# instr_encoder

### I/O pins on the die edge, instr_encoder

(3 px per micron) Pins as bars across the die edge, other pins in gray.
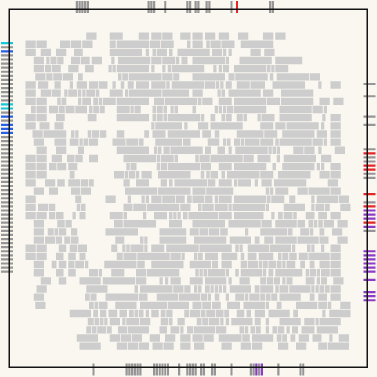
### Metal 4, instr_encoder

(3 px per micron) Supply wires on this layer in gray.
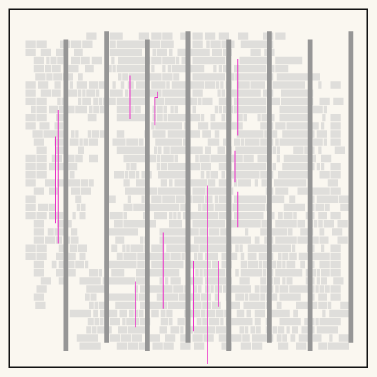
`src/rtl/instr_encoder.sv`:
```
// RV32I instruction encoder: packs decoded fields into a 32-bit word.
// Range-checks immediates and queues results in a 2-entry output FIFO.
//
// Ports:
//   clk, rst_n        clock, synchronous active-low reset
//   in_valid/in_ready request handshake
//   fmt               0=R 1=I 2=S 3=B 4=U 5=J, 6/7 illegal
//   opcode, rd, rs1, rs2, funct3, funct7, imm   decoded fields
//   out_valid/out_ready  result handshake
//   instr, range_err  head entry (zero when out_valid=0)
//   word_count        error-free words popped (saturating)
//   err_count         erroneous words popped (saturating)
module instr_encoder #(
  parameter int COUNT_W = 16
) (
  input  logic               clk,
  input  logic               rst_n,
  input  logic               in_valid,
  output logic               in_ready,
  input  logic [2:0]         fmt,
  input  logic [6:0]         opcode,
  input  logic [4:0]         rd,
  input  logic [4:0]         rs1,
  input  logic [4:0]         rs2,
  input  logic [2:0]         funct3,
  input  logic [6:0]         funct7,
  input  logic [31:0]        imm,
  output logic               out_valid,
  input  logic               out_ready,
  output logic [31:0]        instr,
  output logic               range_err,
  output logic [COUNT_W-1:0] word_count,
  output logic [COUNT_W-1:0] err_count
);

  localparam logic [2:0] FMT_R = 3'd0;
  localparam logic [2:0] FMT_I = 3'd1;
  localparam logic [2:0] FMT_S = 3'd2;
  localparam logic [2:0] FMT_B = 3'd3;
  localparam logic [2:0] FMT_U = 3'd4;
  localparam logic [2:0] FMT_J = 3'd5;

  typedef struct packed {
    logic        err;
    logic [31:0] word;
  } ent_t;

  logic        i_ok;
  logic        b_ok;
  logic        j_ok;
  logic        u_ok;
  logic [31:0] enc_word;
  logic        enc_bad;
  ent_t        new_ent;

  // Sign-extension checks: the upper bits must all match the sign bit.
  assign i_ok = (&imm[31:11]) | ~(|imm[31:11]);
  assign b_ok = ~imm[0] & ((&imm[31:12]) | ~(|imm[31:12]));
  assign j_ok = ~imm[0] & ((&imm[31:20]) | ~(|imm[31:20]));
  assign u_ok = ~(|imm[11:0]);

  always_comb begin
    enc_word = '0;
    enc_bad  = 1'b0;
    unique case (fmt)
      FMT_R: begin
        enc_word = {funct7, rs2, rs1, funct3, rd, opcode};
      end
      FMT_I: begin
        enc_word = {imm[11:0], rs1, funct3, rd, opcode};
        enc_bad  = ~i_ok;
      end
      FMT_S: begin
        enc_word = {imm[11:5], rs2, rs1, funct3,
                    imm[4:0], opcode};
        enc_bad  = ~i_ok;
      end
      FMT_B: begin
        enc_word = {imm[12], imm[10:5], rs2, rs1, funct3,
                    imm[4:1], imm[11], opcode};
        enc_bad  = ~b_ok;
      end
      FMT_U: begin
        enc_word = {imm[31:12], rd, opcode};
        enc_bad  = ~u_ok;
      end
      FMT_J: begin
        enc_word = {imm[20], imm[10:1], imm[11],
                    imm[19:12], rd, opcode};
        enc_bad  = ~j_ok;
      end
      default: begin
        enc_bad  = 1'b1;
      end
    endcase
  end

  // Rejected requests still occupy a slot, with a zeroed word.
  assign new_ent.err  = enc_bad;
  assign new_ent.word = enc_bad ? 32'h0 : enc_word;

  ent_t       mem [2];
  logic       rd_ptr;
  logic       wr_ptr;
  logic [1:0] count;
  logic       push;
  logic       pop;
  ent_t       head;

  // Both handshakes derive from registered occupancy only.
  assign in_ready  = ~count[1];
  assign out_valid = |count;
  assign push      = in_valid & in_ready;
  assign pop       = out_valid & out_ready;
  assign head      = mem[rd_ptr];

  assign instr     = out_valid ? head.word : 32'h0;
  assign range_err = out_valid & head.err;

  always_ff @(posedge clk) begin
    if (!rst_n) begin
      for (int i = 0; i < 2; i++) begin
        mem[i] <= '0;
      end
      rd_ptr <= 1'b0;
      wr_ptr <= 1'b0;
      count  <= 2'd0;
    end else begin
      if (push) begin
        mem[wr_ptr] <= new_ent;
        wr_ptr      <= ~wr_ptr;
      end
      if (pop) begin
        rd_ptr <= ~rd_ptr;
      end
      count <= count + 2'(push) - 2'(pop);
    end
  end

  always_ff @(posedge clk) begin
    if (!rst_n) begin
      word_count <= '0;
      err_count  <= '0;
    end else if (pop) begin
      if (!head.err && !(&word_count)) begin
        word_count <= word_count + COUNT_W'(1);
      end
      if (head.err && !(&err_count)) begin
        err_count <= err_count + COUNT_W'(1);
      end
    end
  end

endmodule

```
`config.mk`:
```
export PLATFORM = sky130hd
export DESIGN_NAME = instr_encoder
export DESIGN_NICKNAME = d
export VERILOG_FILES = /design/src/rtl/instr_encoder.sv
export SDC_FILE = /design/constraint.sdc
export NUM_CORES = 1
export LEC_CHECK = 0
export CAP_MARGIN = 30
export CORE_MARGIN = 5
export CORE_UTILIZATION = 51
export CTS_CLUSTER_DIAMETER = 120
export DETAILED_ROUTE_END_ITERATION = 12
export GPL_TIMING_DRIVEN = 0
export PLACE_DENSITY_LB_ADDON = 0.3
export SETUP_SLACK_MARGIN = 0.4
export SYNTH_ARGS = -nofsm -noshare
export SYNTH_HDL_FRONTEND = slang
export SYNTH_SLANG_ARGS = --single-unit
```
`constraint.sdc`:
```
create_clock -name clk -period 4.71 [get_ports clk]
set_input_delay 0.471 -clock clk [delete_from_list [all_inputs] [get_ports clk]]
set_output_delay 0.471 -clock clk [all_outputs]
set_load 0.02 [all_outputs]
```
==> results.cfg <==
; generated from flow reports
[outcome]
outcome = completed

[setup_path]
cp_data_required_time_ns = 4.24
end_kind = primary output
crit_buf_inv = 3
r2r_slack_ns = 2.06

[clock_network]
cts_resized = 0
clk_latency_ns = 0.34
clockRootBuffer = clkbuf_16

[power_and_ir_drop]
leakage_nw = 2.530

[final_layout]
nNonClkBuffers = 187
largest_reg_flops = 66
sh_seq_area = 0.3415
layout_top_cells = clkdlybuf4s50_1 (135), nand2_1 (73), nor2_1 (67)
regMostFlops = mem
stdcell_area_sq_mm = 0.007973

[synthesis]
ys_top_logic_family = simple AND/OR/NAND/NOR gates
synth-seq-cells = 103
synth_stat.cells = 606
synth_top_flop_cell = edfxtp_1

[timing]
hold_slack_ns = 0.5038

[place]
post-place-ws_ns = 1.504

[global_route]
met1_usage = 0.3124
grt.met3_usage = 0.05450
About 'I/O pins on the die edge' of instr_encoder:
[blue] rd | pins: 5 | direction: input | edge: left
[red] opcode | pins: 7 | direction: input | edge: 6 right, 1 top
[cyan] fmt | pins: 3 | direction: input | edge: left
[purple] err_count | pins: 16 | direction: output | edge: 14 right, 2 bottom
all pins by edge: 57 left, 31 bottom, 31 right, 19 top

About 'Metal 4' of instr_encoder:
main direction: vertical
share of all routed wire: 1.7%
longest straight run: 59.2 microns
vias: 5413
total wire length: 16780 microns


# p7_datapath_param_flat

===== src/rtl/p7_datapath_param_pkg.sv =====
// p7_defs: shared ALU, write-select and shift codes for the P7 datapath
package p7_defs;
  localparam logic [2:0] OP_ADD = 3'b000;
  localparam logic [2:0] OP_SUB = 3'b001;
  localparam logic [2:0] OP_AND = 3'b010;
  localparam logic [2:0] OP_NOTB = 3'b011;
  localparam logic [2:0] OP_OR = 3'b100;
  localparam logic [2:0] OP_XOR = 3'b101;
  localparam logic [2:0] OP_PASSB = 3'b110;
  localparam logic [2:0] OP_PASSA = 3'b111;
  localparam logic [1:0] VSEL_IN = 2'b00;
  localparam logic [1:0] VSEL_IMM8 = 2'b01;
  localparam logic [1:0] VSEL_MDATA = 2'b10;
  localparam logic [1:0] VSEL_PC = 2'b11;
  localparam logic [1:0] SH_NONE = 2'b00;
  localparam logic [1:0] SH_LSL = 2'b01;
  localparam logic [1:0] SH_LSR = 2'b10;
  localparam logic [1:0] SH_ASR = 2'b11;
  typedef enum logic {SH_IDLE, SH_RUN} sh_state_t;
endpackage


===== src/rtl/p7_datapath_param_if.sv =====
// p7_datapath_param_if: controller-facing strobes, operands and status of the datapath
interface p7_datapath_param_if #(
  parameter int WIDTH = 16,
  parameter int NREGS = 8,
  parameter int RW = $clog2(NREGS),
  parameter int SW = $clog2(WIDTH)
);
  logic [WIDTH-1:0] datapath_in, sximm8, mdata, PC, sximm5;
  logic [RW-1:0] writenum, readnum;
  logic write;
  logic [1:0] vsel;
  logic loada, loadb, loadc, loads, asel, bsel;
  logic [1:0] shift;
  logic [SW-1:0] shamt;
  logic shift_start;
  logic [2:0] ALUop;
  logic shift_busy, shift_done;
  logic [WIDTH-1:0] datapath_out;
  logic N_out, V_out, Z_out;
  modport master (
    output datapath_in, sximm8, mdata, PC, sximm5, writenum, readnum, write, vsel,
           loada, loadb, loadc, loads, asel, bsel, shift, shamt, shift_start, ALUop,
    input  shift_busy, shift_done, datapath_out, N_out, V_out, Z_out
  );
  modport slave (
    input  datapath_in, sximm8, mdata, PC, sximm5, writenum, readnum, write, vsel,
           loada, loadb, loadc, loads, asel, bsel, shift, shamt, shift_start, ALUop,
    output shift_busy, shift_done, datapath_out, N_out, V_out, Z_out
  );
endinterface


===== src/rtl/p7_regfile_param.sv =====
// p7_regfile_param: register file; out-of-range indices ignore writes and read as 0
module p7_regfile_param #(
  parameter int WIDTH = 16,
  parameter int NREGS = 8,
  parameter int RW = $clog2(NREGS)
) (
  input  logic             clk,
  input  logic             reset_n,
  input  logic             write,
  input  logic [RW-1:0]    writenum,
  input  logic [RW-1:0]    readnum,
  input  logic [WIDTH-1:0] din,
  output logic [WIDTH-1:0] dout
);
  logic [WIDTH-1:0] r [NREGS];
  always_ff @(posedge clk or negedge reset_n)
    if (!reset_n)
      for (int i = 0; i < NREGS; i++) r[i] <= '0;
    else
      for (int i = 0; i < NREGS; i++) if (write && writenum == RW'(i)) r[i] <= din;
  always_comb begin
    dout = '0;
    for (int i = 0; i < NREGS; i++) if (readnum == RW'(i)) dout = r[i];
  end
endmodule


===== src/rtl/p7_datapath_param.sv =====
// p7_datapath_param: register file, A/B/C pipeline, iterative shifter and 8-op ALU
module p7_datapath_param
  import p7_defs::*;
#(
  parameter int WIDTH = 16,
  parameter int NREGS = 8,
  parameter int RW = $clog2(NREGS),
  parameter int SW = $clog2(WIDTH)
) (
  input logic clk,
  input logic reset_n,
  p7_datapath_param_if.slave bus
);
  logic [WIDTH-1:0] data_in, data_out, a, b, c, s, ain, bin, alu, s_next;
  logic [SW-1:0] cnt;
  logic [1:0] code;
  logic n, v, z, nf, vf, zf, done;
  sh_state_t st;
  always_comb begin
    data_in = bus.vsel == VSEL_IN ? bus.datapath_in :
              bus.vsel == VSEL_IMM8 ? bus.sximm8 :
              bus.vsel == VSEL_MDATA ? bus.mdata : bus.PC;
    ain = bus.asel ? '0 : a;
    bin = bus.bsel ? bus.sximm5 : s;
    s_next = code == SH_LSL ? s << 1 : code == SH_LSR ? s >> 1 : {s[WIDTH-1], s[WIDTH-1:1]};
  end
  p7_regfile_param #(.WIDTH(WIDTH), .NREGS(NREGS), .RW(RW)) u_rf (
    .clk(clk), .reset_n(reset_n), .write(bus.write), .writenum(bus.writenum),
    .readnum(bus.readnum), .din(data_in), .dout(data_out)
  );
  always_comb begin
    alu = '0;
    v = 1'b0;
    case (bus.ALUop)
      OP_ADD: begin
        alu = ain + bin;
        v = (ain[WIDTH-1] == bin[WIDTH-1]) && (alu[WIDTH-1] != ain[WIDTH-1]);
      end
      OP_SUB: begin
        alu = ain - bin;
        v = (ain[WIDTH-1] != bin[WIDTH-1]) && (alu[WIDTH-1] != ain[WIDTH-1]);
      end
      OP_AND: alu = ain & bin;
      OP_NOTB: alu = ~bin;
      OP_OR: alu = ain | bin;
      OP_XOR: alu = ain ^ bin;
      OP_PASSB: alu = bin;
      default: alu = ain;
    endcase
    n = alu[WIDTH-1];
    z = alu == '0;
  end
  always_ff @(posedge clk or negedge reset_n)
    if (!reset_n) begin
      a <= '0;
      b <= '0;
      c <= '0;
      {nf, vf, zf} <= '0;
    end else begin
      if (bus.loada) a <= data_out;
      if (bus.loadb) b <= data_out;
      if (bus.loadc) c <= alu;
      if (bus.loads) {nf, vf, zf} <= {n, v, z};
    end
  // shift code and amount are latched at start so the controller may move on
  always_ff @(posedge clk or negedge reset_n)
    if (!reset_n) begin
      st <= SH_IDLE;
      s <= '0;
      cnt <= '0;
      code <= SH_NONE;
      done <= 1'b0;
    end else begin
      done <= 1'b0;
      if (st == SH_RUN) begin
        s <= s_next;
        cnt <= cnt - 1'b1;
        if (cnt == SW'(1)) begin
          st <= SH_IDLE;
          done <= 1'b1;
        end
      end else if (bus.shift_start) begin
        s <= b;
        cnt <= bus.shamt;
        code <= bus.shift;
        if (bus.shamt == '0 || bus.shift == SH_NONE) done <= 1'b1;
        else st <= SH_RUN;
      end
    end
  assign bus.shift_busy = st == SH_RUN;
  assign bus.shift_done = done;
  assign bus.datapath_out = c;
  assign bus.N_out = nf;
  assign bus.V_out = vf;
  assign bus.Z_out = zf;
endmodule


===== src/flat_wrapper.sv =====
// flat-port wrapper written by rule: the top's interface ports become plain ports
module p7_datapath_param_flat import p7_defs::*;
#(
  parameter int WIDTH = 16,
  parameter int NREGS = 8,
  parameter int RW = $clog2(NREGS),
  parameter int SW = $clog2(WIDTH)
)
  (clk, reset_n, bus_datapath_in, bus_sximm8, bus_mdata, bus_PC, bus_sximm5, bus_writenum, bus_readnum, bus_write, bus_vsel, bus_loada, bus_loadb, bus_loadc, bus_loads, bus_asel, bus_bsel, bus_shift, bus_shamt, bus_shift_start, bus_ALUop, bus_shift_busy, bus_shift_done, bus_datapath_out, bus_N_out, bus_V_out, bus_Z_out);
  p7_datapath_param_if #(.WIDTH(WIDTH), .NREGS(NREGS), .RW(RW), .SW(SW)) bus_i ();
  input logic clk;
  input logic reset_n;
  input wire logic [$bits(bus_i.datapath_in)-1:0] bus_datapath_in;
  input wire logic [$bits(bus_i.sximm8)-1:0] bus_sximm8;
  input wire logic [$bits(bus_i.mdata)-1:0] bus_mdata;
  input wire logic [$bits(bus_i.PC)-1:0] bus_PC;
  input wire logic [$bits(bus_i.sximm5)-1:0] bus_sximm5;
  input wire logic [$bits(bus_i.writenum)-1:0] bus_writenum;
  input wire logic [$bits(bus_i.readnum)-1:0] bus_readnum;
  input wire logic [$bits(bus_i.write)-1:0] bus_write;
  input wire logic [$bits(bus_i.vsel)-1:0] bus_vsel;
  input wire logic [$bits(bus_i.loada)-1:0] bus_loada;
  input wire logic [$bits(bus_i.loadb)-1:0] bus_loadb;
  input wire logic [$bits(bus_i.loadc)-1:0] bus_loadc;
  input wire logic [$bits(bus_i.loads)-1:0] bus_loads;
  input wire logic [$bits(bus_i.asel)-1:0] bus_asel;
  input wire logic [$bits(bus_i.bsel)-1:0] bus_bsel;
  input wire logic [$bits(bus_i.shift)-1:0] bus_shift;
  input wire logic [$bits(bus_i.shamt)-1:0] bus_shamt;
  input wire logic [$bits(bus_i.shift_start)-1:0] bus_shift_start;
  input wire logic [$bits(bus_i.ALUop)-1:0] bus_ALUop;
  output wire logic [$bits(bus_i.shift_busy)-1:0] bus_shift_busy;
  output wire logic [$bits(bus_i.shift_done)-1:0] bus_shift_done;
  output wire logic [$bits(bus_i.datapath_out)-1:0] bus_datapath_out;
  output wire logic [$bits(bus_i.N_out)-1:0] bus_N_out;
  output wire logic [$bits(bus_i.V_out)-1:0] bus_V_out;
  output wire logic [$bits(bus_i.Z_out)-1:0] bus_Z_out;
  assign bus_i.datapath_in = bus_datapath_in;
  assign bus_i.sximm8 = bus_sximm8;
  assign bus_i.mdata = bus_mdata;
  assign bus_i.PC = bus_PC;
  assign bus_i.sximm5 = bus_sximm5;
  assign bus_i.writenum = bus_writenum;
  assign bus_i.readnum = bus_readnum;
  assign bus_i.write = bus_write;
  assign bus_i.vsel = bus_vsel;
  assign bus_i.loada = bus_loada;
  assign bus_i.loadb = bus_loadb;
  assign bus_i.loadc = bus_loadc;
  assign bus_i.loads = bus_loads;
  assign bus_i.asel = bus_asel;
  assign bus_i.bsel = bus_bsel;
  assign bus_i.shift = bus_shift;
  assign bus_i.shamt = bus_shamt;
  assign bus_i.shift_start = bus_shift_start;
  assign bus_i.ALUop = bus_ALUop;
  assign bus_shift_busy = bus_i.shift_busy;
  assign bus_shift_done = bus_i.shift_done;
  assign bus_datapath_out = bus_i.datapath_out;
  assign bus_N_out = bus_i.N_out;
  assign bus_V_out = bus_i.V_out;
  assign bus_Z_out = bus_i.Z_out;
  p7_datapath_param #(.WIDTH(WIDTH), .NREGS(NREGS), .RW(RW), .SW(SW)) u_core (.clk(clk), .reset_n(reset_n), .bus(bus_i));
endmodule

===== config.mk =====
export PLATFORM = sky130hd
export DESIGN_NAME = p7_datapath_param_flat
export DESIGN_NICKNAME = d
export VERILOG_FILES = /design/src/rtl/p7_datapath_param_pkg.sv /design/src/rtl/p7_datapath_param_if.sv /design/src/rtl/p7_regfile_param.sv /design/src/rtl/p7_datapath_param.sv /design/src/flat_wrapper.sv
export SDC_FILE = /design/constraint.sdc
export NUM_CORES = 1
export LEC_CHECK = 0
export ABC_AREA = 0
export CAP_MARGIN = 10
export CORE_MARGIN = 2
export CORE_UTILIZATION = 50
export CTS_BUF_LIST = sky130_fd_sc_hd__clkbuf_16
export DETAILED_ROUTE_END_ITERATION = 6
export MAX_ROUTING_LAYER = met4
export PLACE_DENSITY_LB_ADDON = 0.3
export REMOVE_ABC_BUFFERS = 1
export SLEW_MARGIN = 40
export SYNTH_ARGS = -nofsm -noshare
export SYNTH_HDL_FRONTEND = slang
export SYNTH_HIERARCHICAL = 1
export SYNTH_SLANG_ARGS = --single-unit

===== constraint.sdc =====
create_clock -name clk -period 9.14 [get_ports clk]
set_input_delay 1.828 -clock clk [delete_from_list [all_inputs] [get_ports clk]]
set_output_delay 1.828 -clock clk [all_outputs]
set_load 0.02 [all_outputs]

### The clock network, p7_datapath_param_flat

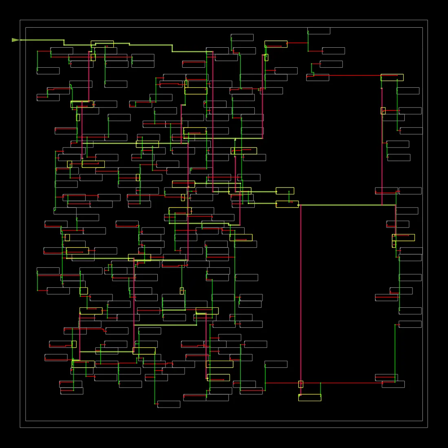
Clock Skew: 0.007841 ns
flop count: 203

### Layout detail, p7_datapath_param_flat

Region (100, 100) to (150, 150) microns. Cells in gray, sequential cells in the stronger gray; small squares are vias.
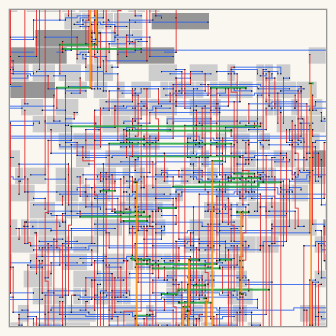
[blue] met1
[red] met2
[orange] met4
[green] met3
sequential cells in the window: 5
netlist names of flops here include: u_core/cnt (4), u_core/s (1)
most frequent: ha_1 (22), inv_1 (18), nor2_1 (17)
cells with their middle in the window: 182

==> results.cfg <==
; generated from flow reports
[power_and_ir_drop]
internal_power_mw = 2.323

[synthesis]
yosys.area.top_type = dfrtp_1
fa_ha_area_frac = 0.04961
synth.most_common_cell = dfrtp_1
syn_area_sq_mm = 0.01317
simple_gate_share = 0.1063

[place]
gp_congestion = 0.9560
dp.cells = 1645

[setup_path]
reg2regPathDepth = 13
cpPeakStageDelay_ns = 0.85
arrival_ns = 6.03
crit_chain = clkdlybuf4s50_1 > nor2b_1 > ha_1 > fa_1 > and3b_1 > a311oi_1 > o21ai_0 > a31o_2 > o41ai_2 > mux2_2 > a211oi_4 > nand4_1 > o32ai_2

[floorplanning]
initCoreUtil = 0.5066
coreArea_sq_mm = 0.02598

[final_layout]
antenna_cells = 0
logic_area_sq_mm = 0.007421
bufAreaShareNonClock = 0.09524

[global_route]
overflow = 0
grt.met3_usage = 0.02526

[route]
viasPerCell = 5.980
final_antenna_net_count = 0
met3_length_microns = 1874

[outcome]
outcome = completed

# alu_share_arbiter_flat

### Layout detail, alu_share_arbiter_flat

Region (75, 75) to (125, 125) microns. Cells in gray, sequential cells in the stronger gray; small squares are vias.
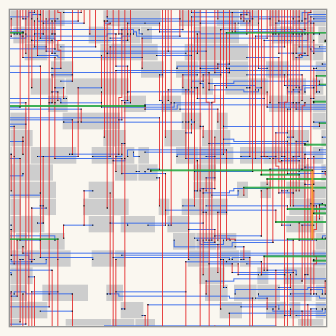
### Metal 4, alu_share_arbiter_flat

(3 px per micron) Supply wires on this layer in gray.
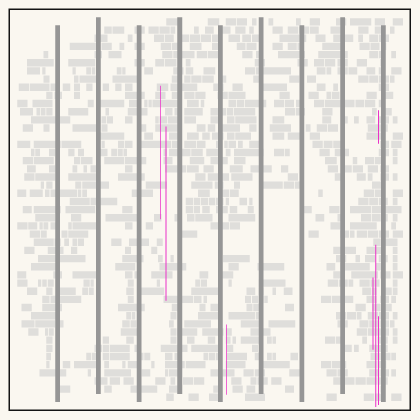
### Metal 3, alu_share_arbiter_flat

(4 px per micron)
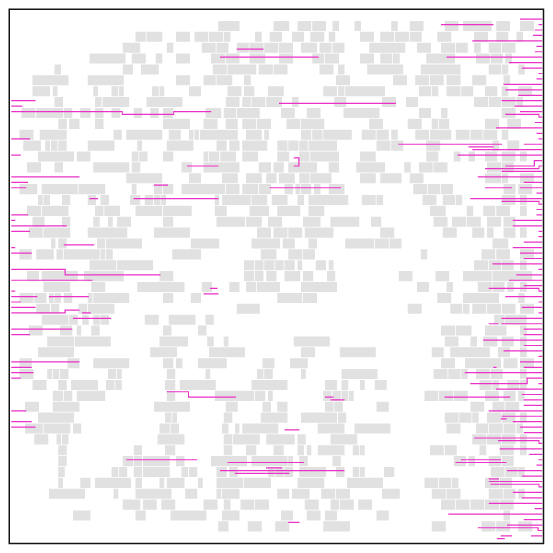
<file path="src/rtl/alu_share_arbiter_if.sv">
// Request, response and shared-ALU signals of the two-requester ALU arbiter.
// slave: the arbiter's view; master: the requesters plus the ALU instance.
interface alu_share_arbiter_if #(
  parameter int WIDTH = 32,
  parameter int OPW   = 4
);
  logic             req0_valid;
  logic             req0_ready;
  logic [WIDTH-1:0] req0_oprd1;
  logic [WIDTH-1:0] req0_oprd2;
  logic [OPW-1:0]   req0_op;

  logic             req1_valid;
  logic             req1_ready;
  logic [WIDTH-1:0] req1_oprd1;
  logic [WIDTH-1:0] req1_oprd2;
  logic [OPW-1:0]   req1_op;

  logic             rsp0_valid;
  logic             rsp0_ready;
  logic             rsp1_valid;
  logic             rsp1_ready;
  logic [WIDTH-1:0] rsp_result;
  logic             rsp_zero;
  logic             rsp_err;

  logic [WIDTH-1:0] alu_oprd1;
  logic [WIDTH-1:0] alu_oprd2;
  logic [OPW-1:0]   alu_op;
  logic [WIDTH-1:0] alu_result;
  logic             alu_zero;

  modport slave (
    input  req0_valid, req0_oprd1, req0_oprd2, req0_op,
    input  req1_valid, req1_oprd1, req1_oprd2, req1_op,
    output req0_ready, req1_ready,
    output rsp0_valid, rsp1_valid, rsp_result, rsp_zero, rsp_err,
    input  rsp0_ready, rsp1_ready,
    output alu_oprd1, alu_oprd2, alu_op,
    input  alu_result, alu_zero
  );

  modport master (
    output req0_valid, req0_oprd1, req0_oprd2, req0_op,
    output req1_valid, req1_oprd1, req1_oprd2, req1_op,
    input  req0_ready, req1_ready,
    input  rsp0_valid, rsp1_valid, rsp_result, rsp_zero, rsp_err,
    output rsp0_ready, rsp1_ready,
    input  alu_oprd1, alu_oprd2, alu_op,
    output alu_result, alu_zero
  );
endinterface

</file>
<file path="src/rtl/alu_share_arbiter.sv">
// Round-robin share of one combinational ALU between two valid/ready requesters.
// Response 1 cycle after accept; a response held by rspN_ready low blocks all new accepts.
module alu_share_arbiter #(
  parameter int WIDTH = 32,
  parameter int OPW   = 4
) (
  input  logic              clk,
  input  logic              rst,
  alu_share_arbiter_if.slave bus
);

  typedef enum logic {IDLE, RESP} state_t;

  localparam logic [OPW-1:0] OP_ADD = 4'b0010;

  state_t           state, state_nxt;
  logic             last_grant;
  logic             grant_id;
  logic [WIDTH-1:0] result_q;
  logic             zero_q;
  logic             err_q;

  logic             win_vld;
  logic             win_id;
  logic [OPW-1:0]   win_op;
  logic [WIDTH-1:0] win_a;
  logic [WIDTH-1:0] win_b;
  logic             win_legal;

  function automatic logic op_legal(input logic [OPW-1:0] op);
    case (op)
      4'b0000, 4'b0001, 4'b0010, 4'b0110,
      4'b0111, 4'b1000, 4'b1100: op_legal = 1'b1;
      default:                   op_legal = 1'b0;
    endcase
  endfunction

  // Winner is only meaningful in IDLE; on a tie the requester not served last wins.
  always_comb begin
    win_vld = 1'b0;
    win_id  = 1'b0;
    if (state == IDLE && !rst) begin
      if (bus.req0_valid && bus.req1_valid) begin
        win_vld = 1'b1;
        win_id  = ~last_grant;
      end else if (bus.req0_valid) begin
        win_vld = 1'b1;
        win_id  = 1'b0;
      end else if (bus.req1_valid) begin
        win_vld = 1'b1;
        win_id  = 1'b1;
      end
    end
  end

  assign win_op    = win_id ? bus.req1_op    : bus.req0_op;
  assign win_a     = win_id ? bus.req1_oprd1 : bus.req0_oprd1;
  assign win_b     = win_id ? bus.req1_oprd2 : bus.req0_oprd2;
  assign win_legal = op_legal(win_op);

  always_ff @(posedge clk or posedge rst) begin
    if (rst) begin
      state <= IDLE;
    end else begin
      state <= state_nxt;
    end
  end

  always_comb begin
    state_nxt      = state;
    bus.req0_ready = 1'b0;
    bus.req1_ready = 1'b0;
    bus.rsp0_valid = 1'b0;
    bus.rsp1_valid = 1'b0;
    bus.alu_oprd1  = '0;
    bus.alu_oprd2  = '0;
    bus.alu_op     = '0;
    case (state)
      IDLE: begin
        bus.req0_ready = win_vld & ~win_id;
        bus.req1_ready = win_vld &  win_id;
        if (win_vld) begin
          bus.alu_oprd1 = win_a;
          bus.alu_oprd2 = win_b;
          // Illegal codes still get a defined ALU operation; its result is discarded.
          bus.alu_op    = win_legal ? win_op : OP_ADD;
          state_nxt     = RESP;
        end
      end
      RESP: begin
        bus.rsp0_valid = ~grant_id;
        bus.rsp1_valid =  grant_id;
        if (grant_id ? bus.rsp1_ready : bus.rsp0_ready) begin
          state_nxt = IDLE;
        end
      end
      default: state_nxt = IDLE;
    endcase
  end

  // win_vld implies ready for the winner, so it marks the accept edge.
  always_ff @(posedge clk or posedge rst) begin
    if (rst) begin
      last_grant <= 1'b1;
      grant_id   <= 1'b0;
      result_q   <= '0;
      zero_q     <= 1'b0;
      err_q      <= 1'b0;
    end else if (win_vld) begin
      last_grant <= win_id;
      grant_id   <= win_id;
      if (win_legal) begin
        result_q <= bus.alu_result;
        zero_q   <= bus.alu_zero;
        err_q    <= 1'b0;
      end else begin
        result_q <= '0;
        zero_q   <= 1'b0;
        err_q    <= 1'b1;
      end
    end
  end

  assign bus.rsp_result = result_q;
  assign bus.rsp_zero   = zero_q;
  assign bus.rsp_err    = err_q;

endmodule
</file>
<file path="src/flat_wrapper.sv">
// flat-port wrapper written by rule: the top's interface ports become plain ports
module alu_share_arbiter_flat 
#(
  parameter int WIDTH = 32,
  parameter int OPW   = 4
)
  (clk, rst, bus_req0_valid, bus_req0_oprd1, bus_req0_oprd2, bus_req0_op, bus_req1_valid, bus_req1_oprd1, bus_req1_oprd2, bus_req1_op, bus_req0_ready, bus_req1_ready, bus_rsp0_valid, bus_rsp1_valid, bus_rsp_result, bus_rsp_zero, bus_rsp_err, bus_rsp0_ready, bus_rsp1_ready, bus_alu_oprd1, bus_alu_oprd2, bus_alu_op, bus_alu_result, bus_alu_zero);
  alu_share_arbiter_if #(.WIDTH(WIDTH), .OPW(OPW)) bus_i ();
  input  logic clk;
  input  logic rst;
  input wire logic [$bits(bus_i.req0_valid)-1:0] bus_req0_valid;
  input wire logic [$bits(bus_i.req0_oprd1)-1:0] bus_req0_oprd1;
  input wire logic [$bits(bus_i.req0_oprd2)-1:0] bus_req0_oprd2;
  input wire logic [$bits(bus_i.req0_op)-1:0] bus_req0_op;
  input wire logic [$bits(bus_i.req1_valid)-1:0] bus_req1_valid;
  input wire logic [$bits(bus_i.req1_oprd1)-1:0] bus_req1_oprd1;
  input wire logic [$bits(bus_i.req1_oprd2)-1:0] bus_req1_oprd2;
  input wire logic [$bits(bus_i.req1_op)-1:0] bus_req1_op;
  output wire logic [$bits(bus_i.req0_ready)-1:0] bus_req0_ready;
  output wire logic [$bits(bus_i.req1_ready)-1:0] bus_req1_ready;
  output wire logic [$bits(bus_i.rsp0_valid)-1:0] bus_rsp0_valid;
  output wire logic [$bits(bus_i.rsp1_valid)-1:0] bus_rsp1_valid;
  output wire logic [$bits(bus_i.rsp_result)-1:0] bus_rsp_result;
  output wire logic [$bits(bus_i.rsp_zero)-1:0] bus_rsp_zero;
  output wire logic [$bits(bus_i.rsp_err)-1:0] bus_rsp_err;
  input wire logic [$bits(bus_i.rsp0_ready)-1:0] bus_rsp0_ready;
  input wire logic [$bits(bus_i.rsp1_ready)-1:0] bus_rsp1_ready;
  output wire logic [$bits(bus_i.alu_oprd1)-1:0] bus_alu_oprd1;
  output wire logic [$bits(bus_i.alu_oprd2)-1:0] bus_alu_oprd2;
  output wire logic [$bits(bus_i.alu_op)-1:0] bus_alu_op;
  input wire logic [$bits(bus_i.alu_result)-1:0] bus_alu_result;
  input wire logic [$bits(bus_i.alu_zero)-1:0] bus_alu_zero;
  assign bus_i.req0_valid = bus_req0_valid;
  assign bus_i.req0_oprd1 = bus_req0_oprd1;
  assign bus_i.req0_oprd2 = bus_req0_oprd2;
  assign bus_i.req0_op = bus_req0_op;
  assign bus_i.req1_valid = bus_req1_valid;
  assign bus_i.req1_oprd1 = bus_req1_oprd1;
  assign bus_i.req1_oprd2 = bus_req1_oprd2;
  assign bus_i.req1_op = bus_req1_op;
  assign bus_req0_ready = bus_i.req0_ready;
  assign bus_req1_ready = bus_i.req1_ready;
  assign bus_rsp0_valid = bus_i.rsp0_valid;
  assign bus_rsp1_valid = bus_i.rsp1_valid;
  assign bus_rsp_result = bus_i.rsp_result;
  assign bus_rsp_zero = bus_i.rsp_zero;
  assign bus_rsp_err = bus_i.rsp_err;
  assign bus_i.rsp0_ready = bus_rsp0_ready;
  assign bus_i.rsp1_ready = bus_rsp1_ready;
  assign bus_alu_oprd1 = bus_i.alu_oprd1;
  assign bus_alu_oprd2 = bus_i.alu_oprd2;
  assign bus_alu_op = bus_i.alu_op;
  assign bus_i.alu_result = bus_alu_result;
  assign bus_i.alu_zero = bus_alu_zero;
  alu_share_arbiter #(.WIDTH(WIDTH), .OPW(OPW)) u_core (.clk(clk), .rst(rst), .bus(bus_i));
endmodule
</file>
<file path="config.mk">
export PLATFORM = sky130hd
export DESIGN_NAME = alu_share_arbiter_flat
export DESIGN_NICKNAME = d
export VERILOG_FILES = /design/src/rtl/alu_share_arbiter_if.sv /design/src/rtl/alu_share_arbiter.sv /design/src/flat_wrapper.sv
export SDC_FILE = /design/constraint.sdc
export NUM_CORES = 1
export LEC_CHECK = 0
export CAP_MARGIN = 25
export CELL_PAD_IN_SITES_DETAIL_PLACEMENT = 0
export CELL_PAD_IN_SITES_GLOBAL_PLACEMENT = 1
export CORE_MARGIN = 2
export CORE_UTILIZATION = 19
export CTS_BUF_LIST = sky130_fd_sc_hd__clkbuf_4
export CTS_CLUSTER_DIAMETER = 200
export DETAILED_ROUTE_END_ITERATION = 8
export PLACE_DENSITY_LB_ADDON = 0.1
export SLEW_MARGIN = 30
export SYNTH_ARGS = -nofsm -noshare
export SYNTH_HDL_FRONTEND = slang
export SYNTH_SLANG_ARGS = --single-unit
</file>
<file path="constraint.sdc">
create_clock -name clk -period 1.5 [get_ports clk]
set_input_delay 0.225 -clock clk [delete_from_list [all_inputs] [get_ports clk]]
set_output_delay 0.225 -clock clk [all_outputs]
set_load 0.005 [all_outputs]
</file>
==> results.cfg <==
; generated from flow reports
[outcome]
outcome = complete, but fails checks
violations = setup timing

[setup_path]
critical_path_depth = 9
crit_family = flip-flops
cp_data_required_time_ns = 1.27
reg2regPathDepth = 9

[timing]
period_used_share = 1.435
setup_ws_ns = -0.6518
setup_violations = 107

[final_layout]
layout-drive-gt1-share = 0.3494
register_area_sq_um = 927.1

[power_and_ir_drop]
total_power_mw = 7.806
switching_share = 0.3675

[synthesis]
yosys_warnings = 0
syn_area_sq_mm = 0.003171

[place]
post-place-ws_ns = -0.9602
post_dp_cell_area_sq_mm = 0.006414

[floorplanning]
fp.dieW_microns = 133.2
About 'Layout detail' of alu_share_arbiter_flat:
[orange] met4
[green] met3
[blue] met1
[red] met2
sequential cells in the window: 0
most frequent: clkdlybuf4s50_1 (45), a22o_1 (29), buf_2 (23)
cells with their middle in the window: 125

About 'Metal 4' of alu_share_arbiter_flat:
wire length on this layer: 243 microns
share of all routed wire: 1.2%
total wire length: 20170 microns
vias: 4553

About 'Metal 3' of alu_share_arbiter_flat:
main direction: horizontal
share of all routed wire: 6.6%
longest straight run: 30.8 microns
wire length on this layer: 1340 microns
nets with wire on the layer: 148
Global Route met3 Usage: 0.04072


# oam_dma_arbiter

[config.mk]
export PLATFORM = sky130hd
export DESIGN_NAME = oam_dma_arbiter
export DESIGN_NICKNAME = d
export VERILOG_FILES = /design/src/rtl/oam_dma_arbiter.sv
export SDC_FILE = /design/constraint.sdc
export NUM_CORES = 1
export LEC_CHECK = 0
export ABC_AREA = 1
export CAP_MARGIN = 20
export CORE_ASPECT_RATIO = 1.75
export CORE_MARGIN = 3
export CORE_UTILIZATION = 45
export CTS_CLUSTER_DIAMETER = 150
export CTS_CLUSTER_SIZE = 10
export DETAILED_ROUTE_END_ITERATION = 6
export PLACE_DENSITY = 0.86
export SLEW_MARGIN = 10
export SYNTH_ARGS = -nofsm -noshare
export SYNTH_HDL_FRONTEND = slang
export SYNTH_SLANG_ARGS = --single-unit
[constraint.sdc]
create_clock -name CLK -period 2.5 [get_ports CLK]
set_clock_uncertainty 0.05 [all_clocks]
set_input_delay 0.25 -clock CLK [delete_from_list [all_inputs] [get_ports CLK]]
set_output_delay 0.25 -clock CLK [all_outputs]
set_load 0.01 [all_outputs]
[src/rtl/oam_dma_arbiter.sv]
// OAM DMA engine and external-bus arbiter between the CPU pins and the memory bus.
// A write to REG_ADDR starts a LEN-byte copy from {SRC,8'h00} into OAM; while the
// copy runs the engine owns the bus and CPU accesses below 0xFF00 are suppressed.
module oam_dma_arbiter #(
  parameter int unsigned LEN         = 160,
  parameter int unsigned START_DELAY = 1,
  parameter logic [15:0] REG_ADDR    = 16'hFF46
) (
  input  logic        CLK,
  input  logic        SYNC_RESET,
  input  logic [15:0] CPU_A,
  input  logic        CPU_RD,
  input  logic        CPU_WR,
  input  logic [7:0]  CPU_DO,
  output logic [7:0]  CPU_DI,
  output logic        CPU_BLOCKED,
  output logic [15:0] BUS_A,
  output logic        BUS_RD,
  output logic        BUS_WR,
  output logic [7:0]  BUS_DO,
  input  logic [7:0]  BUS_DI,
  output logic [7:0]  OAM_A,
  output logic [7:0]  OAM_D,
  output logic        OAM_WE,
  output logic        DMA_ACTIVE
);

  localparam int unsigned DW = (START_DELAY > 1) ? $clog2(START_DELAY) : 1;
  localparam logic [DW-1:0] DelayLast = DW'(START_DELAY - 1);
  localparam logic [7:0]    IdxLast   = 8'(LEN - 1);

  typedef enum logic [1:0] {StIdle, StDelay, StRead, StFlush} state_e;

  state_e          state_q;
  logic [7:0]      src_q;
  logic [7:0]      idx_q;
  logic [DW-1:0]   cnt_q;
  logic            dma_active_q;
  logic            oam_we_q;
  logic [7:0]      oam_a_q;
  logic [7:0]      oam_d_q;

  logic            reg_wr;
  logic            reg_rd;
  logic            cpu_local;
  logic [7:0]      eff_src;

  assign reg_wr    = CPU_WR && (CPU_A == REG_ADDR);
  assign reg_rd    = CPU_RD && (CPU_A == REG_ADDR);
  // FFxx (and the DMA register itself) is serviced on-chip, never on the bus.
  assign cpu_local = (CPU_A[15:8] == 8'hFF) || (CPU_A == REG_ADDR);
  // Echo region 0xE0-0xFF folds back onto 0xC0-0xDF.
  assign eff_src   = (src_q < 8'hE0) ? src_q : (src_q & 8'hDF);

  // Transfer FSM, source register and the one-deep OAM write pipeline.
  always_ff @(posedge CLK) begin
    if (SYNC_RESET) begin
      state_q      <= StIdle;
      src_q        <= 8'h00;
      idx_q        <= 8'h00;
      cnt_q        <= '0;
      dma_active_q <= 1'b0;
      oam_we_q     <= 1'b0;
      oam_a_q      <= 8'h00;
      oam_d_q      <= 8'h00;
    end else begin
      // Runs regardless of the FSM so a captured byte always lands, even on restart.
      oam_we_q <= (state_q == StRead);
      if (state_q == StRead) begin
        oam_a_q <= idx_q;
        oam_d_q <= BUS_DI;
      end

      if (reg_wr) begin
        src_q        <= CPU_DO;
        state_q      <= StDelay;
        cnt_q        <= '0;
        idx_q        <= 8'h00;
        dma_active_q <= 1'b0;
      end else begin
        unique case (state_q)
          StIdle: begin
          end
          StDelay: begin
            if (cnt_q == DelayLast) begin
              state_q      <= StRead;
              idx_q        <= 8'h00;
              dma_active_q <= 1'b1;
            end else begin
              cnt_q <= cnt_q + 1'b1;
            end
          end
          StRead: begin
            idx_q <= idx_q + 8'd1;
            if (idx_q == IdxLast) begin
              state_q      <= StFlush;
              dma_active_q <= 1'b0;
            end
          end
          StFlush: begin
            state_q <= StIdle;
          end
        endcase
      end
    end
  end

  // Bus ownership and the CPU-facing view of the current access.
  always_comb begin
    BUS_A       = CPU_A;
    BUS_RD      = 1'b0;
    BUS_WR      = 1'b0;
    BUS_DO      = CPU_DO;
    CPU_DI      = 8'hFF;
    CPU_BLOCKED = 1'b0;
    if (dma_active_q) begin
      BUS_A       = {eff_src, idx_q};
      BUS_RD      = 1'b1;
      BUS_DO      = 8'h00;
      CPU_BLOCKED = !cpu_local && (CPU_RD || CPU_WR);
    end else if (!cpu_local) begin
      BUS_RD = CPU_RD;
      BUS_WR = CPU_WR;
      CPU_DI = BUS_DI;
    end
    if (reg_rd) begin
      CPU_DI = src_q;
    end
  end

  assign OAM_WE     = oam_we_q;
  assign OAM_A      = oam_a_q;
  assign OAM_D      = oam_d_q;
  assign DMA_ACTIVE = dma_active_q;

endmodule

### I/O pins on the die edge, oam_dma_arbiter

(4 px per micron) Pins as bars across the die edge, other pins in gray.
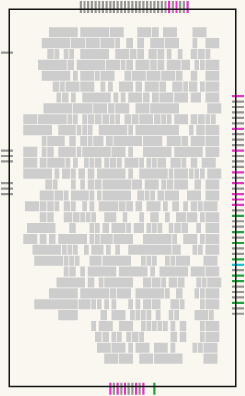
[green] CPU_DO | pins: 8 | direction: input | edge: 7 right, 1 bottom
[cyan] CPU_WR | pins: 1 | direction: input | edge: right
[magenta] BUS_A | pins: 16 | direction: output | edge: 8 right, 5 bottom, 3 top
all pins by edge: 41 right, 30 top, 11 bottom, 7 left

### Placed cells, one color a class, oam_dma_arbiter

(8 px per micron)
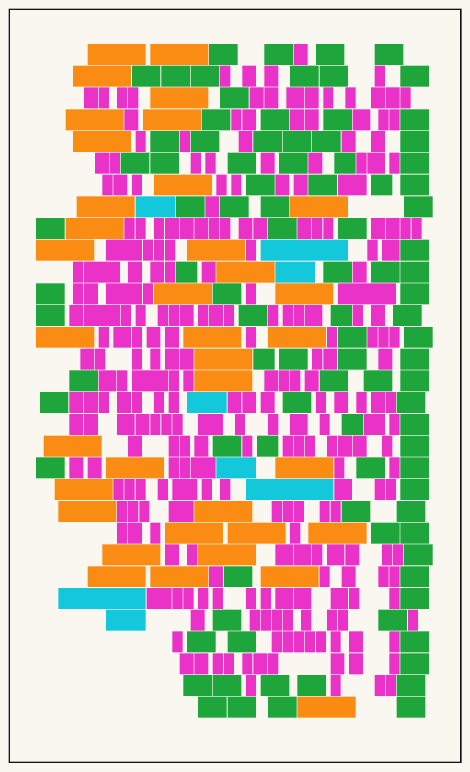
[cyan] clock drivers and dummy loads | cells: 8 | share of their area: 5.3%
[magenta] all other logic | cells: 259 | share of their area: 40%
[green] other buffers and delay cells | cells: 95 | share of their area: 31%
[orange] flip-flops | cells: 36 | share of their area: 24%
design area: 0.003079 sq mm
Post-Route Utilization: 0.7351
flop share of the area: 0.2341

### The clock network, oam_dma_arbiter

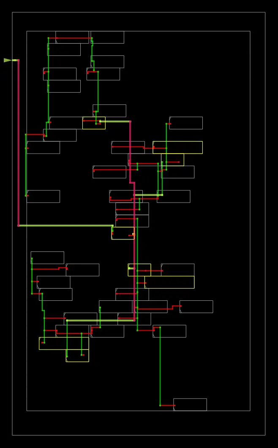
clk sinks: 36
clock network power: 0.707 mW

==> results.cfg <==
; generated from flow reports
[setup_path]
end_kind = primary output
rr_startpoint = state_q[1]$_SDFFE_PP0P_
crit_family = buffers and inverters

[synthesis]
synthCells = 309
seq_area_frac_synth = 0.3623
yosysTopAreaCellShare = 0.3623
edf_count = 0

[route]
first_pass_iters = 4
viasPerCell = 5.092

[final_layout]
stdcell_count = 447
nets = 438

[outcome]
outcome = completed

[place]
hpwl_microns = 4951

[global_route]
busiest_layer = met2

[floorplanning]
num_tap_cells = 49
coreArea_sq_mm = 0.004189

[timing]
setup_tns_ns = 0

[power_and_ir_drop]
internal_power_mw = 1.372

# mult_div_unit

[config.mk]
export PLATFORM = sky130hd
export DESIGN_NAME = mult_div_unit
export DESIGN_NICKNAME = d
export VERILOG_FILES = /design/src/rtl/mdu_pkg.sv /design/src/rtl/mdu_abs_neg.sv /design/src/rtl/mult_div_unit.sv
export SDC_FILE = /design/constraint.sdc
export NUM_CORES = 1
export LEC_CHECK = 0
export CAP_MARGIN = 20
export CORE_MARGIN = 2
export CORE_UTILIZATION = 40
export CTS_BUF_LIST = sky130_fd_sc_hd__clkbuf_8
export CTS_CLUSTER_DIAMETER = 100
export CTS_CLUSTER_SIZE = 8
export DETAILED_ROUTE_END_ITERATION = 6
export MAX_ROUTING_LAYER = met4
export SKIP_CTS_REPAIR_TIMING = 1
export SYNTH_ARGS = -nofsm -noshare
export SYNTH_HDL_FRONTEND = slang
export SYNTH_SLANG_ARGS = --single-unit
export TNS_END_PERCENT = 10
[constraint.sdc]
create_clock -name clk -period 9.81 [get_ports clk]
set_clock_uncertainty 0.2 [all_clocks]
set_input_delay 2.943 -clock clk [delete_from_list [all_inputs] [get_ports clk]]
set_output_delay 2.943 -clock clk [all_outputs]
set_load 0.005 [all_outputs]
[src/rtl/mdu_pkg.sv]
// Shared encodings for the multiply/divide unit: op codes (also used by the
// control and hazard units) and the sequencing FSM states.
package mdu_pkg;

  localparam logic [2:0] OP_MULT  = 3'd0;
  localparam logic [2:0] OP_MULTU = 3'd1;
  localparam logic [2:0] OP_DIV   = 3'd2;
  localparam logic [2:0] OP_DIVU  = 3'd3;
  localparam logic [2:0] OP_MTHI  = 3'd4;
  localparam logic [2:0] OP_MTLO  = 3'd5;

  typedef enum logic [1:0] {
    ST_IDLE = 2'd0,
    ST_CALC = 2'd1,
    ST_FIX  = 2'd2
  } mdu_state_e;

endpackage

[src/rtl/mdu_abs_neg.sv]
// Conditional two's-complement negate at a fixed width. Used both to take
// operand magnitudes and to put the sign back on results.
module mdu_abs_neg #(
  parameter int W = 32
) (
  input  logic [W-1:0] din,
  input  logic         neg,
  output logic [W-1:0] dout
);

  assign dout = neg ? (~din + W'(1)) : din;

endmodule

[src/rtl/mult_div_unit.sv]
// Iterative multiply/divide unit with HI/LO registers.
//
//   state   | meaning
//   --------+-----------------------------------------------------------
//   ST_IDLE | waiting for start; MTHI/MTLO write directly from here
//   ST_CALC | one shift-add (mult) or restoring (div) step per cycle
//   ST_FIX  | sign correction, HI/LO write, done pulse
//
// Magnitudes are latched at start so a/b may change afterwards. Multiply
// keeps the 2W-bit accumulator {partial product, remaining multiplier bits};
// divide keeps the quotient (shifted-in dividend) in the low half of the same
// accumulator and the partial remainder in rem_q.
module mult_div_unit
  import mdu_pkg::*;
#(
  parameter int DATA_WIDTH = 32
) (
  input  logic                  clk,
  input  logic                  reset,
  input  logic                  start,
  input  logic [2:0]            op,
  input  logic [DATA_WIDTH-1:0] a,
  input  logic [DATA_WIDTH-1:0] b,
  input  logic                  flush,
  output logic                  busy,
  output logic                  done,
  output logic [DATA_WIDTH-1:0] hi,
  output logic [DATA_WIDTH-1:0] lo
);

  localparam int W     = DATA_WIDTH;
  localparam int CNT_W = $clog2(DATA_WIDTH) + 1;

  mdu_state_e          state_q, state_d;
  logic [CNT_W-1:0]    cnt_q, cnt_d;
  logic [W-1:0]        mag_a_q, mag_a_d;
  logic [W-1:0]        mag_b_q, mag_b_d;
  logic [2*W-1:0]      acc_q, acc_d;
  logic [W-1:0]        rem_q, rem_d;
  logic                is_div_q, is_div_d;
  logic                sign_lo_q, sign_lo_d;
  logic                sign_rem_q, sign_rem_d;
  logic [W-1:0]        hi_q, hi_d;
  logic [W-1:0]        lo_q, lo_d;
  logic                done_q, done_d;

  logic                signed_op;
  logic                a_neg, b_neg;
  logic [W-1:0]        a_mag, b_mag;
  logic [W:0]          mul_sum;
  logic [W:0]          div_shift;
  logic [W:0]          div_diff;
  logic                div_ge;
  logic [2*W-1:0]      prod_fix;
  logic [W-1:0]        rem_fix;

  assign signed_op = (op == OP_MULT) || (op == OP_DIV);
  assign a_neg     = signed_op & a[W-1];
  assign b_neg     = signed_op & b[W-1];

  mdu_abs_neg #(.W(W)) u_abs_a (.din(a), .neg(a_neg), .dout(a_mag));
  mdu_abs_neg #(.W(W)) u_abs_b (.din(b), .neg(b_neg), .dout(b_mag));

  // Low half doubles as the quotient for divides; the upper half stays zero
  // there, so negating the full accumulator also negates the quotient.
  mdu_abs_neg #(.W(2*W)) u_fix_lo  (.din(acc_q), .neg(sign_lo_q),  .dout(prod_fix));
  mdu_abs_neg #(.W(W))   u_fix_rem (.din(rem_q), .neg(sign_rem_q), .dout(rem_fix));

  // Remainder stays below the divisor, so bit W of the difference is the borrow.
  assign mul_sum   = {1'b0, acc_q[2*W-1:W]} + {1'b0, (acc_q[0] ? mag_a_q : {W{1'b0}})};
  assign div_shift = {rem_q, acc_q[W-1]};
  assign div_diff  = div_shift - {1'b0, mag_b_q};
  assign div_ge    = ~div_diff[W];

  // Next-state, datapath step and HI/LO write selection.
  always_comb begin
    state_d    = state_q;
    cnt_d      = cnt_q;
    mag_a_d    = mag_a_q;
    mag_b_d    = mag_b_q;
    acc_d      = acc_q;
    rem_d      = rem_q;
    is_div_d   = is_div_q;
    sign_lo_d  = sign_lo_q;
    sign_rem_d = sign_rem_q;
    hi_d       = hi_q;
    lo_d       = lo_q;
    done_d     = 1'b0;
    case (state_q)
      ST_IDLE: begin
        if (start && !flush) begin
          if (op <= OP_DIVU) begin
            state_d    = ST_CALC;
            cnt_d      = '0;
            mag_a_d    = a_mag;
            mag_b_d    = b_mag;
            is_div_d   = (op == OP_DIV) || (op == OP_DIVU);
            sign_lo_d  = a_neg ^ b_neg;
            sign_rem_d = a_neg;
            acc_d      = is_div_d ? {{W{1'b0}}, a_mag} : {{W{1'b0}}, b_mag};
            rem_d      = '0;
          end else if (op == OP_MTHI) begin
            hi_d = a;
          end else if (op == OP_MTLO) begin
            lo_d = a;
          end
        end
      end
      ST_CALC: begin
        if (flush) begin
          state_d = ST_IDLE;
        end else begin
          cnt_d = cnt_q + CNT_W'(1);
          if (is_div_q) begin
            rem_d = div_ge ? div_diff[W-1:0] : div_shift[W-1:0];
            acc_d = {acc_q[2*W-1:W], acc_q[W-2:0], div_ge};
          end else begin
            acc_d = {mul_sum, acc_q[W-1:1]};
          end
          if (cnt_q == CNT_W'(W-1)) state_d = ST_FIX;
        end
      end
      ST_FIX: begin
        // Flush is ignored here: the op has already architecturally issued.
        state_d = ST_IDLE;
        done_d  = 1'b1;
        if (is_div_q) begin
          lo_d = (mag_b_q == '0) ? '1 : prod_fix[W-1:0];
          hi_d = rem_fix;
        end else begin
          lo_d = prod_fix[W-1:0];
          hi_d = prod_fix[2*W-1:W];
        end
      end
      default: state_d = ST_IDLE;
    endcase
  end

  // State and datapath registers, cleared asynchronously.
  always_ff @(posedge clk or posedge reset) begin
    if (reset) begin
      state_q    <= ST_IDLE;
      cnt_q      <= '0;
      mag_a_q    <= '0;
      mag_b_q    <= '0;
      acc_q      <= '0;
      rem_q      <= '0;
      is_div_q   <= 1'b0;
      sign_lo_q  <= 1'b0;
      sign_rem_q <= 1'b0;
      hi_q       <= '0;
      lo_q       <= '0;
      done_q     <= 1'b0;
    end else begin
      state_q    <= state_d;
      cnt_q      <= cnt_d;
      mag_a_q    <= mag_a_d;
      mag_b_q    <= mag_b_d;
      acc_q      <= acc_d;
      rem_q      <= rem_d;
      is_div_q   <= is_div_d;
      sign_lo_q  <= sign_lo_d;
      sign_rem_q <= sign_rem_d;
      hi_q       <= hi_d;
      lo_q       <= lo_d;
      done_q     <= done_d;
    end
  end

  assign busy = (state_q != ST_IDLE);
  assign done = done_q;
  assign hi   = hi_q;
  assign lo   = lo_q;

endmodule

==> results.cfg <==
; generated from flow reports
[final_layout]
clkbuf_count = 36
nFillCells = 4212
sh_comb_area = 0.5458
utilization = 0.4607
antenna_cells = 0

[worst_hold_path]
min_from = lo[5]$_DFFE_PP0P_
min_to = lo[5]$_DFFE_PP0P_
hold_path_class = reg2reg

[power_and_ir_drop]
peakVddDrop_v = 0.00009095
comb_power_share = 0.462
switching_power_mw = 2.129

[timing]
relSlewSlack = 0.2942
setup_tns_ns = 0
setup_ws_ns = 4.054

[clock_network]
cts_inserted_buffers = 35

[route]
final_antenna_net_count = 0
viasPerCell = 5.885

[global_route]
track_usage = 0.2940

[setup_path]
worst_path_max_delay_cell = clkdlybuf4s50_1
start_kind = input pin
arrival_ns = 5.97
crit_start = a[4]
rr_startpoint = acc_q[31]$_DFFE_PP0P_
criticalPathCategory = in2reg
cpPeakStageDelay_ns = 0.59

[synthesis]
synth.avg_cell_area_sq_um = 8.058
ys_sh_aoi = 0.2281
yosys.area.top_type = dfrtp_1

[flow_run]
drv_cap = 0

[outcome]
outcome = completed
### The clock network, mult_div_unit

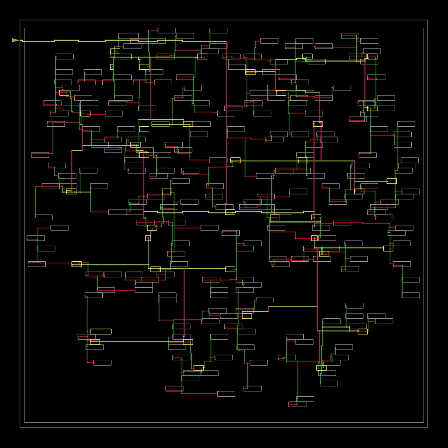
clk sinks: 236
clk latency late pin: 0.58 ns


# riscv_dmem_bridge

### Metal 3, riscv_dmem_bridge

(4 px per micron)
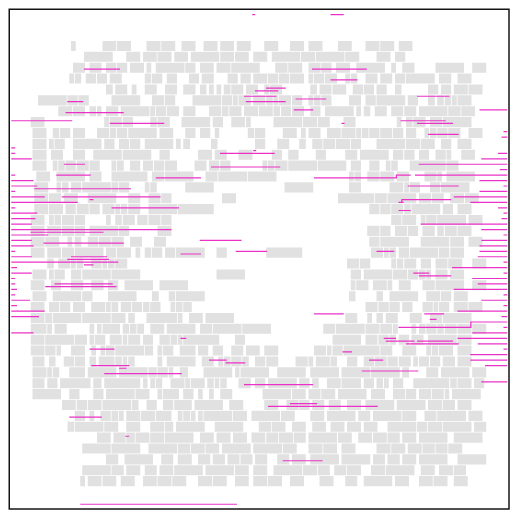
### I/O pins on the die edge, riscv_dmem_bridge

(3 px per micron) Pins as bars across the die edge, other pins in gray.
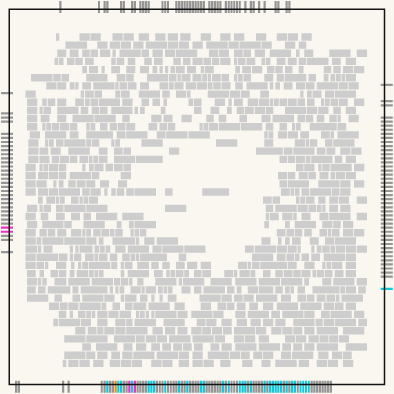
File: config.mk
export PLATFORM = sky130hd
export DESIGN_NAME = riscv_dmem_bridge
export DESIGN_NICKNAME = d
export VERILOG_FILES = /design/src/rtl/riscv_pkg.sv /design/src/rtl/riscv_bus_timeout.sv /design/src/rtl/riscv_dmem_bridge.sv
export SDC_FILE = /design/constraint.sdc
export NUM_CORES = 1
export LEC_CHECK = 0
export CORE_MARGIN = 5
export CORE_UTILIZATION = 46
export DETAILED_ROUTE_END_ITERATION = 8
export HOLD_SLACK_MARGIN = 0.05
export PLACE_DENSITY = 0.91
export SYNTH_ARGS = -nofsm -noshare
export SYNTH_HDL_FRONTEND = slang
export SYNTH_HIERARCHICAL = 1
export SYNTH_SLANG_ARGS = --single-unit
File: constraint.sdc
create_clock -name clk -period 2.5 [get_ports clk]
set_input_delay 0.5 -clock clk [delete_from_list [all_inputs] [get_ports clk]]
set_output_delay 0.5 -clock clk [all_outputs]
set_load 0.01 [all_outputs]
File: src/rtl/riscv_pkg.sv
// Shared types and constants for the RV32I data-memory bridge.
package riscv_pkg;

    typedef enum logic [1:0] {
        ST_IDLE = 2'd0,
        ST_REQ  = 2'd1,
        ST_DONE = 2'd2
    } state_t;

    // Load value returned to the core when an access fails
    localparam logic [31:0] FAULT_LOAD = 32'h0000_0000;

    // Write-enable lane masks (half and word built from the byte lane)
    localparam logic [3:0] WE_BYTE = 4'b0001;
    localparam logic [3:0] WE_HALF = WE_BYTE | (WE_BYTE << 1);
    localparam logic [3:0] WE_WORD = WE_HALF | (WE_HALF << 2);

    // Alignment rule: store wins over load; byte stores are always aligned
    function automatic logic is_misaligned(input logic rd, input logic [3:0] we,
                                           input logic [1:0] a);
        logic mis;
        mis = 1'b0;
        if (|we) begin
            if (we == WE_WORD)
                mis = (a != 2'b00);
            else if (we == WE_HALF || we == (WE_HALF << 2))
                mis = a[0];
        end else begin
            mis = rd && (a != 2'b00);
        end
        return mis;
    endfunction

endpackage

File: src/rtl/riscv_bus_timeout.sv
// Wait-cycle counter for an outstanding bus request; expires on the
// TIMEOUT-th cycle without an ack.
module riscv_bus_timeout #(
    parameter int unsigned TIMEOUT = 16,
    parameter int unsigned CW      = 8
) (
    input  logic clk,
    input  logic clrn,
    input  logic i_start,
    input  logic i_run,
    output logic o_expire
);

    logic [CW-1:0] r_count;

    assign o_expire = i_run && (r_count == CW'(TIMEOUT - 1));

    // Count non-acked request cycles; restart on every new transaction
    always_ff @(posedge clk) begin
        if (clrn)
            r_count <= '0;
        else if (i_start)
            r_count <= '0;
        else if (i_run && !o_expire)
            r_count <= r_count + CW'(1);
    end

endmodule

File: src/rtl/riscv_dmem_bridge.sv
// Core data port to valid/ack bus bridge with timeout and fault reporting.
// Optional build macro RISCV_DMEM_MISALIGN_EN adds an alignment check in IDLE
// and a 'misalign' pulse output.
module riscv_dmem_bridge
    import riscv_pkg::*;
#(
    parameter int unsigned TIMEOUT = 16,
    parameter int unsigned CW      = 8
) (
    input  logic        clk,
    input  logic        clrn,
    input  logic [31:0] m_addr,
    input  logic [31:0] d_t_mem,
    input  logic [3:0]  write,
    input  logic        read,
    output logic [31:0] d_f_mem,
    output logic        stall,
    output logic        fault,
    output logic        fault_sticky,
`ifdef RISCV_DMEM_MISALIGN_EN
    output logic        misalign,
`endif
    output logic        bus_req,
    output logic        bus_we,
    output logic [31:0] bus_addr,
    output logic [31:0] bus_wdata,
    output logic [3:0]  bus_be,
    input  logic        bus_ack,
    input  logic        bus_err,
    input  logic [31:0] bus_rdata
);

    state_t      r_state, w_state_nxt;
    logic        r_bus_req, r_bus_we, r_fault, r_fault_sticky;
    logic [31:0] r_bus_addr, r_bus_wdata, r_d_f_mem;
    logic [3:0]  r_bus_be;

    logic        w_bus_req_nxt, w_bus_we_nxt, w_fault_nxt, w_stall;
    logic [31:0] w_bus_addr_nxt, w_bus_wdata_nxt, w_d_f_mem_nxt;
    logic [3:0]  w_bus_be_nxt;
    logic        w_is_store, w_is_req, w_misalign, w_start, w_run, w_expire;

    assign w_is_store = |write;
    assign w_is_req   = w_is_store | read;

`ifdef RISCV_DMEM_MISALIGN_EN
    logic r_misalign;
    assign w_misalign = is_misaligned(read, write, m_addr[1:0]);
    assign misalign   = r_misalign;

    // Misalign pulse coincides with the fault pulse in DONE
    always_ff @(posedge clk) begin
        if (clrn)
            r_misalign <= 1'b0;
        else
            r_misalign <= (r_state == ST_IDLE) && w_is_req && w_misalign;
    end
`else
    logic w_unused_addr;
    assign w_misalign    = 1'b0;
    assign w_unused_addr = ^m_addr[1:0];
`endif

    assign w_run = (r_state == ST_REQ) && !bus_ack;

    riscv_bus_timeout #(
        .TIMEOUT (TIMEOUT),
        .CW      (CW)
    ) u_timeout (
        .clk      (clk),
        .clrn     (clrn),
        .i_start  (w_start),
        .i_run    (w_run),
        .o_expire (w_expire)
    );

    // State and registered outputs
    always_ff @(posedge clk) begin
        if (clrn) begin
            r_state        <= ST_IDLE;
            r_bus_req      <= 1'b0;
            r_bus_we       <= 1'b0;
            r_bus_addr     <= '0;
            r_bus_wdata    <= '0;
            r_bus_be       <= '0;
            r_d_f_mem      <= '0;
            r_fault        <= 1'b0;
            r_fault_sticky <= 1'b0;
        end else begin
            r_state        <= w_state_nxt;
            r_bus_req      <= w_bus_req_nxt;
            r_bus_we       <= w_bus_we_nxt;
            r_bus_addr     <= w_bus_addr_nxt;
            r_bus_wdata    <= w_bus_wdata_nxt;
            r_bus_be       <= w_bus_be_nxt;
            r_d_f_mem      <= w_d_f_mem_nxt;
            r_fault        <= w_fault_nxt;
            r_fault_sticky <= r_fault_sticky | w_fault_nxt;
        end
    end

    // Next-state: IDLE -> REQ (or straight to DONE on misalign) -> DONE -> IDLE
    always_comb begin
        w_state_nxt = r_state;
        case (r_state)
            ST_IDLE: if (w_is_req) w_state_nxt = w_misalign ? ST_DONE : ST_REQ;
            ST_REQ:  if (bus_ack || w_expire) w_state_nxt = ST_DONE;
            ST_DONE: w_state_nxt = ST_IDLE;
            default: w_state_nxt = ST_IDLE;
        endcase
    end

    // Output next-values; any fault forces the load data to FAULT_LOAD
    always_comb begin
        w_bus_req_nxt   = r_bus_req;
        w_bus_we_nxt    = r_bus_we;
        w_bus_addr_nxt  = r_bus_addr;
        w_bus_wdata_nxt = r_bus_wdata;
        w_bus_be_nxt    = r_bus_be;
        w_d_f_mem_nxt   = r_d_f_mem;
        w_fault_nxt     = 1'b0;
        w_start         = 1'b0;
        w_stall         = 1'b0;
        case (r_state)
            ST_IDLE: begin
                w_stall = w_is_req;
                if (w_is_req) begin
                    if (w_misalign) begin
                        w_fault_nxt   = 1'b1;
                        w_d_f_mem_nxt = FAULT_LOAD;
                    end else begin
                        w_start         = 1'b1;
                        w_bus_req_nxt   = 1'b1;
                        w_bus_we_nxt    = w_is_store;
                        w_bus_addr_nxt  = {m_addr[31:2], 2'b00};
                        w_bus_wdata_nxt = d_t_mem;
                        w_bus_be_nxt    = w_is_store ? write : WE_WORD;
                    end
                end
            end
            ST_REQ: begin
                w_stall = 1'b1;
                if (bus_ack) begin
                    w_bus_req_nxt = 1'b0;
                    if (bus_err) begin
                        w_fault_nxt   = 1'b1;
                        w_d_f_mem_nxt = FAULT_LOAD;
                    end else if (!r_bus_we) begin
                        w_d_f_mem_nxt = bus_rdata;
                    end
                end else if (w_expire) begin
                    w_bus_req_nxt = 1'b0;
                    w_fault_nxt   = 1'b1;
                    w_d_f_mem_nxt = FAULT_LOAD;
                end
            end
            default: ;
        endcase
    end

    assign stall        = w_stall;
    assign bus_req      = r_bus_req;
    assign bus_we       = r_bus_we;
    assign bus_addr     = r_bus_addr;
    assign bus_wdata    = r_bus_wdata;
    assign bus_be       = r_bus_be;
    assign d_f_mem      = r_d_f_mem;
    assign fault        = r_fault;
    assign fault_sticky = r_fault_sticky;

endmodule

==> results.cfg <==
; generated from flow reports
[route]
maxUsedRoutingLayer = met4
drc = 0
viasPerCell = 5.864

[floorplanning]
placementRows = 41
dieHeight_microns = 124.6

[timing]
setup_ws_ns = 0.03824
setup_violations = 0
hold_violations = 0

[global_route]
grt_start_max_net_pins = 128

[outcome]
outcome = completed

[clock_network]
clockBufferDepth = 2

[final_layout]
clkbuf_count = 12
stdcell_area_sq_mm = 0.008494

[synthesis]
synth_top_flop_cell = dfxtp_1

[setup_path]
reg2regPathDepth = 8
About 'Metal 3' of riscv_dmem_bridge:
longest straight run: 39.8 microns
wire length on this layer: 1170 microns

About 'I/O pins on the die edge' of riscv_dmem_bridge:
[cyan] d_f_mem | pins: 32 | direction: output | edge: 31 bottom, 1 right
[orange] bus_err | pins: 1 | direction: input | edge: bottom
[magenta] write | pins: 4 | direction: input | edge: 2 left, 2 bottom


# mem_port_arbiter

### I/O pins on the die edge, mem_port_arbiter

(3 px per micron) Pins as bars across the die edge, other pins in gray.
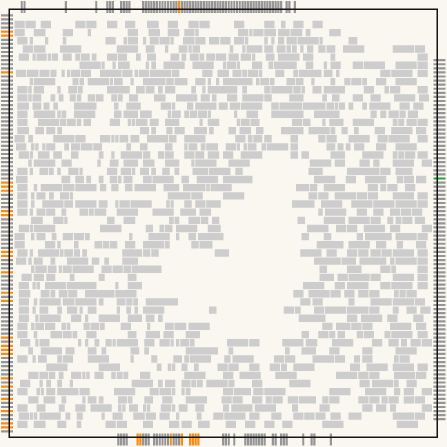
### The clock network, mem_port_arbiter

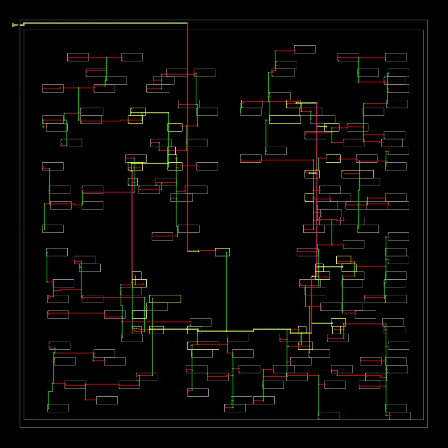
### Metal 3, mem_port_arbiter

(3 px per micron)
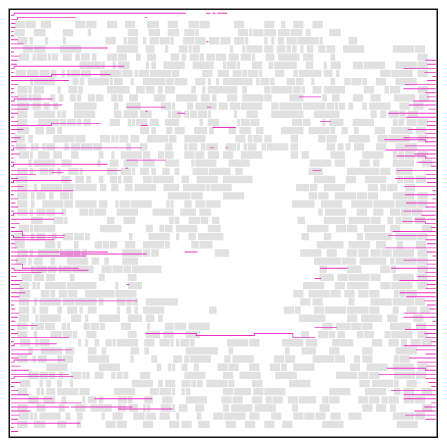
$ cat config.mk
export PLATFORM = sky130hd
export DESIGN_NAME = mem_port_arbiter
export DESIGN_NICKNAME = d
export VERILOG_FILES = /design/src/rtl/mem_port_arbiter.sv
export SDC_FILE = /design/constraint.sdc
export NUM_CORES = 1
export LEC_CHECK = 0
export CAP_MARGIN = 20
export CORE_UTILIZATION = 30
export CTS_BUF_LIST = sky130_fd_sc_hd__clkbuf_4 sky130_fd_sc_hd__clkbuf_8
export CTS_CLUSTER_DIAMETER = 100
export DETAILED_ROUTE_END_ITERATION = 10
export SYNTH_ARGS = -nofsm -noshare
export SYNTH_HDL_FRONTEND = slang
export SYNTH_SLANG_ARGS = --single-unit
export TNS_END_PERCENT = 5
$ cat constraint.sdc
create_clock -name clk -period 1.6 [get_ports clk]
set_clock_uncertainty 0.05 [all_clocks]
set_input_delay 0.16 -clock clk [delete_from_list [all_inputs] [get_ports clk]]
set_output_delay 0.16 -clock clk [all_outputs]
set_load 0.005 [all_outputs]
$ cat src/rtl/mem_port_arbiter.sv
// Two-port round-robin arbiter and single-access sequencer for the word-addressed
// program/data memory: IDLE picks a winner, ACCESS drives memory, RESP returns data.
module mem_port_arbiter #(
    parameter int DEPTH_WORDS = 16,
    parameter int DATA_W      = 32
) (
    input  logic              clk,
    input  logic              rst,
    input  logic              req0,
    input  logic              req1,
    input  logic [31:0]       addr0,
    input  logic [31:0]       addr1,
    input  logic              we0,
    input  logic              we1,
    input  logic [DATA_W-1:0] wdata0,
    input  logic [DATA_W-1:0] wdata1,
    output logic              gnt0,
    output logic              gnt1,
    output logic              rvalid0,
    output logic              rvalid1,
    output logic [DATA_W-1:0] rdata0,
    output logic [DATA_W-1:0] rdata1,
    output logic              err0,
    output logic              err1,
    output logic              busy,
    output logic [31:0]       mem_addr,
    output logic              mem_we,
    output logic [DATA_W-1:0] mem_wdata,
    input  logic [DATA_W-1:0] mem_rdata
);

    typedef enum logic [1:0] {IDLE = 2'd0, ACCESS = 2'd1, RESP = 2'd2} state_t;

    localparam logic [31:0] LIMIT = 32'(DEPTH_WORDS * 4);

    state_t            r_state, w_next;
    logic              r_last;
    logic              r_port;
    logic              r_we;
    logic [31:0]       r_addr;
    logic [DATA_W-1:0] r_wdata;
    logic [1:0]        r_gnt;
    logic [1:0]        r_rvalid;
    logic [DATA_W-1:0] r_rdata0, r_rdata1;
    logic              r_err0, r_err1;

    logic              w_any;
    logic              w_win;
    logic              w_illegal;
    logic              w_access;
    logic [DATA_W-1:0] w_rd;

    assign w_any     = req0 | req1;
    // On a tie the port that was not served last wins; r_last resets to 1 so port 0 wins first.
    assign w_win     = req1 & (~req0 | ~r_last);
    assign w_illegal = (r_addr[1:0] != 2'b00) || (r_addr >= LIMIT);
    assign w_access  = (r_state == ACCESS);
    assign w_rd      = (r_we || w_illegal) ? '0 : mem_rdata;

    always_ff @(posedge clk) begin
        if (rst) r_state <= IDLE;
        else     r_state <= w_next;
    end

    always_comb begin
        w_next = r_state;
        unique case (r_state)
            IDLE:    if (w_any) w_next = ACCESS;
            ACCESS:  w_next = RESP;
            RESP:    w_next = IDLE;
            default: w_next = IDLE;
        endcase
    end

    always_ff @(posedge clk) begin
        if (rst) begin
            r_last   <= 1'b1;
            r_port   <= 1'b0;
            r_we     <= 1'b0;
            r_addr   <= '0;
            r_wdata  <= '0;
            r_gnt    <= '0;
            r_rvalid <= '0;
            r_rdata0 <= '0;
            r_rdata1 <= '0;
            r_err0   <= 1'b0;
            r_err1   <= 1'b0;
        end else begin
            r_gnt    <= '0;
            r_rvalid <= '0;
            r_rdata0 <= '0;
            r_rdata1 <= '0;
            r_err0   <= 1'b0;
            r_err1   <= 1'b0;
            if (r_state == IDLE && w_any) begin
                r_port        <= w_win;
                r_addr        <= w_win ? addr1  : addr0;
                r_we          <= w_win ? we1    : we0;
                r_wdata       <= w_win ? wdata1 : wdata0;
                r_gnt[w_win]  <= 1'b1;
                r_last        <= w_win;
            end
            if (w_access) begin
                r_rvalid[r_port] <= 1'b1;
                if (r_port) begin
                    r_rdata1 <= w_rd;
                    r_err1   <= w_illegal;
                end else begin
                    r_rdata0 <= w_rd;
                    r_err0   <= w_illegal;
                end
            end
        end
    end

    assign gnt0      = r_gnt[0];
    assign gnt1      = r_gnt[1];
    assign rvalid0   = r_rvalid[0];
    assign rvalid1   = r_rvalid[1];
    assign rdata0    = r_rdata0;
    assign rdata1    = r_rdata1;
    assign err0      = r_err0;
    assign err1      = r_err1;
    assign busy      = (r_state != IDLE);
    assign mem_addr  = w_access ? r_addr  : '0;
    assign mem_wdata = w_access ? r_wdata : '0;
    // Reset in the access cycle must not let a write reach memory.
    assign mem_we    = w_access & r_we & ~w_illegal & ~rst;

endmodule

==> results.cfg <==
; generated from flow reports
[power_and_ir_drop]
switching_share = 0.2758
p_comb_mw = 2.20

[setup_path]
cp_data_required_time_ns = 1.39
start_kind = flop
crit_family = buffers and inverters

[global_route]
antenna_found_initial = 0

[synthesis]
synth.avg_cell_area_sq_um = 8.919
yosys_warnings = 0

[timing]
setup_ws_ns = -0.1816
setup_violations = 113
finalCriticalPeriod_ns = 1.782

[final_layout]
nNonClkBuffers = 385
nMultiInputCombCells = 454

[outcome]
outcome = complete, but fails checks
violations = setup timing

[floorplanning]
dieHeight_microns = 142.2
initCoreUtil = 0.3110

[place]
post-place-ws_ns = -0.3498

[clock_network]
clockRootBuffer = clkbuf_8
clk_pin_slew_ns = 0.07

[route]
first_pass_iters = 4
## Picture notes: 'I/O pins on the die edge' of mem_port_arbiter
[orange] mem_wdata | pins: 32 | direction: output | edge: 23 left, 8 bottom, 1 top
[green] gnt1 | pins: 1 | direction: output | edge: right
all pins by edge: 103 left, 89 right, 65 top, 45 bottom

## Picture notes: 'The clock network' of mem_port_arbiter
clkbuf count: 20
flop count: 139
clk latency late pin: 0.45 ns
Num CTS Buffers: 17

## Picture notes: 'Metal 3' of mem_port_arbiter
main direction: horizontal
wire length on this layer: 1850 microns
Global Route met3 Usage: 0.06763
vias: 6109
total wire length: 22430 microns


# luma_key

**src/rtl/luma_key_pkg.sv**
```systemverilog
// Shared widths, reset constants and divider state encoding for the luma keyer.
// Types and helpers only; no logic of its own.
package luma_key_pkg;
  localparam int SUM_W = 32;
  localparam int CNT_W = 22;
  localparam logic [7:0] MEAN_RST = 8'h80;

  typedef enum logic [1:0] {
    ST_IDLE = 2'd0,
    ST_DIV  = 2'd1,
    ST_DONE = 2'd2
  } div_state_e;

  // Clamp mean + signed offset into 0..255.
  function automatic logic [7:0] sat_add(input logic [7:0] base, input logic [7:0] off);
    logic signed [9:0] s;
    s = $signed({2'b00, base}) + $signed({{2{off[7]}}, off});
    if (s[9])      return 8'h00;
    else if (s[8]) return 8'hFF;
    else           return s[7:0];
  endfunction
endpackage

```
**src/rtl/luma_mean_div.sv**
```systemverilog
// Frame-mean engine: snapshots sum/count and runs an 8-step restoring divide.
// Result 9 cycles after the snapshot; never stalls, a new snapshot aborts a busy divide.
module luma_mean_div
  import luma_key_pkg::*;
(
  input  logic             clk,
  input  logic             rst,
  input  logic             snap,
  input  logic [SUM_W-1:0] sum_in,
  input  logic [CNT_W-1:0] cnt_in,
  output logic [7:0]       mean_out,
  output logic             mean_valid
);
  div_state_e       state_q, state_d;
  logic [SUM_W-1:0] rem_q, rem_d;
  logic [CNT_W-1:0] div_q, div_d;
  logic [7:0]       quo_q, quo_d;
  logic [2:0]       bit_q, bit_d;
  logic [7:0]       mean_q, mean_d;
  logic             vld_q, vld_d;
  logic [SUM_W-1:0] trial;
  logic             fits;
  logic [7:0]       quo_nxt;

  always_comb begin
    trial   = SUM_W'(div_q) << bit_q;
    fits    = (rem_q >= trial);
    quo_nxt = quo_q | (fits ? (8'd1 << bit_q) : 8'd0);
    state_d = state_q;
    rem_d   = rem_q;
    div_d   = div_q;
    quo_d   = quo_q;
    bit_d   = bit_q;
    mean_d  = mean_q;
    vld_d   = 1'b0;
    case (state_q)
      ST_DIV: begin
        if (fits) rem_d = rem_q - trial;
        quo_d = quo_nxt;
        if (bit_q == 3'd0) begin
          state_d = ST_DONE;
          mean_d  = quo_nxt;
          vld_d   = 1'b1;
        end else begin
          bit_d = bit_q - 3'd1;
        end
      end
      default: state_d = ST_IDLE;
    endcase
    // A fresh snapshot always wins, even on the last iteration.
    if (snap) begin
      rem_d   = sum_in;
      div_d   = cnt_in;
      quo_d   = 8'h00;
      bit_d   = 3'd7;
      mean_d  = mean_q;
      vld_d   = 1'b0;
      state_d = (cnt_in != '0) ? ST_DIV : ST_IDLE;
    end
  end

  always_ff @(posedge clk) begin
    if (rst) begin
      state_q <= ST_IDLE;
      rem_q   <= '0;
      div_q   <= '0;
      quo_q   <= '0;
      bit_q   <= '0;
      mean_q  <= MEAN_RST;
      vld_q   <= 1'b0;
    end else begin
      state_q <= state_d;
      rem_q   <= rem_d;
      div_q   <= div_d;
      quo_q   <= quo_d;
      bit_q   <= bit_d;
      mean_q  <= mean_d;
      vld_q   <= vld_d;
    end
  end

  assign mean_out   = mean_q;
  assign mean_valid = vld_q;
endmodule

```
**src/rtl/luma_key.sv**
```systemverilog
// Luma keyer: hard 0x00/0xFF mask with line-local hysteresis, manual or mean-derived threshold.
// Pixel latency 2 cycles, one pixel per clock, no backpressure.
module luma_key
  import luma_key_pkg::*;
#(
  parameter logic SYNC_POL = 1'b1
) (
  input  logic       clk,
  input  logic       rst,
  input  logic [7:0] vid_pData_in,
  input  logic       vid_pVDE_in,
  input  logic       vid_pHSync_in,
  input  logic       vid_pVSync_in,
  input  logic       auto_en,
  input  logic [7:0] thresh_in,
  input  logic [7:0] offset_in,
  input  logic [3:0] hyst_in,
  input  logic       invert,
  output logic [7:0] vid_pData_out,
  output logic       vid_pVDE_out,
  output logic       vid_pHSync_out,
  output logic       vid_pVSync_out,
  output logic [7:0] mean_out,
  output logic       mean_valid
);
  logic [7:0]       luma_s1_q, luma_s1_d;
  logic             de_s1_q, de_s1_d, hs_s1_q, hs_s1_d, vs_s1_q, vs_s1_d;
  logic             fedge_s1_q, fedge_s1_d, derise_s1_q, derise_s1_d;
  logic [7:0]       dat_s2_q, dat_s2_d;
  logic             de_s2_q, de_s2_d, hs_s2_q, hs_s2_d, vs_s2_q, vs_s2_d;
  logic [SUM_W-1:0] sum_q, sum_d;
  logic [CNT_W-1:0] cnt_q, cnt_d;
  logic [7:0]       thr_q, thr_d;
  logic             arm_q, arm_d, kst_q, kst_d;
  logic             armed, latch, key;
  logic [7:0]       thr_eff, thr_lo;

  always_comb begin
    luma_s1_d   = vid_pData_in;
    de_s1_d     = vid_pVDE_in;
    hs_s1_d     = vid_pHSync_in;
    vs_s1_d     = vid_pVSync_in;
    fedge_s1_d  = (vid_pVSync_in == SYNC_POL) && (vs_s1_q != SYNC_POL);
    derise_s1_d = vid_pVDE_in && !de_s1_q;

    // The pixel sharing the edge cycle opens the new frame.
    sum_d = sum_q;
    cnt_d = cnt_q;
    if (fedge_s1_q) begin
      sum_d = de_s1_q ? SUM_W'(luma_s1_q) : '0;
      cnt_d = de_s1_q ? CNT_W'(1) : '0;
    end else if (de_s1_q) begin
      sum_d = sum_q + SUM_W'(luma_s1_q);
      cnt_d = cnt_q + CNT_W'(1);
    end

    // The latching pixel already uses the new threshold, so thr is frame-constant.
    armed   = arm_q | fedge_s1_q;
    latch   = armed & derise_s1_q;
    thr_eff = thr_q;
    if (latch) thr_eff = auto_en ? sat_add(mean_out, offset_in) : thresh_in;
    thr_d = thr_eff;
    arm_d = armed & ~latch;

    thr_lo   = (thr_eff > {4'b0000, hyst_in}) ? (thr_eff - {4'b0000, hyst_in}) : 8'h00;
    key      = kst_q ? (luma_s1_q >= thr_lo) : (luma_s1_q >= thr_eff);
    kst_d    = de_s1_q & key;
    dat_s2_d = (de_s1_q && (key ^ invert)) ? 8'hFF : 8'h00;
    de_s2_d  = de_s1_q;
    hs_s2_d  = hs_s1_q;
    vs_s2_d  = vs_s1_q;
  end

  always_ff @(posedge clk) begin
    if (rst) begin
      luma_s1_q   <= '0;
      de_s1_q     <= 1'b0;
      hs_s1_q     <= 1'b0;
      vs_s1_q     <= 1'b0;
      fedge_s1_q  <= 1'b0;
      derise_s1_q <= 1'b0;
      dat_s2_q    <= '0;
      de_s2_q     <= 1'b0;
      hs_s2_q     <= 1'b0;
      vs_s2_q     <= 1'b0;
      sum_q       <= '0;
      cnt_q       <= '0;
      thr_q       <= MEAN_RST;
      arm_q       <= 1'b0;
      kst_q       <= 1'b0;
    end else begin
      luma_s1_q   <= luma_s1_d;
      de_s1_q     <= de_s1_d;
      hs_s1_q     <= hs_s1_d;
      vs_s1_q     <= vs_s1_d;
      fedge_s1_q  <= fedge_s1_d;
      derise_s1_q <= derise_s1_d;
      dat_s2_q    <= dat_s2_d;
      de_s2_q     <= de_s2_d;
      hs_s2_q     <= hs_s2_d;
      vs_s2_q     <= vs_s2_d;
      sum_q       <= sum_d;
      cnt_q       <= cnt_d;
      thr_q       <= thr_d;
      arm_q       <= arm_d;
      kst_q       <= kst_d;
    end
  end

  luma_mean_div u_div (
    .clk        (clk),
    .rst        (rst),
    .snap       (fedge_s1_q),
    .sum_in     (sum_q),
    .cnt_in     (cnt_q),
    .mean_out   (mean_out),
    .mean_valid (mean_valid)
  );

  assign vid_pData_out  = dat_s2_q;
  assign vid_pVDE_out   = de_s2_q;
  assign vid_pHSync_out = hs_s2_q;
  assign vid_pVSync_out = vs_s2_q;
endmodule

```
**config.mk**
```make
export PLATFORM = sky130hd
export DESIGN_NAME = luma_key
export DESIGN_NICKNAME = d
export VERILOG_FILES = /design/src/rtl/luma_key_pkg.sv /design/src/rtl/luma_mean_div.sv /design/src/rtl/luma_key.sv
export SDC_FILE = /design/constraint.sdc
export NUM_CORES = 1
export LEC_CHECK = 0
export ABC_CLOCK_PERIOD_IN_PS = 8300
export CAP_MARGIN = 15
export CORE_AREA = 2 2 139 141
export CTS_CLUSTER_DIAMETER = 50
export CTS_CLUSTER_SIZE = 8
export DETAILED_ROUTE_END_ITERATION = 6
export DIE_AREA = 0 0 141 143
export PLACE_DENSITY = 0.72
export SLEW_MARGIN = 20
export SYNTH_ARGS = -nofsm -noshare
export SYNTH_HDL_FRONTEND = slang
export SYNTH_SLANG_ARGS = --single-unit
```
**constraint.sdc**
```tcl
create_clock -name clk -period 8.3 [get_ports clk]
set_input_delay 0.83 -clock clk [delete_from_list [all_inputs] [get_ports clk]]
set_output_delay 0.83 -clock clk [all_outputs]
set_load 0.1 [all_outputs]
```
### I/O pins on the die edge, luma_key

(2 px per micron) Pins as bars across the die edge, other pins in gray.
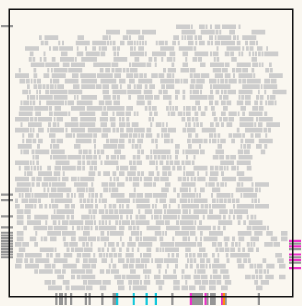
[cyan] hyst_in | pins: 4 | direction: input | edge: bottom
[magenta] mean_out | pins: 8 | direction: output | edge: 5 right, 3 bottom
[orange] auto_en | pins: 1 | direction: input | edge: bottom
all pins by edge: 31 bottom, 15 left, 9 right
Die X: 141 microns
Port Buffer Count: 54
die outline height: 143 microns

==> results.cfg <==
; generated from flow reports
[setup_path]
cp_data_required_time_ns = 8.67
start_kind = input pin
criticalPathCategory = in2reg
reg2regPathDepth = 27

[global_route]
grt_start_max_net_pins = 77
met2_usage = 0.4141
grt.met3_usage = 0.04795

[synthesis]
synth-seq-cells = 157
mux_share = 0.09759
syn_area_sq_mm = 0.01014
synthCells = 1229
xor_share = 0.06218

[outcome]
outcome = completed

[route]
via_count = 8803
maxUsedRoutingLayer = met4

[timing]
period_used_share = 0.7767
worst_pin_slew_ns = 0.9761

[clock_network]
clk_pin_slew_ns = 0.07
htree_levels = 4
### Layout detail, luma_key

Region (81, 82) to (131, 132) microns. Cells in gray, sequential cells in the stronger gray; small squares are vias.
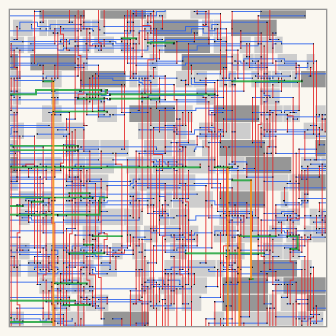
[red] met2
[blue] met1
[orange] met4
[green] met3
netlist names of flops here include: sum_q (10), u_div.rem_q (10)
cells with their middle in the window: 204
sequential cells in the window: 21
most frequent: nand2_1 (23), a21oi_1 (21), dfxtp_1 (21)


# dcp_mem_dump_flat

### Layout detail, dcp_mem_dump_flat

Region (76, 76) to (126, 126) microns. Cells in gray, sequential cells in the stronger gray; small squares are vias.
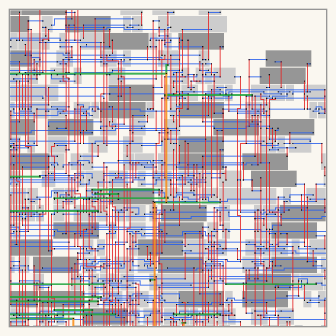
### Metal 3, dcp_mem_dump_flat

(4 px per micron)
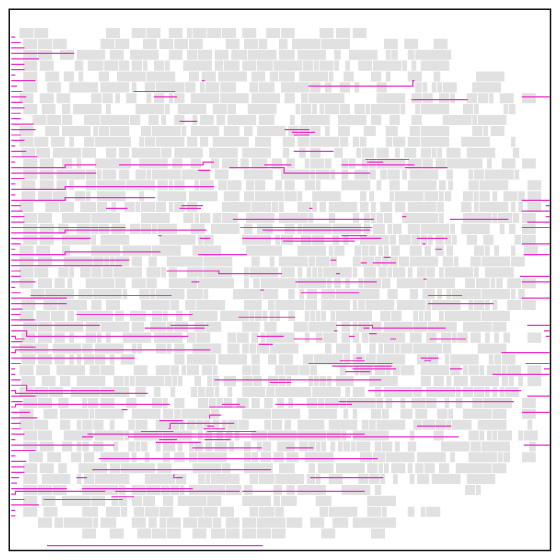
==> config.mk <==
export PLATFORM = sky130hd
export DESIGN_NAME = dcp_mem_dump_flat
export DESIGN_NICKNAME = d
export VERILOG_FILES = /design/src/rtl/dcp_pkg.sv /design/src/rtl/dcp_mem_dump_if.sv /design/src/rtl/dcp_print_seq.sv /design/src/rtl/dcp_mem_dump.sv /design/src/flat_wrapper.sv
export SDC_FILE = /design/constraint.sdc
export NUM_CORES = 1
export LEC_CHECK = 0
export CORE_MARGIN = 2
export CORE_UTILIZATION = 57
export DETAILED_ROUTE_END_ITERATION = 6
export HOLD_SLACK_MARGIN = 0.1
export PLACE_DENSITY = 0.84
export SYNTH_ARGS = -nofsm -noshare
export SYNTH_HDL_FRONTEND = slang
export SYNTH_SLANG_ARGS = --single-unit
==> constraint.sdc <==
create_clock -name clk -period 6.7 [get_ports clk]
set_clock_uncertainty 0.1 [all_clocks]
set_input_delay 1.005 -clock clk [delete_from_list [all_inputs] [get_ports clk]]
set_output_delay 1.005 -clock clk [all_outputs]
set_load 0.02 [all_outputs]
==> src/rtl/dcp_pkg.sv <==
// Shared definitions for the debug control unit command engines:
// command codes, print types, ASCII constants and the dump FSM states.
package dcp_pkg;

    localparam logic [7:0] CMD_D = 8'h44;  // 'D' dump data memory
    localparam logic [7:0] CMD_I = 8'h49;  // 'I' dump instruction memory
    localparam logic [7:0] CMD_R = 8'h52;  // 'R' register dump
    localparam logic [7:0] CMD_P = 8'h50;  // 'P' program load

    localparam logic TYPE_CHAR = 1'b0;     // print dout_tx[7:0] as one ASCII char
    localparam logic TYPE_HEX  = 1'b1;     // print dout_tx as 8 hex digits

    localparam logic [7:0] ASCII_DASH  = 8'h2D;
    localparam logic [7:0] ASCII_LF    = 8'h0A;
    localparam logic [7:0] ASCII_COLON = 8'h3A;

    typedef enum logic [2:0] {
        ST_IDLE,
        ST_ARG,
        ST_RD,
        ST_P_ADDR,
        ST_P_SEP,
        ST_P_DATA,
        ST_P_NL,
        ST_DONE
    } dump_state_e;

    typedef enum logic {
        SRC_D,
        SRC_I
    } dump_src_e;

endpackage

==> src/rtl/dcp_mem_dump_if.sv <==
// Bus bundle between the memory-dump engine and its environment
// (parent FSM, scan unit, print unit, memories).
interface dcp_mem_dump_if #(
    parameter int unsigned ADDR_W = 32,
    parameter int unsigned DATA_W = 32
);
    logic [7:0]        sel_mode;
    logic              finish;
    logic              req_rx;
    logic              type_rx;
    logic              ack_rx;
    logic              flag_rx;
    logic [31:0]       din_rx;
    logic              req_tx;
    logic              type_tx;
    logic [31:0]       dout_tx;
    logic              ack_tx;
    logic [ADDR_W-1:0] addr;
    logic [DATA_W-1:0] dout_dm;
    logic [DATA_W-1:0] dout_im;

    // Engine side
    modport master (
        input  sel_mode,
        output finish,
        output req_rx, type_rx,
        input  ack_rx, flag_rx, din_rx,
        output req_tx, type_tx, dout_tx,
        input  ack_tx,
        output addr,
        input  dout_dm, dout_im
    );

    // Environment side
    modport slave (
        output sel_mode,
        input  finish,
        input  req_rx, type_rx,
        output ack_rx, flag_rx, din_rx,
        input  req_tx, type_tx, dout_tx,
        output ack_tx,
        input  addr,
        output dout_dm, dout_im
    );

endinterface

==> src/rtl/dcp_print_seq.sv <==
// Emits one print item over the req/ack handshake. While start is high and
// no request is pending, latches payload/type and raises req_tx; the ack
// drops it again, so consecutive items always see one idle cycle between
// them. Dropping start cancels a pending request on the next edge.
module dcp_print_seq (
    input  logic        clk,
    input  logic        rst,
    input  logic        start,
    input  logic [31:0] payload,
    input  logic        ptype,
    input  logic        ack_tx,
    output logic        req_tx,
    output logic        type_tx,
    output logic [31:0] dout_tx,
    output logic        done
);

    // Stray acks are ignored because done requires an outstanding request.
    assign done = req_tx & ack_tx;

    // Request/payload register: launch, hold until ack, cancel when start drops
    always_ff @(posedge clk) begin
        if (rst) begin
            req_tx  <= 1'b0;
            type_tx <= 1'b0;
            dout_tx <= '0;
        end else if (!start) begin
            req_tx <= 1'b0;
        end else if (req_tx) begin
            if (ack_tx) begin
                req_tx <= 1'b0;
            end
        end else begin
            req_tx  <= 1'b1;
            type_tx <= ptype;
            dout_tx <= payload;
        end
    end

endmodule

==> src/rtl/dcp_mem_dump.sv <==
// Memory-dump command engine ('D' data memory, 'I' instruction memory).
// Reads DUMP_WORDS words starting at a scanned or remembered address and
// prints "AAAAAAAA-DDDDDDDD\n" per word. Each memory has its own
// continuation pointer so a bare command resumes the previous dump.
module dcp_mem_dump
    import dcp_pkg::*;
#(
    parameter int unsigned ADDR_W     = 32,
    parameter int unsigned DATA_W     = 32,
    parameter int unsigned DUMP_WORDS = 8,
    parameter int unsigned ADDR_STEP  = 1,
    parameter int unsigned RD_LAT     = 1,
    parameter logic [7:0]  CMD_D_CODE = CMD_D,
    parameter logic [7:0]  CMD_I_CODE = CMD_I
) (
    input  logic           clk,
    input  logic           rst,
    dcp_mem_dump_if.master bus
);

    localparam int unsigned CNT_W = $clog2(DUMP_WORDS + 1);
    localparam int unsigned LAT_W = $clog2(RD_LAT + 2);

    dump_state_e       state, state_next;
    dump_src_e         src;
    logic [ADDR_W-1:0] cur, cur_inc, ptr_d, ptr_i, ptr_src, addr_q, addr_o;
    logic [CNT_W-1:0]  cnt, cnt_inc;
    logic [LAT_W-1:0]  lat_cnt;
    logic [DATA_W-1:0] data_q;
    logic [7:0]        src_code;
    logic              cmd_hit, abort, rd_ready;
    logic              finish_o, req_rx_o, type_rx_o;
    logic              pr_start, pr_type, pr_done;
    logic [31:0]       pr_payload;

    assign cmd_hit  = (bus.sel_mode == CMD_D_CODE) || (bus.sel_mode == CMD_I_CODE);
    assign src_code = (src == SRC_I) ? CMD_I_CODE : CMD_D_CODE;
    assign abort    = (state != ST_IDLE) && (state != ST_DONE) && (bus.sel_mode != src_code);
    assign ptr_src  = (src == SRC_I) ? ptr_i : ptr_d;
    assign cur_inc  = cur + ADDR_W'(ADDR_STEP);
    assign cnt_inc  = cnt + CNT_W'(1);
    assign rd_ready = (lat_cnt == LAT_W'(RD_LAT));
    // Address is driven straight from cur in RD so RD_LAT=0 reads in the
    // same cycle; outside RD it holds the last value presented.
    assign addr_o   = (state == ST_RD) ? cur : addr_q;

    assign bus.addr    = addr_o;
    assign bus.finish  = finish_o;
    assign bus.req_rx  = req_rx_o;
    assign bus.type_rx = type_rx_o;

    dcp_print_seq u_print (
        .clk     (clk),
        .rst     (rst),
        .start   (pr_start),
        .payload (pr_payload),
        .ptype   (pr_type),
        .ack_tx  (bus.ack_tx),
        .req_tx  (bus.req_tx),
        .type_tx (bus.type_tx),
        .dout_tx (bus.dout_tx),
        .done    (pr_done)
    );

    // State register
    always_ff @(posedge clk) begin
        if (rst) begin
            state <= ST_IDLE;
        end else begin
            state <= state_next;
        end
    end

    // Next-state and request/print decode
    always_comb begin
        state_next = state;
        finish_o   = 1'b0;
        req_rx_o   = 1'b0;
        type_rx_o  = 1'b0;
        pr_start   = 1'b0;
        pr_type    = TYPE_CHAR;
        pr_payload = '0;
        case (state)
            ST_IDLE: begin
                if (cmd_hit) state_next = ST_ARG;
            end
            ST_ARG: begin
                req_rx_o  = 1'b1;
                type_rx_o = 1'b1;
                if (bus.ack_rx) state_next = ST_RD;
            end
            ST_RD: begin
                if (rd_ready) state_next = ST_P_ADDR;
            end
            ST_P_ADDR: begin
                pr_start   = 1'b1;
                pr_type    = TYPE_HEX;
                pr_payload = 32'(cur);
                if (pr_done) state_next = ST_P_SEP;
            end
            ST_P_SEP: begin
                pr_start   = 1'b1;
                pr_type    = TYPE_CHAR;
                pr_payload = {24'h0, ASCII_DASH};
                if (pr_done) state_next = ST_P_DATA;
            end
            ST_P_DATA: begin
                pr_start   = 1'b1;
                pr_type    = TYPE_HEX;
                pr_payload = 32'(data_q);
                if (pr_done) state_next = ST_P_NL;
            end
            ST_P_NL: begin
                pr_start   = 1'b1;
                pr_type    = TYPE_CHAR;
                pr_payload = {24'h0, ASCII_LF};
                if (pr_done) state_next = (cnt_inc == CNT_W'(DUMP_WORDS)) ? ST_DONE : ST_RD;
            end
            ST_DONE: begin
                finish_o = 1'b1;
                if (!cmd_hit) state_next = ST_IDLE;
            end
            default: state_next = ST_IDLE;
        endcase
        // Abort overrides everything so requests drop on the next edge.
        if (abort) begin
            state_next = ST_IDLE;
            req_rx_o   = 1'b0;
            type_rx_o  = 1'b0;
            pr_start   = 1'b0;
        end
    end

    // Datapath: source latch, current address, word count, read data, pointers
    always_ff @(posedge clk) begin
        if (rst) begin
            src     <= SRC_D;
            cur     <= '0;
            cnt     <= '0;
            lat_cnt <= '0;
            data_q  <= '0;
            ptr_d   <= '0;
            ptr_i   <= '0;
            addr_q  <= '0;
        end else begin
            addr_q <= addr_o;
            if (state == ST_IDLE && state_next == ST_ARG) begin
                src <= (bus.sel_mode == CMD_I_CODE) ? SRC_I : SRC_D;
            end
            if (state == ST_ARG && state_next == ST_RD) begin
                cur     <= bus.flag_rx ? ADDR_W'(bus.din_rx) : ptr_src;
                cnt     <= '0;
                lat_cnt <= '0;
            end
            if (state == ST_RD && state_next == ST_RD) begin
                lat_cnt <= lat_cnt + LAT_W'(1);
            end
            if (state == ST_RD && state_next == ST_P_ADDR) begin
                data_q <= (src == SRC_I) ? bus.dout_im : bus.dout_dm;
            end
            if (state == ST_P_NL && pr_done && !abort) begin
                cur     <= cur_inc;
                cnt     <= cnt_inc;
                lat_cnt <= '0;
                if (cnt_inc == CNT_W'(DUMP_WORDS)) begin
                    if (src == SRC_I) ptr_i <= cur_inc;
                    else              ptr_d <= cur_inc;
                end
            end
        end
    end

endmodule

==> src/flat_wrapper.sv <==
// flat-port wrapper written by rule: the top's interface ports become plain ports
module dcp_mem_dump_flat import dcp_pkg::*;
#(
    parameter int unsigned ADDR_W     = 32,
    parameter int unsigned DATA_W     = 32,
    parameter int unsigned DUMP_WORDS = 8,
    parameter int unsigned ADDR_STEP  = 1,
    parameter int unsigned RD_LAT     = 1,
    parameter logic [7:0]  CMD_D_CODE = CMD_D,
    parameter logic [7:0]  CMD_I_CODE = CMD_I
)
  (clk, rst, bus_sel_mode, bus_finish, bus_req_rx, bus_type_rx, bus_ack_rx, bus_flag_rx, bus_din_rx, bus_req_tx, bus_type_tx, bus_dout_tx, bus_ack_tx, bus_addr, bus_dout_dm, bus_dout_im);
  dcp_mem_dump_if #(.ADDR_W(ADDR_W), .DATA_W(DATA_W)) bus_i ();
  input  logic clk;
  input  logic rst;
  input wire logic [$bits(bus_i.sel_mode)-1:0] bus_sel_mode;
  output wire logic [$bits(bus_i.finish)-1:0] bus_finish;
  output wire logic [$bits(bus_i.req_rx)-1:0] bus_req_rx;
  output wire logic [$bits(bus_i.type_rx)-1:0] bus_type_rx;
  input wire logic [$bits(bus_i.ack_rx)-1:0] bus_ack_rx;
  input wire logic [$bits(bus_i.flag_rx)-1:0] bus_flag_rx;
  input wire logic [$bits(bus_i.din_rx)-1:0] bus_din_rx;
  output wire logic [$bits(bus_i.req_tx)-1:0] bus_req_tx;
  output wire logic [$bits(bus_i.type_tx)-1:0] bus_type_tx;
  output wire logic [$bits(bus_i.dout_tx)-1:0] bus_dout_tx;
  input wire logic [$bits(bus_i.ack_tx)-1:0] bus_ack_tx;
  output wire logic [$bits(bus_i.addr)-1:0] bus_addr;
  input wire logic [$bits(bus_i.dout_dm)-1:0] bus_dout_dm;
  input wire logic [$bits(bus_i.dout_im)-1:0] bus_dout_im;
  assign bus_i.sel_mode = bus_sel_mode;
  assign bus_finish = bus_i.finish;
  assign bus_req_rx = bus_i.req_rx;
  assign bus_type_rx = bus_i.type_rx;
  assign bus_i.ack_rx = bus_ack_rx;
  assign bus_i.flag_rx = bus_flag_rx;
  assign bus_i.din_rx = bus_din_rx;
  assign bus_req_tx = bus_i.req_tx;
  assign bus_type_tx = bus_i.type_tx;
  assign bus_dout_tx = bus_i.dout_tx;
  assign bus_i.ack_tx = bus_ack_tx;
  assign bus_addr = bus_i.addr;
  assign bus_i.dout_dm = bus_dout_dm;
  assign bus_i.dout_im = bus_dout_im;
  dcp_mem_dump #(.ADDR_W(ADDR_W), .DATA_W(DATA_W), .DUMP_WORDS(DUMP_WORDS), .ADDR_STEP(ADDR_STEP), .RD_LAT(RD_LAT), .CMD_D_CODE(CMD_D_CODE), .CMD_I_CODE(CMD_I_CODE)) u_core (.clk(clk), .rst(rst), .bus(bus_i));
endmodule
==> results.cfg <==
; generated from flow reports
[power_and_ir_drop]
switching_share = 0.2115
pwr-share-seq = 0.484

[floorplanning]
coreArea_sq_mm = 0.01670

[route]
viasPerCell = 5.926
wl_met2_microns = 12030
drt-total-wl_microns = 26400
met3_length_microns = 2439

[place]
gp_congestion = 0.8707
hpwl_microns = 17590

[final_layout]
largest_class = combinational gates
clkbuf_count = 26
nMultiInputCombCells = 804

[synthesis]
ys_sh_aoi = 0.2076
ys_area_sq_mm = 0.009774
mux_share = 0.1056
synth.most_common_cell = dfxtp_1

[setup_path]
crit_chain = inv_1 > nor3_4 > buf_4 > mux2_2 > clkdlybuf4s50_1
crit_family = buffers and inverters

[clock_network]
cts_tree = yes
clk_pin_slew_ns = 0.06

[outcome]
outcome = completed
## Picture notes: 'Layout detail' of dcp_mem_dump_flat
[green] met3
[orange] met4
[blue] met1
[red] met2
netlist names of flops here include: u_core.ptr_i (13), u_core.cur (12), u_core.ptr_d (9)
most frequent: nor2_1 (49), dfxtp_1 (34), a211oi_1 (32)
sequential cells in the window: 34
cells with their middle in the window: 195

## Picture notes: 'Metal 3' of dcp_mem_dump_flat
nets with wire on the layer: 176
wire length on this layer: 2440 microns
share of all routed wire: 9.2%


# pwm_dac

$ cat config.mk
export PLATFORM = sky130hd
export DESIGN_NAME = pwm_dac
export DESIGN_NICKNAME = d
export VERILOG_FILES = /design/src/rtl/pwm_dac.sv
export SDC_FILE = /design/constraint.sdc
export NUM_CORES = 1
export LEC_CHECK = 0
export ABC_AREA = 1
export ABC_CLOCK_PERIOD_IN_PS = 3900
export CELL_PAD_IN_SITES_DETAIL_PLACEMENT = 1
export CELL_PAD_IN_SITES_GLOBAL_PLACEMENT = 1
export CORE_MARGIN = 2
export CORE_UTILIZATION = 43
export DETAILED_ROUTE_END_ITERATION = 12
export HOLD_SLACK_MARGIN = 0.1
export PLACE_DENSITY = 0.8
export RECOVER_POWER = 50
export SLEW_MARGIN = 15
export SYNTH_ARGS = -nofsm -noshare
export SYNTH_HDL_FRONTEND = slang
export SYNTH_SLANG_ARGS = --single-unit
$ cat constraint.sdc
create_clock -name clk -period 3.9 [get_ports clk]
set_input_delay 0.585 -clock clk [delete_from_list [all_inputs] [get_ports clk]]
set_output_delay 0.585 -clock clk [all_outputs]
set_load 0.05 [all_outputs]
$ cat src/rtl/pwm_dac.sv
// pwm_dac: turns an unsigned wave sample into a single-bit PWM stream for an
// external RC low-pass DAC. A one-entry input buffer with a valid/ready
// handshake decouples the sample source from the PWM period. The duty value
// only changes at period boundaries (or on entry into RUN), so every pulse is
// glitch-free.
//
// Optional feature macro: UNDERRUN_CNT_EN
//   Defined   -> adds clr_underrun input and underrun_count[7:0] output, a
//                saturating count of boundaries that found the buffer empty.
//   Undefined -> neither port nor the counter exists.
module pwm_dac #(
   parameter int WIDTH = 8,
   parameter int PRE_W = 4
) (
   input  logic             clk,
   input  logic             rst,
   input  logic             enable,
   input  logic [PRE_W-1:0] prescale,
   input  logic [WIDTH-1:0] sample_in,
   input  logic             sample_valid,
   output logic             sample_ready,
   output logic             pwm_out,
   output logic             period_start,
   output logic [WIDTH-1:0] duty
`ifdef UNDERRUN_CNT_EN
   ,
   input  logic             clr_underrun,
   output logic [7:0]       underrun_count
`endif
);

   localparam logic [WIDTH-1:0] CNT_MAX = {WIDTH{1'b1}};
   localparam logic [WIDTH-1:0] CNT_ONE = WIDTH'(1);
   localparam logic [PRE_W-1:0] PRE_ONE = PRE_W'(1);

   typedef enum logic {
      ST_IDLE = 1'b0,
      ST_RUN  = 1'b1
   } state_t;

   state_t           r_state;
   state_t           w_state_nxt;

   logic [PRE_W-1:0] r_pre_cnt;
   logic [WIDTH-1:0] r_cnt;
   logic [WIDTH-1:0] r_duty;
   logic [WIDTH-1:0] r_buf;
   logic             r_buf_full;
   logic             r_pwm;
   logic             r_period_start;

   logic             w_start;     // IDLE -> RUN entry on this edge
   logic             w_tick;      // prescaled tick on this edge
   logic             w_boundary;  // last tick of a period on this edge
   logic             w_load;      // buffered sample becomes the new duty
   logic             w_accept;    // handshake completes on this edge

   // Next-state and per-edge event decode.
   always_comb begin
      w_state_nxt = r_state;
      w_start     = 1'b0;
      w_tick      = 1'b0;
      w_boundary  = 1'b0;
      case (r_state)
         ST_IDLE: begin
            if (enable) begin
               w_state_nxt = ST_RUN;
               w_start     = 1'b1;
            end
         end
         ST_RUN: begin
            if (!enable) begin
               w_state_nxt = ST_IDLE;
            end else begin
               // >= lets a prescale decrease take effect on the very next clock
               w_tick     = (r_pre_cnt >= prescale);
               w_boundary = w_tick && (r_cnt == CNT_MAX);
            end
         end
         default: w_state_nxt = ST_IDLE;
      endcase
   end

   // Both decisions use the pre-edge buffer state, so an accept and a
   // consume can never happen on the same edge.
   assign w_load   = (w_start || w_boundary) && r_buf_full;
   assign w_accept = sample_valid && !r_buf_full;

   // FSM state register.
   always_ff @(posedge clk or negedge rst) begin
      if (!rst) r_state <= ST_IDLE;
      else      r_state <= w_state_nxt;
   end

   // Prescaler, period counter, period_start pulse and registered PWM pin.
   always_ff @(posedge clk or negedge rst) begin
      if (!rst) begin
         r_pre_cnt      <= '0;
         r_cnt          <= '0;
         r_period_start <= 1'b0;
         r_pwm          <= 1'b0;
      end else begin
         if ((w_state_nxt == ST_IDLE) || w_start) begin
            r_pre_cnt <= '0;
            r_cnt     <= '0;
         end else if (w_tick) begin
            r_pre_cnt <= '0;
            r_cnt     <= r_cnt + CNT_ONE;  // natural wrap at the boundary
         end else begin
            r_pre_cnt <= r_pre_cnt + PRE_ONE;
         end
         r_period_start <= w_start || w_boundary;
         r_pwm          <= (r_state == ST_RUN) && (r_cnt < r_duty);
      end
   end

   // Buffer occupancy and the duty value in effect.
   always_ff @(posedge clk or negedge rst) begin
      if (!rst) begin
         r_buf_full <= 1'b0;
         r_duty     <= '0;
      end else begin
         if (w_load) begin
            r_duty     <= r_buf;
            r_buf_full <= 1'b0;
         end else if (w_accept) begin
            r_buf_full <= 1'b1;
         end
      end
   end

   // Sample storage; only meaningful while r_buf_full is set.
   always_ff @(posedge clk) begin
      if (w_accept) r_buf <= sample_in;
   end

`ifdef UNDERRUN_CNT_EN
   logic [7:0] r_und_cnt;

   function automatic logic [7:0] sat_inc8(input logic [7:0] v);
      return (v == 8'hFF) ? v : v + 8'd1;
   endfunction

   // Count boundaries that found no fresh sample; clear wins over increment.
   always_ff @(posedge clk or negedge rst) begin
      if (!rst)                           r_und_cnt <= '0;
      else if (clr_underrun)              r_und_cnt <= '0;
      else if (w_boundary && !r_buf_full) r_und_cnt <= sat_inc8(r_und_cnt);
   end

   assign underrun_count = r_und_cnt;
`endif

   assign sample_ready = !r_buf_full;
   assign pwm_out      = r_pwm;
   assign period_start = r_period_start;
   assign duty         = r_duty;

endmodule

### The clock network, pwm_dac

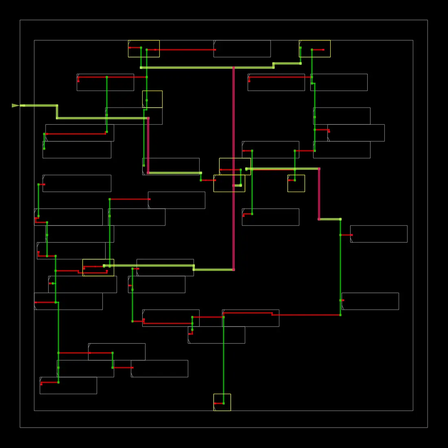
clk latency late pin: 0.30 ns
clock network power: 0.267 mW
clk sinks: 32
Num CTS Buffers: 5
Clock Skew: 0.01242 ns

### Signal metal coverage by tile, pwm_dac

(4 px per micron) 13 x 13 tiles, from dark purple (low) to yellow (high), scaled to the fullest tile. Values are wire area over tile area, all layers added.
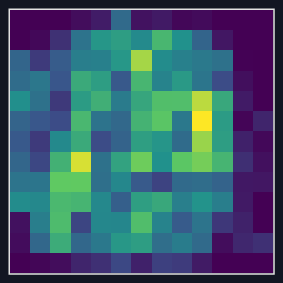
mean over tiles: 0.13
densest ninth of the die: middle
fullest tile: 0.39
total wire length: 3669 microns
vias: 1284
overall global routing resource usage: 0.2041
WL/cell: 14.62 microns

==> results.cfg <==
; generated from flow reports
[outcome]
outcome = completed

[floorplanning]
initCoreUtil = 0.4491
num_tap_cells = 48

[final_layout]
stdcell_count = 251
logic_area_sq_um = 668.1
sh_seq_area = 0.4161

[synthesis]
synth-seq-cells = 32
synth.most_common_cell = nand2_1
mux_share = 0
syn_area_sq_mm = 0.001644

[setup_path]
start_kind = flop

[power_and_ir_drop]
pwr-share-seq = 0.459
internal_power_mw = 0.5604
leakage_nw = 0.9664

[timing]
relSlewSlack = 0.1331
worst_pin_slew_ns = 1.300
finalCriticalPeriod_ns = 2.344

[place]
port-buffer-count = 26
dp.cells = 243

[clock_network]
clockRootBuffer = clkbuf_8
clk_pin_slew_ns = 0.07
### Metal 3, pwm_dac

(8 px per micron)
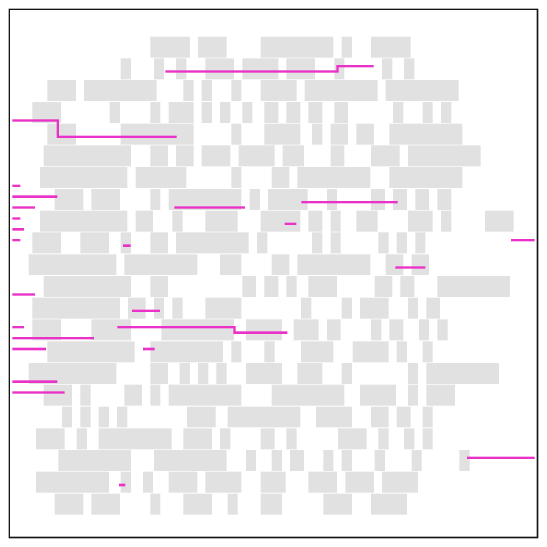
wire length on this layer: 151 microns
longest straight run: 21.4 microns
nets with wire on the layer: 19
Global Route met3 Usage: 0.06644


# control_step_sequencer

### config.mk
export PLATFORM = sky130hd
export DESIGN_NAME = control_step_sequencer
export DESIGN_NICKNAME = d
export VERILOG_FILES = /design/src/rtl/control_step_sequencer.sv
export SDC_FILE = /design/constraint.sdc
export NUM_CORES = 1
export LEC_CHECK = 0
export CORE_UTILIZATION = 47
export CTS_BUF_LIST = sky130_fd_sc_hd__clkbuf_4 sky130_fd_sc_hd__clkbuf_8 sky130_fd_sc_hd__clkbuf_16
export CTS_CLUSTER_SIZE = 10
export DETAILED_ROUTE_END_ITERATION = 7
export PLACE_DENSITY = 0.92
export SYNTH_ARGS = -nofsm -noshare
export SYNTH_HDL_FRONTEND = slang
export SYNTH_SLANG_ARGS = --single-unit
### constraint.sdc
create_clock -name i_clk -period 3.6 [get_ports i_clk]
set_clock_uncertainty 0.15 [all_clocks]
set_input_delay 0.36 -clock i_clk [delete_from_list [all_inputs] [get_ports i_clk]]
set_output_delay 0.36 -clock i_clk [all_outputs]
set_load 0.05 [all_outputs]
### src/rtl/control_step_sequencer.sv
// Hardwired control-step sequencer: one-hot T-steps plus datapath strobes for fetch and
// ALU-reg/imm, ld, st, halt execution, with memory-handshake stalls and a bus timeout.
module control_step_sequencer #(
  parameter int unsigned NUM_STEPS   = 8,
  parameter int unsigned OPC_W       = 5,
  parameter int unsigned MEM_TIMEOUT = 15
) (
  input  logic                 i_clk,
  input  logic                 i_clr,
  input  logic                 i_run,
  input  logic [OPC_W-1:0]     i_ir_opcode,
  input  logic                 i_mem_ready,
  output logic [NUM_STEPS-1:0] o_step,
  output logic                 o_pc_out,
  output logic                 o_zlow_out,
  output logic                 o_mdr_out,
  output logic                 o_c_out,
  output logic                 o_r_out,
  output logic                 o_mar_in,
  output logic                 o_pc_in,
  output logic                 o_mdr_in,
  output logic                 o_ir_in,
  output logic                 o_y_in,
  output logic                 o_z_in,
  output logic                 o_r_in,
  output logic                 o_inc_pc,
  output logic                 o_read,
  output logic                 o_write,
  output logic                 o_gra,
  output logic                 o_grb,
  output logic                 o_grc,
  output logic [3:0]           o_alu_op,
  output logic                 o_busy,
  output logic                 o_instr_done,
  output logic                 o_illegal,
  output logic                 o_halted,
  output logic                 o_bus_err
);

  if (NUM_STEPS < 8) begin : g_num_steps_check
    $error("control_step_sequencer: NUM_STEPS must be >= 8");
  end

  localparam int unsigned CntW = $clog2(MEM_TIMEOUT + 1);
  localparam logic [CntW-1:0] TimeoutCnt = CntW'(MEM_TIMEOUT);

  localparam logic [OPC_W-1:0] OpLd   = OPC_W'(5'b00000);
  localparam logic [OPC_W-1:0] OpSt   = OPC_W'(5'b00010);
  localparam logic [OPC_W-1:0] OpAdd  = OPC_W'(5'b00011);
  localparam logic [OPC_W-1:0] OpSub  = OPC_W'(5'b00100);
  localparam logic [OPC_W-1:0] OpAnd  = OPC_W'(5'b00101);
  localparam logic [OPC_W-1:0] OpOr   = OPC_W'(5'b00110);
  localparam logic [OPC_W-1:0] OpAddi = OPC_W'(5'b01100);
  localparam logic [OPC_W-1:0] OpAndi = OPC_W'(5'b01101);
  localparam logic [OPC_W-1:0] OpOri  = OPC_W'(5'b01110);
  localparam logic [OPC_W-1:0] OpHalt = OPC_W'(5'b11011);

  localparam logic [3:0] AluNone = 4'b0000;
  localparam logic [3:0] AluAdd  = 4'b0001;
  localparam logic [3:0] AluSub  = 4'b0010;
  localparam logic [3:0] AluAnd  = 4'b0011;
  localparam logic [3:0] AluOr   = 4'b0100;

  typedef enum logic [3:0] {
    StIdle, StT0, StT1, StT2, StT3, StT4, StT5, StT6, StT7, StHalted
  } state_e;

  typedef enum logic [2:0] {ClsReg, ClsImm, ClsLd, ClsSt, ClsHalt, ClsBad} cls_e;

  state_e          r_state;
  state_e          w_state_next;
  state_e          w_after;
  logic [CntW-1:0] r_wait_cnt;
  logic [CntW-1:0] w_wait_cnt_next;
  logic [CntW-1:0] w_wait_cnt_inc;
  logic            r_bus_err;
  logic            w_stalled;
  logic            w_timeout;
  cls_e            w_cls;
  logic [3:0]      w_alu_sel;
  logic [2:0]      w_step_idx;
  logic            w_busy;

  always_comb begin
    w_cls     = ClsBad;
    w_alu_sel = AluNone;
    case (i_ir_opcode)
      OpLd:    begin w_cls = ClsLd;   w_alu_sel = AluAdd; end
      OpSt:    begin w_cls = ClsSt;   w_alu_sel = AluAdd; end
      OpAdd:   begin w_cls = ClsReg;  w_alu_sel = AluAdd; end
      OpSub:   begin w_cls = ClsReg;  w_alu_sel = AluSub; end
      OpAnd:   begin w_cls = ClsReg;  w_alu_sel = AluAnd; end
      OpOr:    begin w_cls = ClsReg;  w_alu_sel = AluOr;  end
      OpAddi:  begin w_cls = ClsImm;  w_alu_sel = AluAdd; end
      OpAndi:  begin w_cls = ClsImm;  w_alu_sel = AluAnd; end
      OpOri:   begin w_cls = ClsImm;  w_alu_sel = AluOr;  end
      OpHalt:  begin w_cls = ClsHalt; end
      default: begin w_cls = ClsBad;  end
    endcase
  end

  always_comb begin
    w_busy     = 1'b1;
    w_step_idx = 3'd0;
    case (r_state)
      StT0:    w_step_idx = 3'd0;
      StT1:    w_step_idx = 3'd1;
      StT2:    w_step_idx = 3'd2;
      StT3:    w_step_idx = 3'd3;
      StT4:    w_step_idx = 3'd4;
      StT5:    w_step_idx = 3'd5;
      StT6:    w_step_idx = 3'd6;
      StT7:    w_step_idx = 3'd7;
      default: w_busy     = 1'b0;
    endcase
  end

  assign o_step = w_busy ? (NUM_STEPS'(1) << w_step_idx) : '0;

  // The timeout fires on the stalled cycle that would bring the count up to MEM_TIMEOUT.
  assign w_wait_cnt_inc = r_wait_cnt + 1'b1;
  assign w_timeout      = (w_wait_cnt_inc == TimeoutCnt);
  assign w_after        = i_run ? StT0 : StIdle;

  always_comb begin
    w_state_next = r_state;
    w_stalled    = 1'b0;
    unique case (r_state)
      StIdle: if (i_run) w_state_next = StT0;
      StT0:   w_state_next = StT1;
      StT1: begin
        if (i_mem_ready) w_state_next = StT2;
        else             w_stalled    = 1'b1;
      end
      StT2:   w_state_next = StT3;
      StT3: begin
        case (w_cls)
          ClsHalt: w_state_next = StHalted;
          ClsBad:  w_state_next = w_after;
          default: w_state_next = StT4;
        endcase
      end
      StT4:   w_state_next = StT5;
      StT5: begin
        if (w_cls == ClsLd || w_cls == ClsSt) w_state_next = StT6;
        else                                  w_state_next = w_after;
      end
      StT6: begin
        if (w_cls == ClsLd && !i_mem_ready) w_stalled    = 1'b1;
        else                                w_state_next = StT7;
      end
      StT7: begin
        if (w_cls == ClsSt && !i_mem_ready) w_stalled    = 1'b1;
        else                                w_state_next = w_after;
      end
      StHalted: w_state_next = StHalted;
    endcase
    if (w_stalled && w_timeout) w_state_next = StHalted;
  end

  always_comb begin
    w_wait_cnt_next = r_wait_cnt;
    if (w_state_next != r_state) w_wait_cnt_next = '0;
    else if (w_stalled)          w_wait_cnt_next = w_wait_cnt_inc;
  end

  always_ff @(posedge i_clk or posedge i_clr) begin
    if (i_clr) begin
      r_state    <= StIdle;
      r_wait_cnt <= '0;
      r_bus_err  <= 1'b0;
    end else begin
      r_state    <= w_state_next;
      r_wait_cnt <= w_wait_cnt_next;
      if (w_stalled && w_timeout) r_bus_err <= 1'b1;
    end
  end

  always_comb begin
    o_pc_out     = 1'b0;
    o_zlow_out   = 1'b0;
    o_mdr_out    = 1'b0;
    o_c_out      = 1'b0;
    o_r_out      = 1'b0;
    o_mar_in     = 1'b0;
    o_pc_in      = 1'b0;
    o_mdr_in     = 1'b0;
    o_ir_in      = 1'b0;
    o_y_in       = 1'b0;
    o_z_in       = 1'b0;
    o_r_in       = 1'b0;
    o_inc_pc     = 1'b0;
    o_read       = 1'b0;
    o_write      = 1'b0;
    o_gra        = 1'b0;
    o_grb        = 1'b0;
    o_grc        = 1'b0;
    o_alu_op     = AluNone;
    o_instr_done = 1'b0;
    o_illegal    = 1'b0;
    o_halted     = 1'b0;
    unique case (r_state)
      StIdle: ;
      StT0: begin
        o_pc_out = 1'b1;
        o_mar_in = 1'b1;
        o_inc_pc = 1'b1;
        o_z_in   = 1'b1;
      end
      StT1: begin
        o_zlow_out = 1'b1;
        o_pc_in    = (r_wait_cnt == '0);
        o_read     = 1'b1;
        o_mdr_in   = 1'b1;
      end
      StT2: begin
        o_mdr_out = 1'b1;
        o_ir_in   = 1'b1;
      end
      StT3: begin
        case (w_cls)
          ClsHalt: o_instr_done = 1'b1;
          ClsBad: begin
            o_illegal    = 1'b1;
            o_instr_done = 1'b1;
          end
          default: begin
            o_grb   = 1'b1;
            o_r_out = 1'b1;
            o_y_in  = 1'b1;
          end
        endcase
      end
      StT4: begin
        case (w_cls)
          ClsReg: begin
            o_grc    = 1'b1;
            o_r_out  = 1'b1;
            o_alu_op = w_alu_sel;
            o_z_in   = 1'b1;
          end
          ClsImm, ClsLd, ClsSt: begin
            o_c_out  = 1'b1;
            o_alu_op = w_alu_sel;
            o_z_in   = 1'b1;
          end
          default: ;
        endcase
      end
      StT5: begin
        case (w_cls)
          ClsLd, ClsSt: begin
            o_zlow_out = 1'b1;
            o_mar_in   = 1'b1;
          end
          ClsReg, ClsImm: begin
            o_zlow_out   = 1'b1;
            o_gra        = 1'b1;
            o_r_in       = 1'b1;
            o_instr_done = 1'b1;
          end
          default: o_instr_done = 1'b1;
        endcase
      end
      StT6: begin
        o_mdr_in = 1'b1;
        if (w_cls == ClsLd) begin
          o_read = 1'b1;
        end else begin
          o_gra   = 1'b1;
          o_r_out = 1'b1;
        end
      end
      StT7: begin
        if (w_cls == ClsSt) begin
          o_write      = 1'b1;
          o_instr_done = i_mem_ready;
        end else begin
          o_mdr_out    = 1'b1;
          o_gra        = 1'b1;
          o_r_in       = 1'b1;
          o_instr_done = 1'b1;
        end
      end
      StHalted: o_halted = 1'b1;
    endcase
  end

  assign o_busy    = w_busy;
  assign o_bus_err = r_bus_err;

endmodule

### Placed cells, one color a class, control_step_sequencer

(12 px per micron)
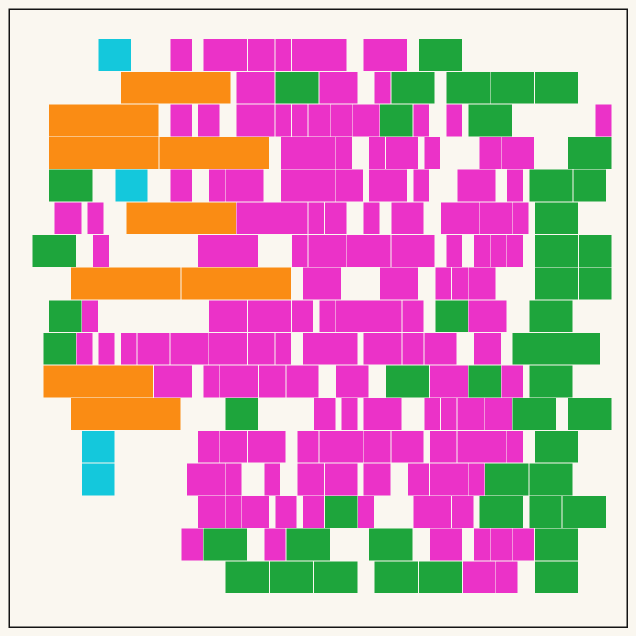
[magenta] all other logic | cells: 132 | share of their area: 55%
[cyan] clock drivers and dummy loads | cells: 4 | share of their area: 1.9%
[orange] flip-flops | cells: 9 | share of their area: 15%
[green] other buffers and delay cells | cells: 46 | share of their area: 29%
flop share of the area: 0.1430
Post-Route Utilization: 0.6987

==> results.cfg <==
; generated from flow reports
[final_layout]
nNonClkInverters = 11
lay_top_count = clkdlybuf4s50_1
nFillCells = 189
nets = 204

[global_route]
track_usage = 0.2453

[clock_network]
clk_pin_slew_ns = 0.06

[synthesis]
synth_top_flop_cell = dfrtp_1
fa_ha_area_frac = 0.03279

[place]
post_dp_cell_area_sq_mm = 0.001545

[floorplanning]
coreArea_sq_mm = 0.002255

[outcome]
outcome = completed

[route]
drt-total-wl_microns = 3041
drc = 0

[power_and_ir_drop]
leakage_nw = 0.6780
switching_power_mw = 0.8043
internal_power_mw = 0.5461

[timing]
slew_violations = 0
period_used_share = 0.9115


==> gallery <==
Layout detail.
(a)
Region (68, 68) to (118, 118) microns. Cells in gray, sequential cells in the stronger gray; small squares are vias.
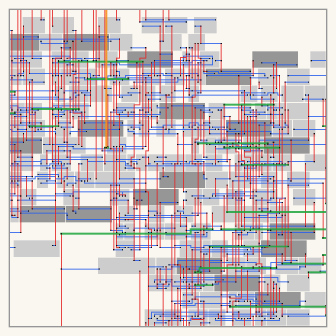
(b)
Region (135, 135) to (185, 185) microns. Cells in gray, sequential cells in the stronger gray; small squares are vias.
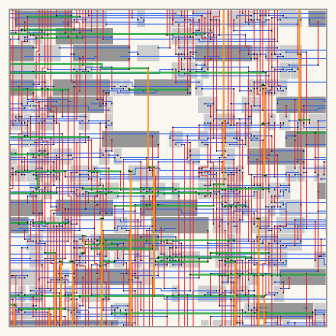
(c)
Region (82, 82) to (132, 132) microns. Cells in gray, sequential cells in the stronger gray; small squares are vias.
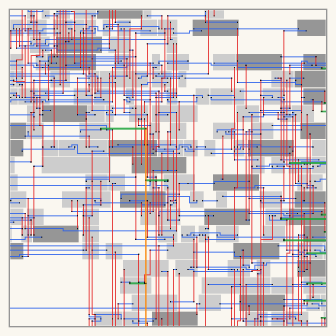
(d)
Region (64, 64) to (114, 114) microns. Cells in gray, sequential cells in the stronger gray; small squares are vias.
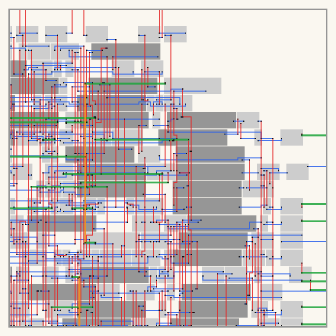
(a) -> riscv_dmem_bridge
(b) -> mult_div_unit
(d) -> instr_encoder
(c) -> mem_port_arbiter


## Gallery

Metal 3.
panel A
(3 px per micron)
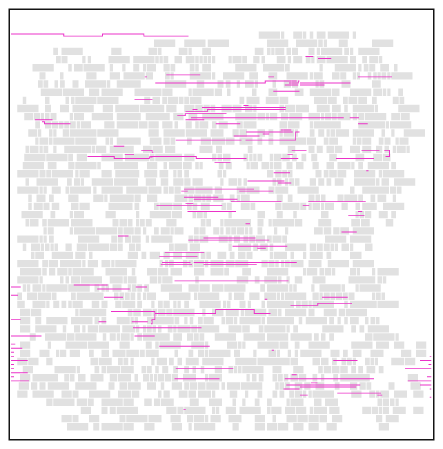
panel B
(3 px per micron)
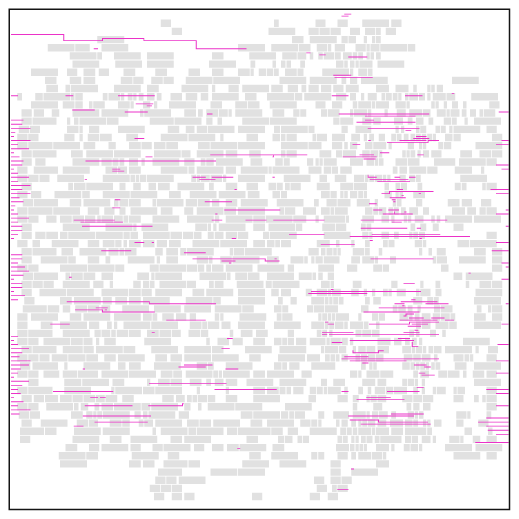
panel C
(4 px per micron)
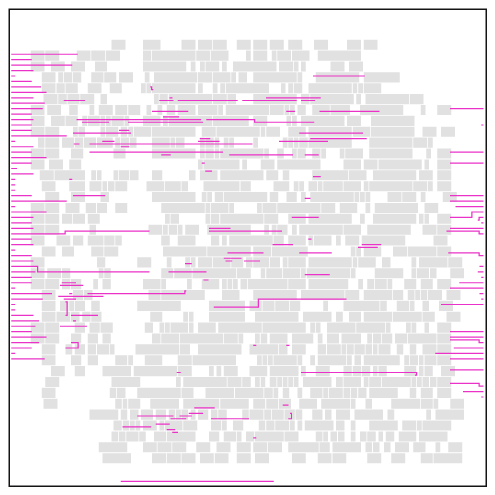
panel D
(2 px per micron)
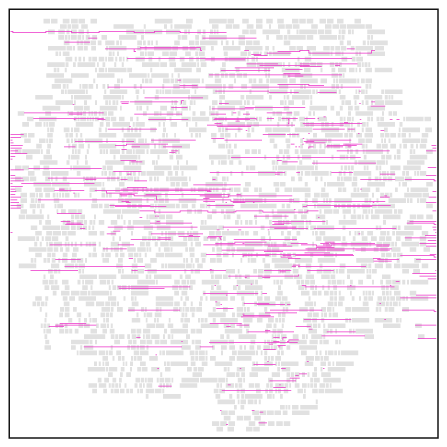
panel E
(6 px per micron)
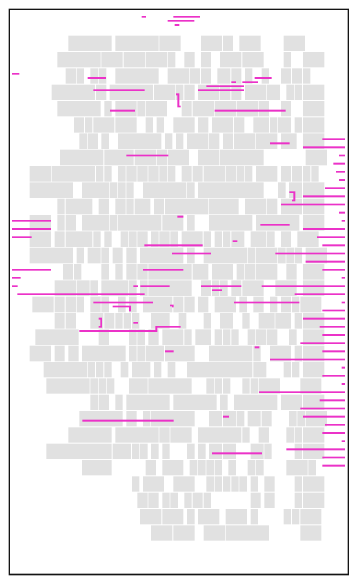
panel F
(10 px per micron)
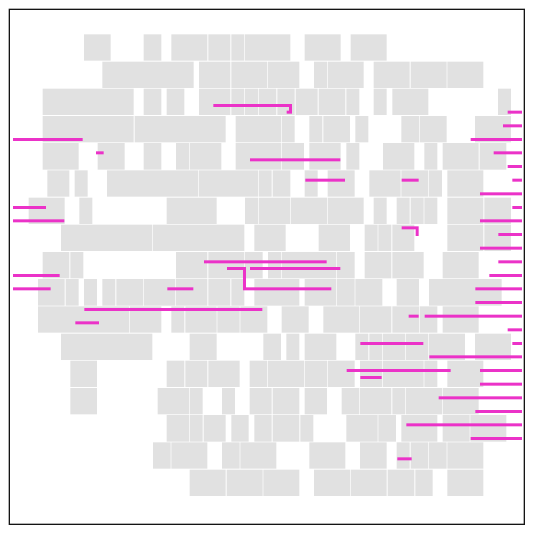
instr_encoder: panel C
p7_datapath_param_flat: panel B
luma_key: panel A
oam_dma_arbiter: panel E
mult_div_unit: panel D
control_step_sequencer: panel F
Of these, smallest die: panel F

Key to panel F:
share of all routed wire: 7.2%
longest straight run: 17.5 microns
main direction: horizontal

Power figures rest on the tool's default switching activity, not on a simulated workload.
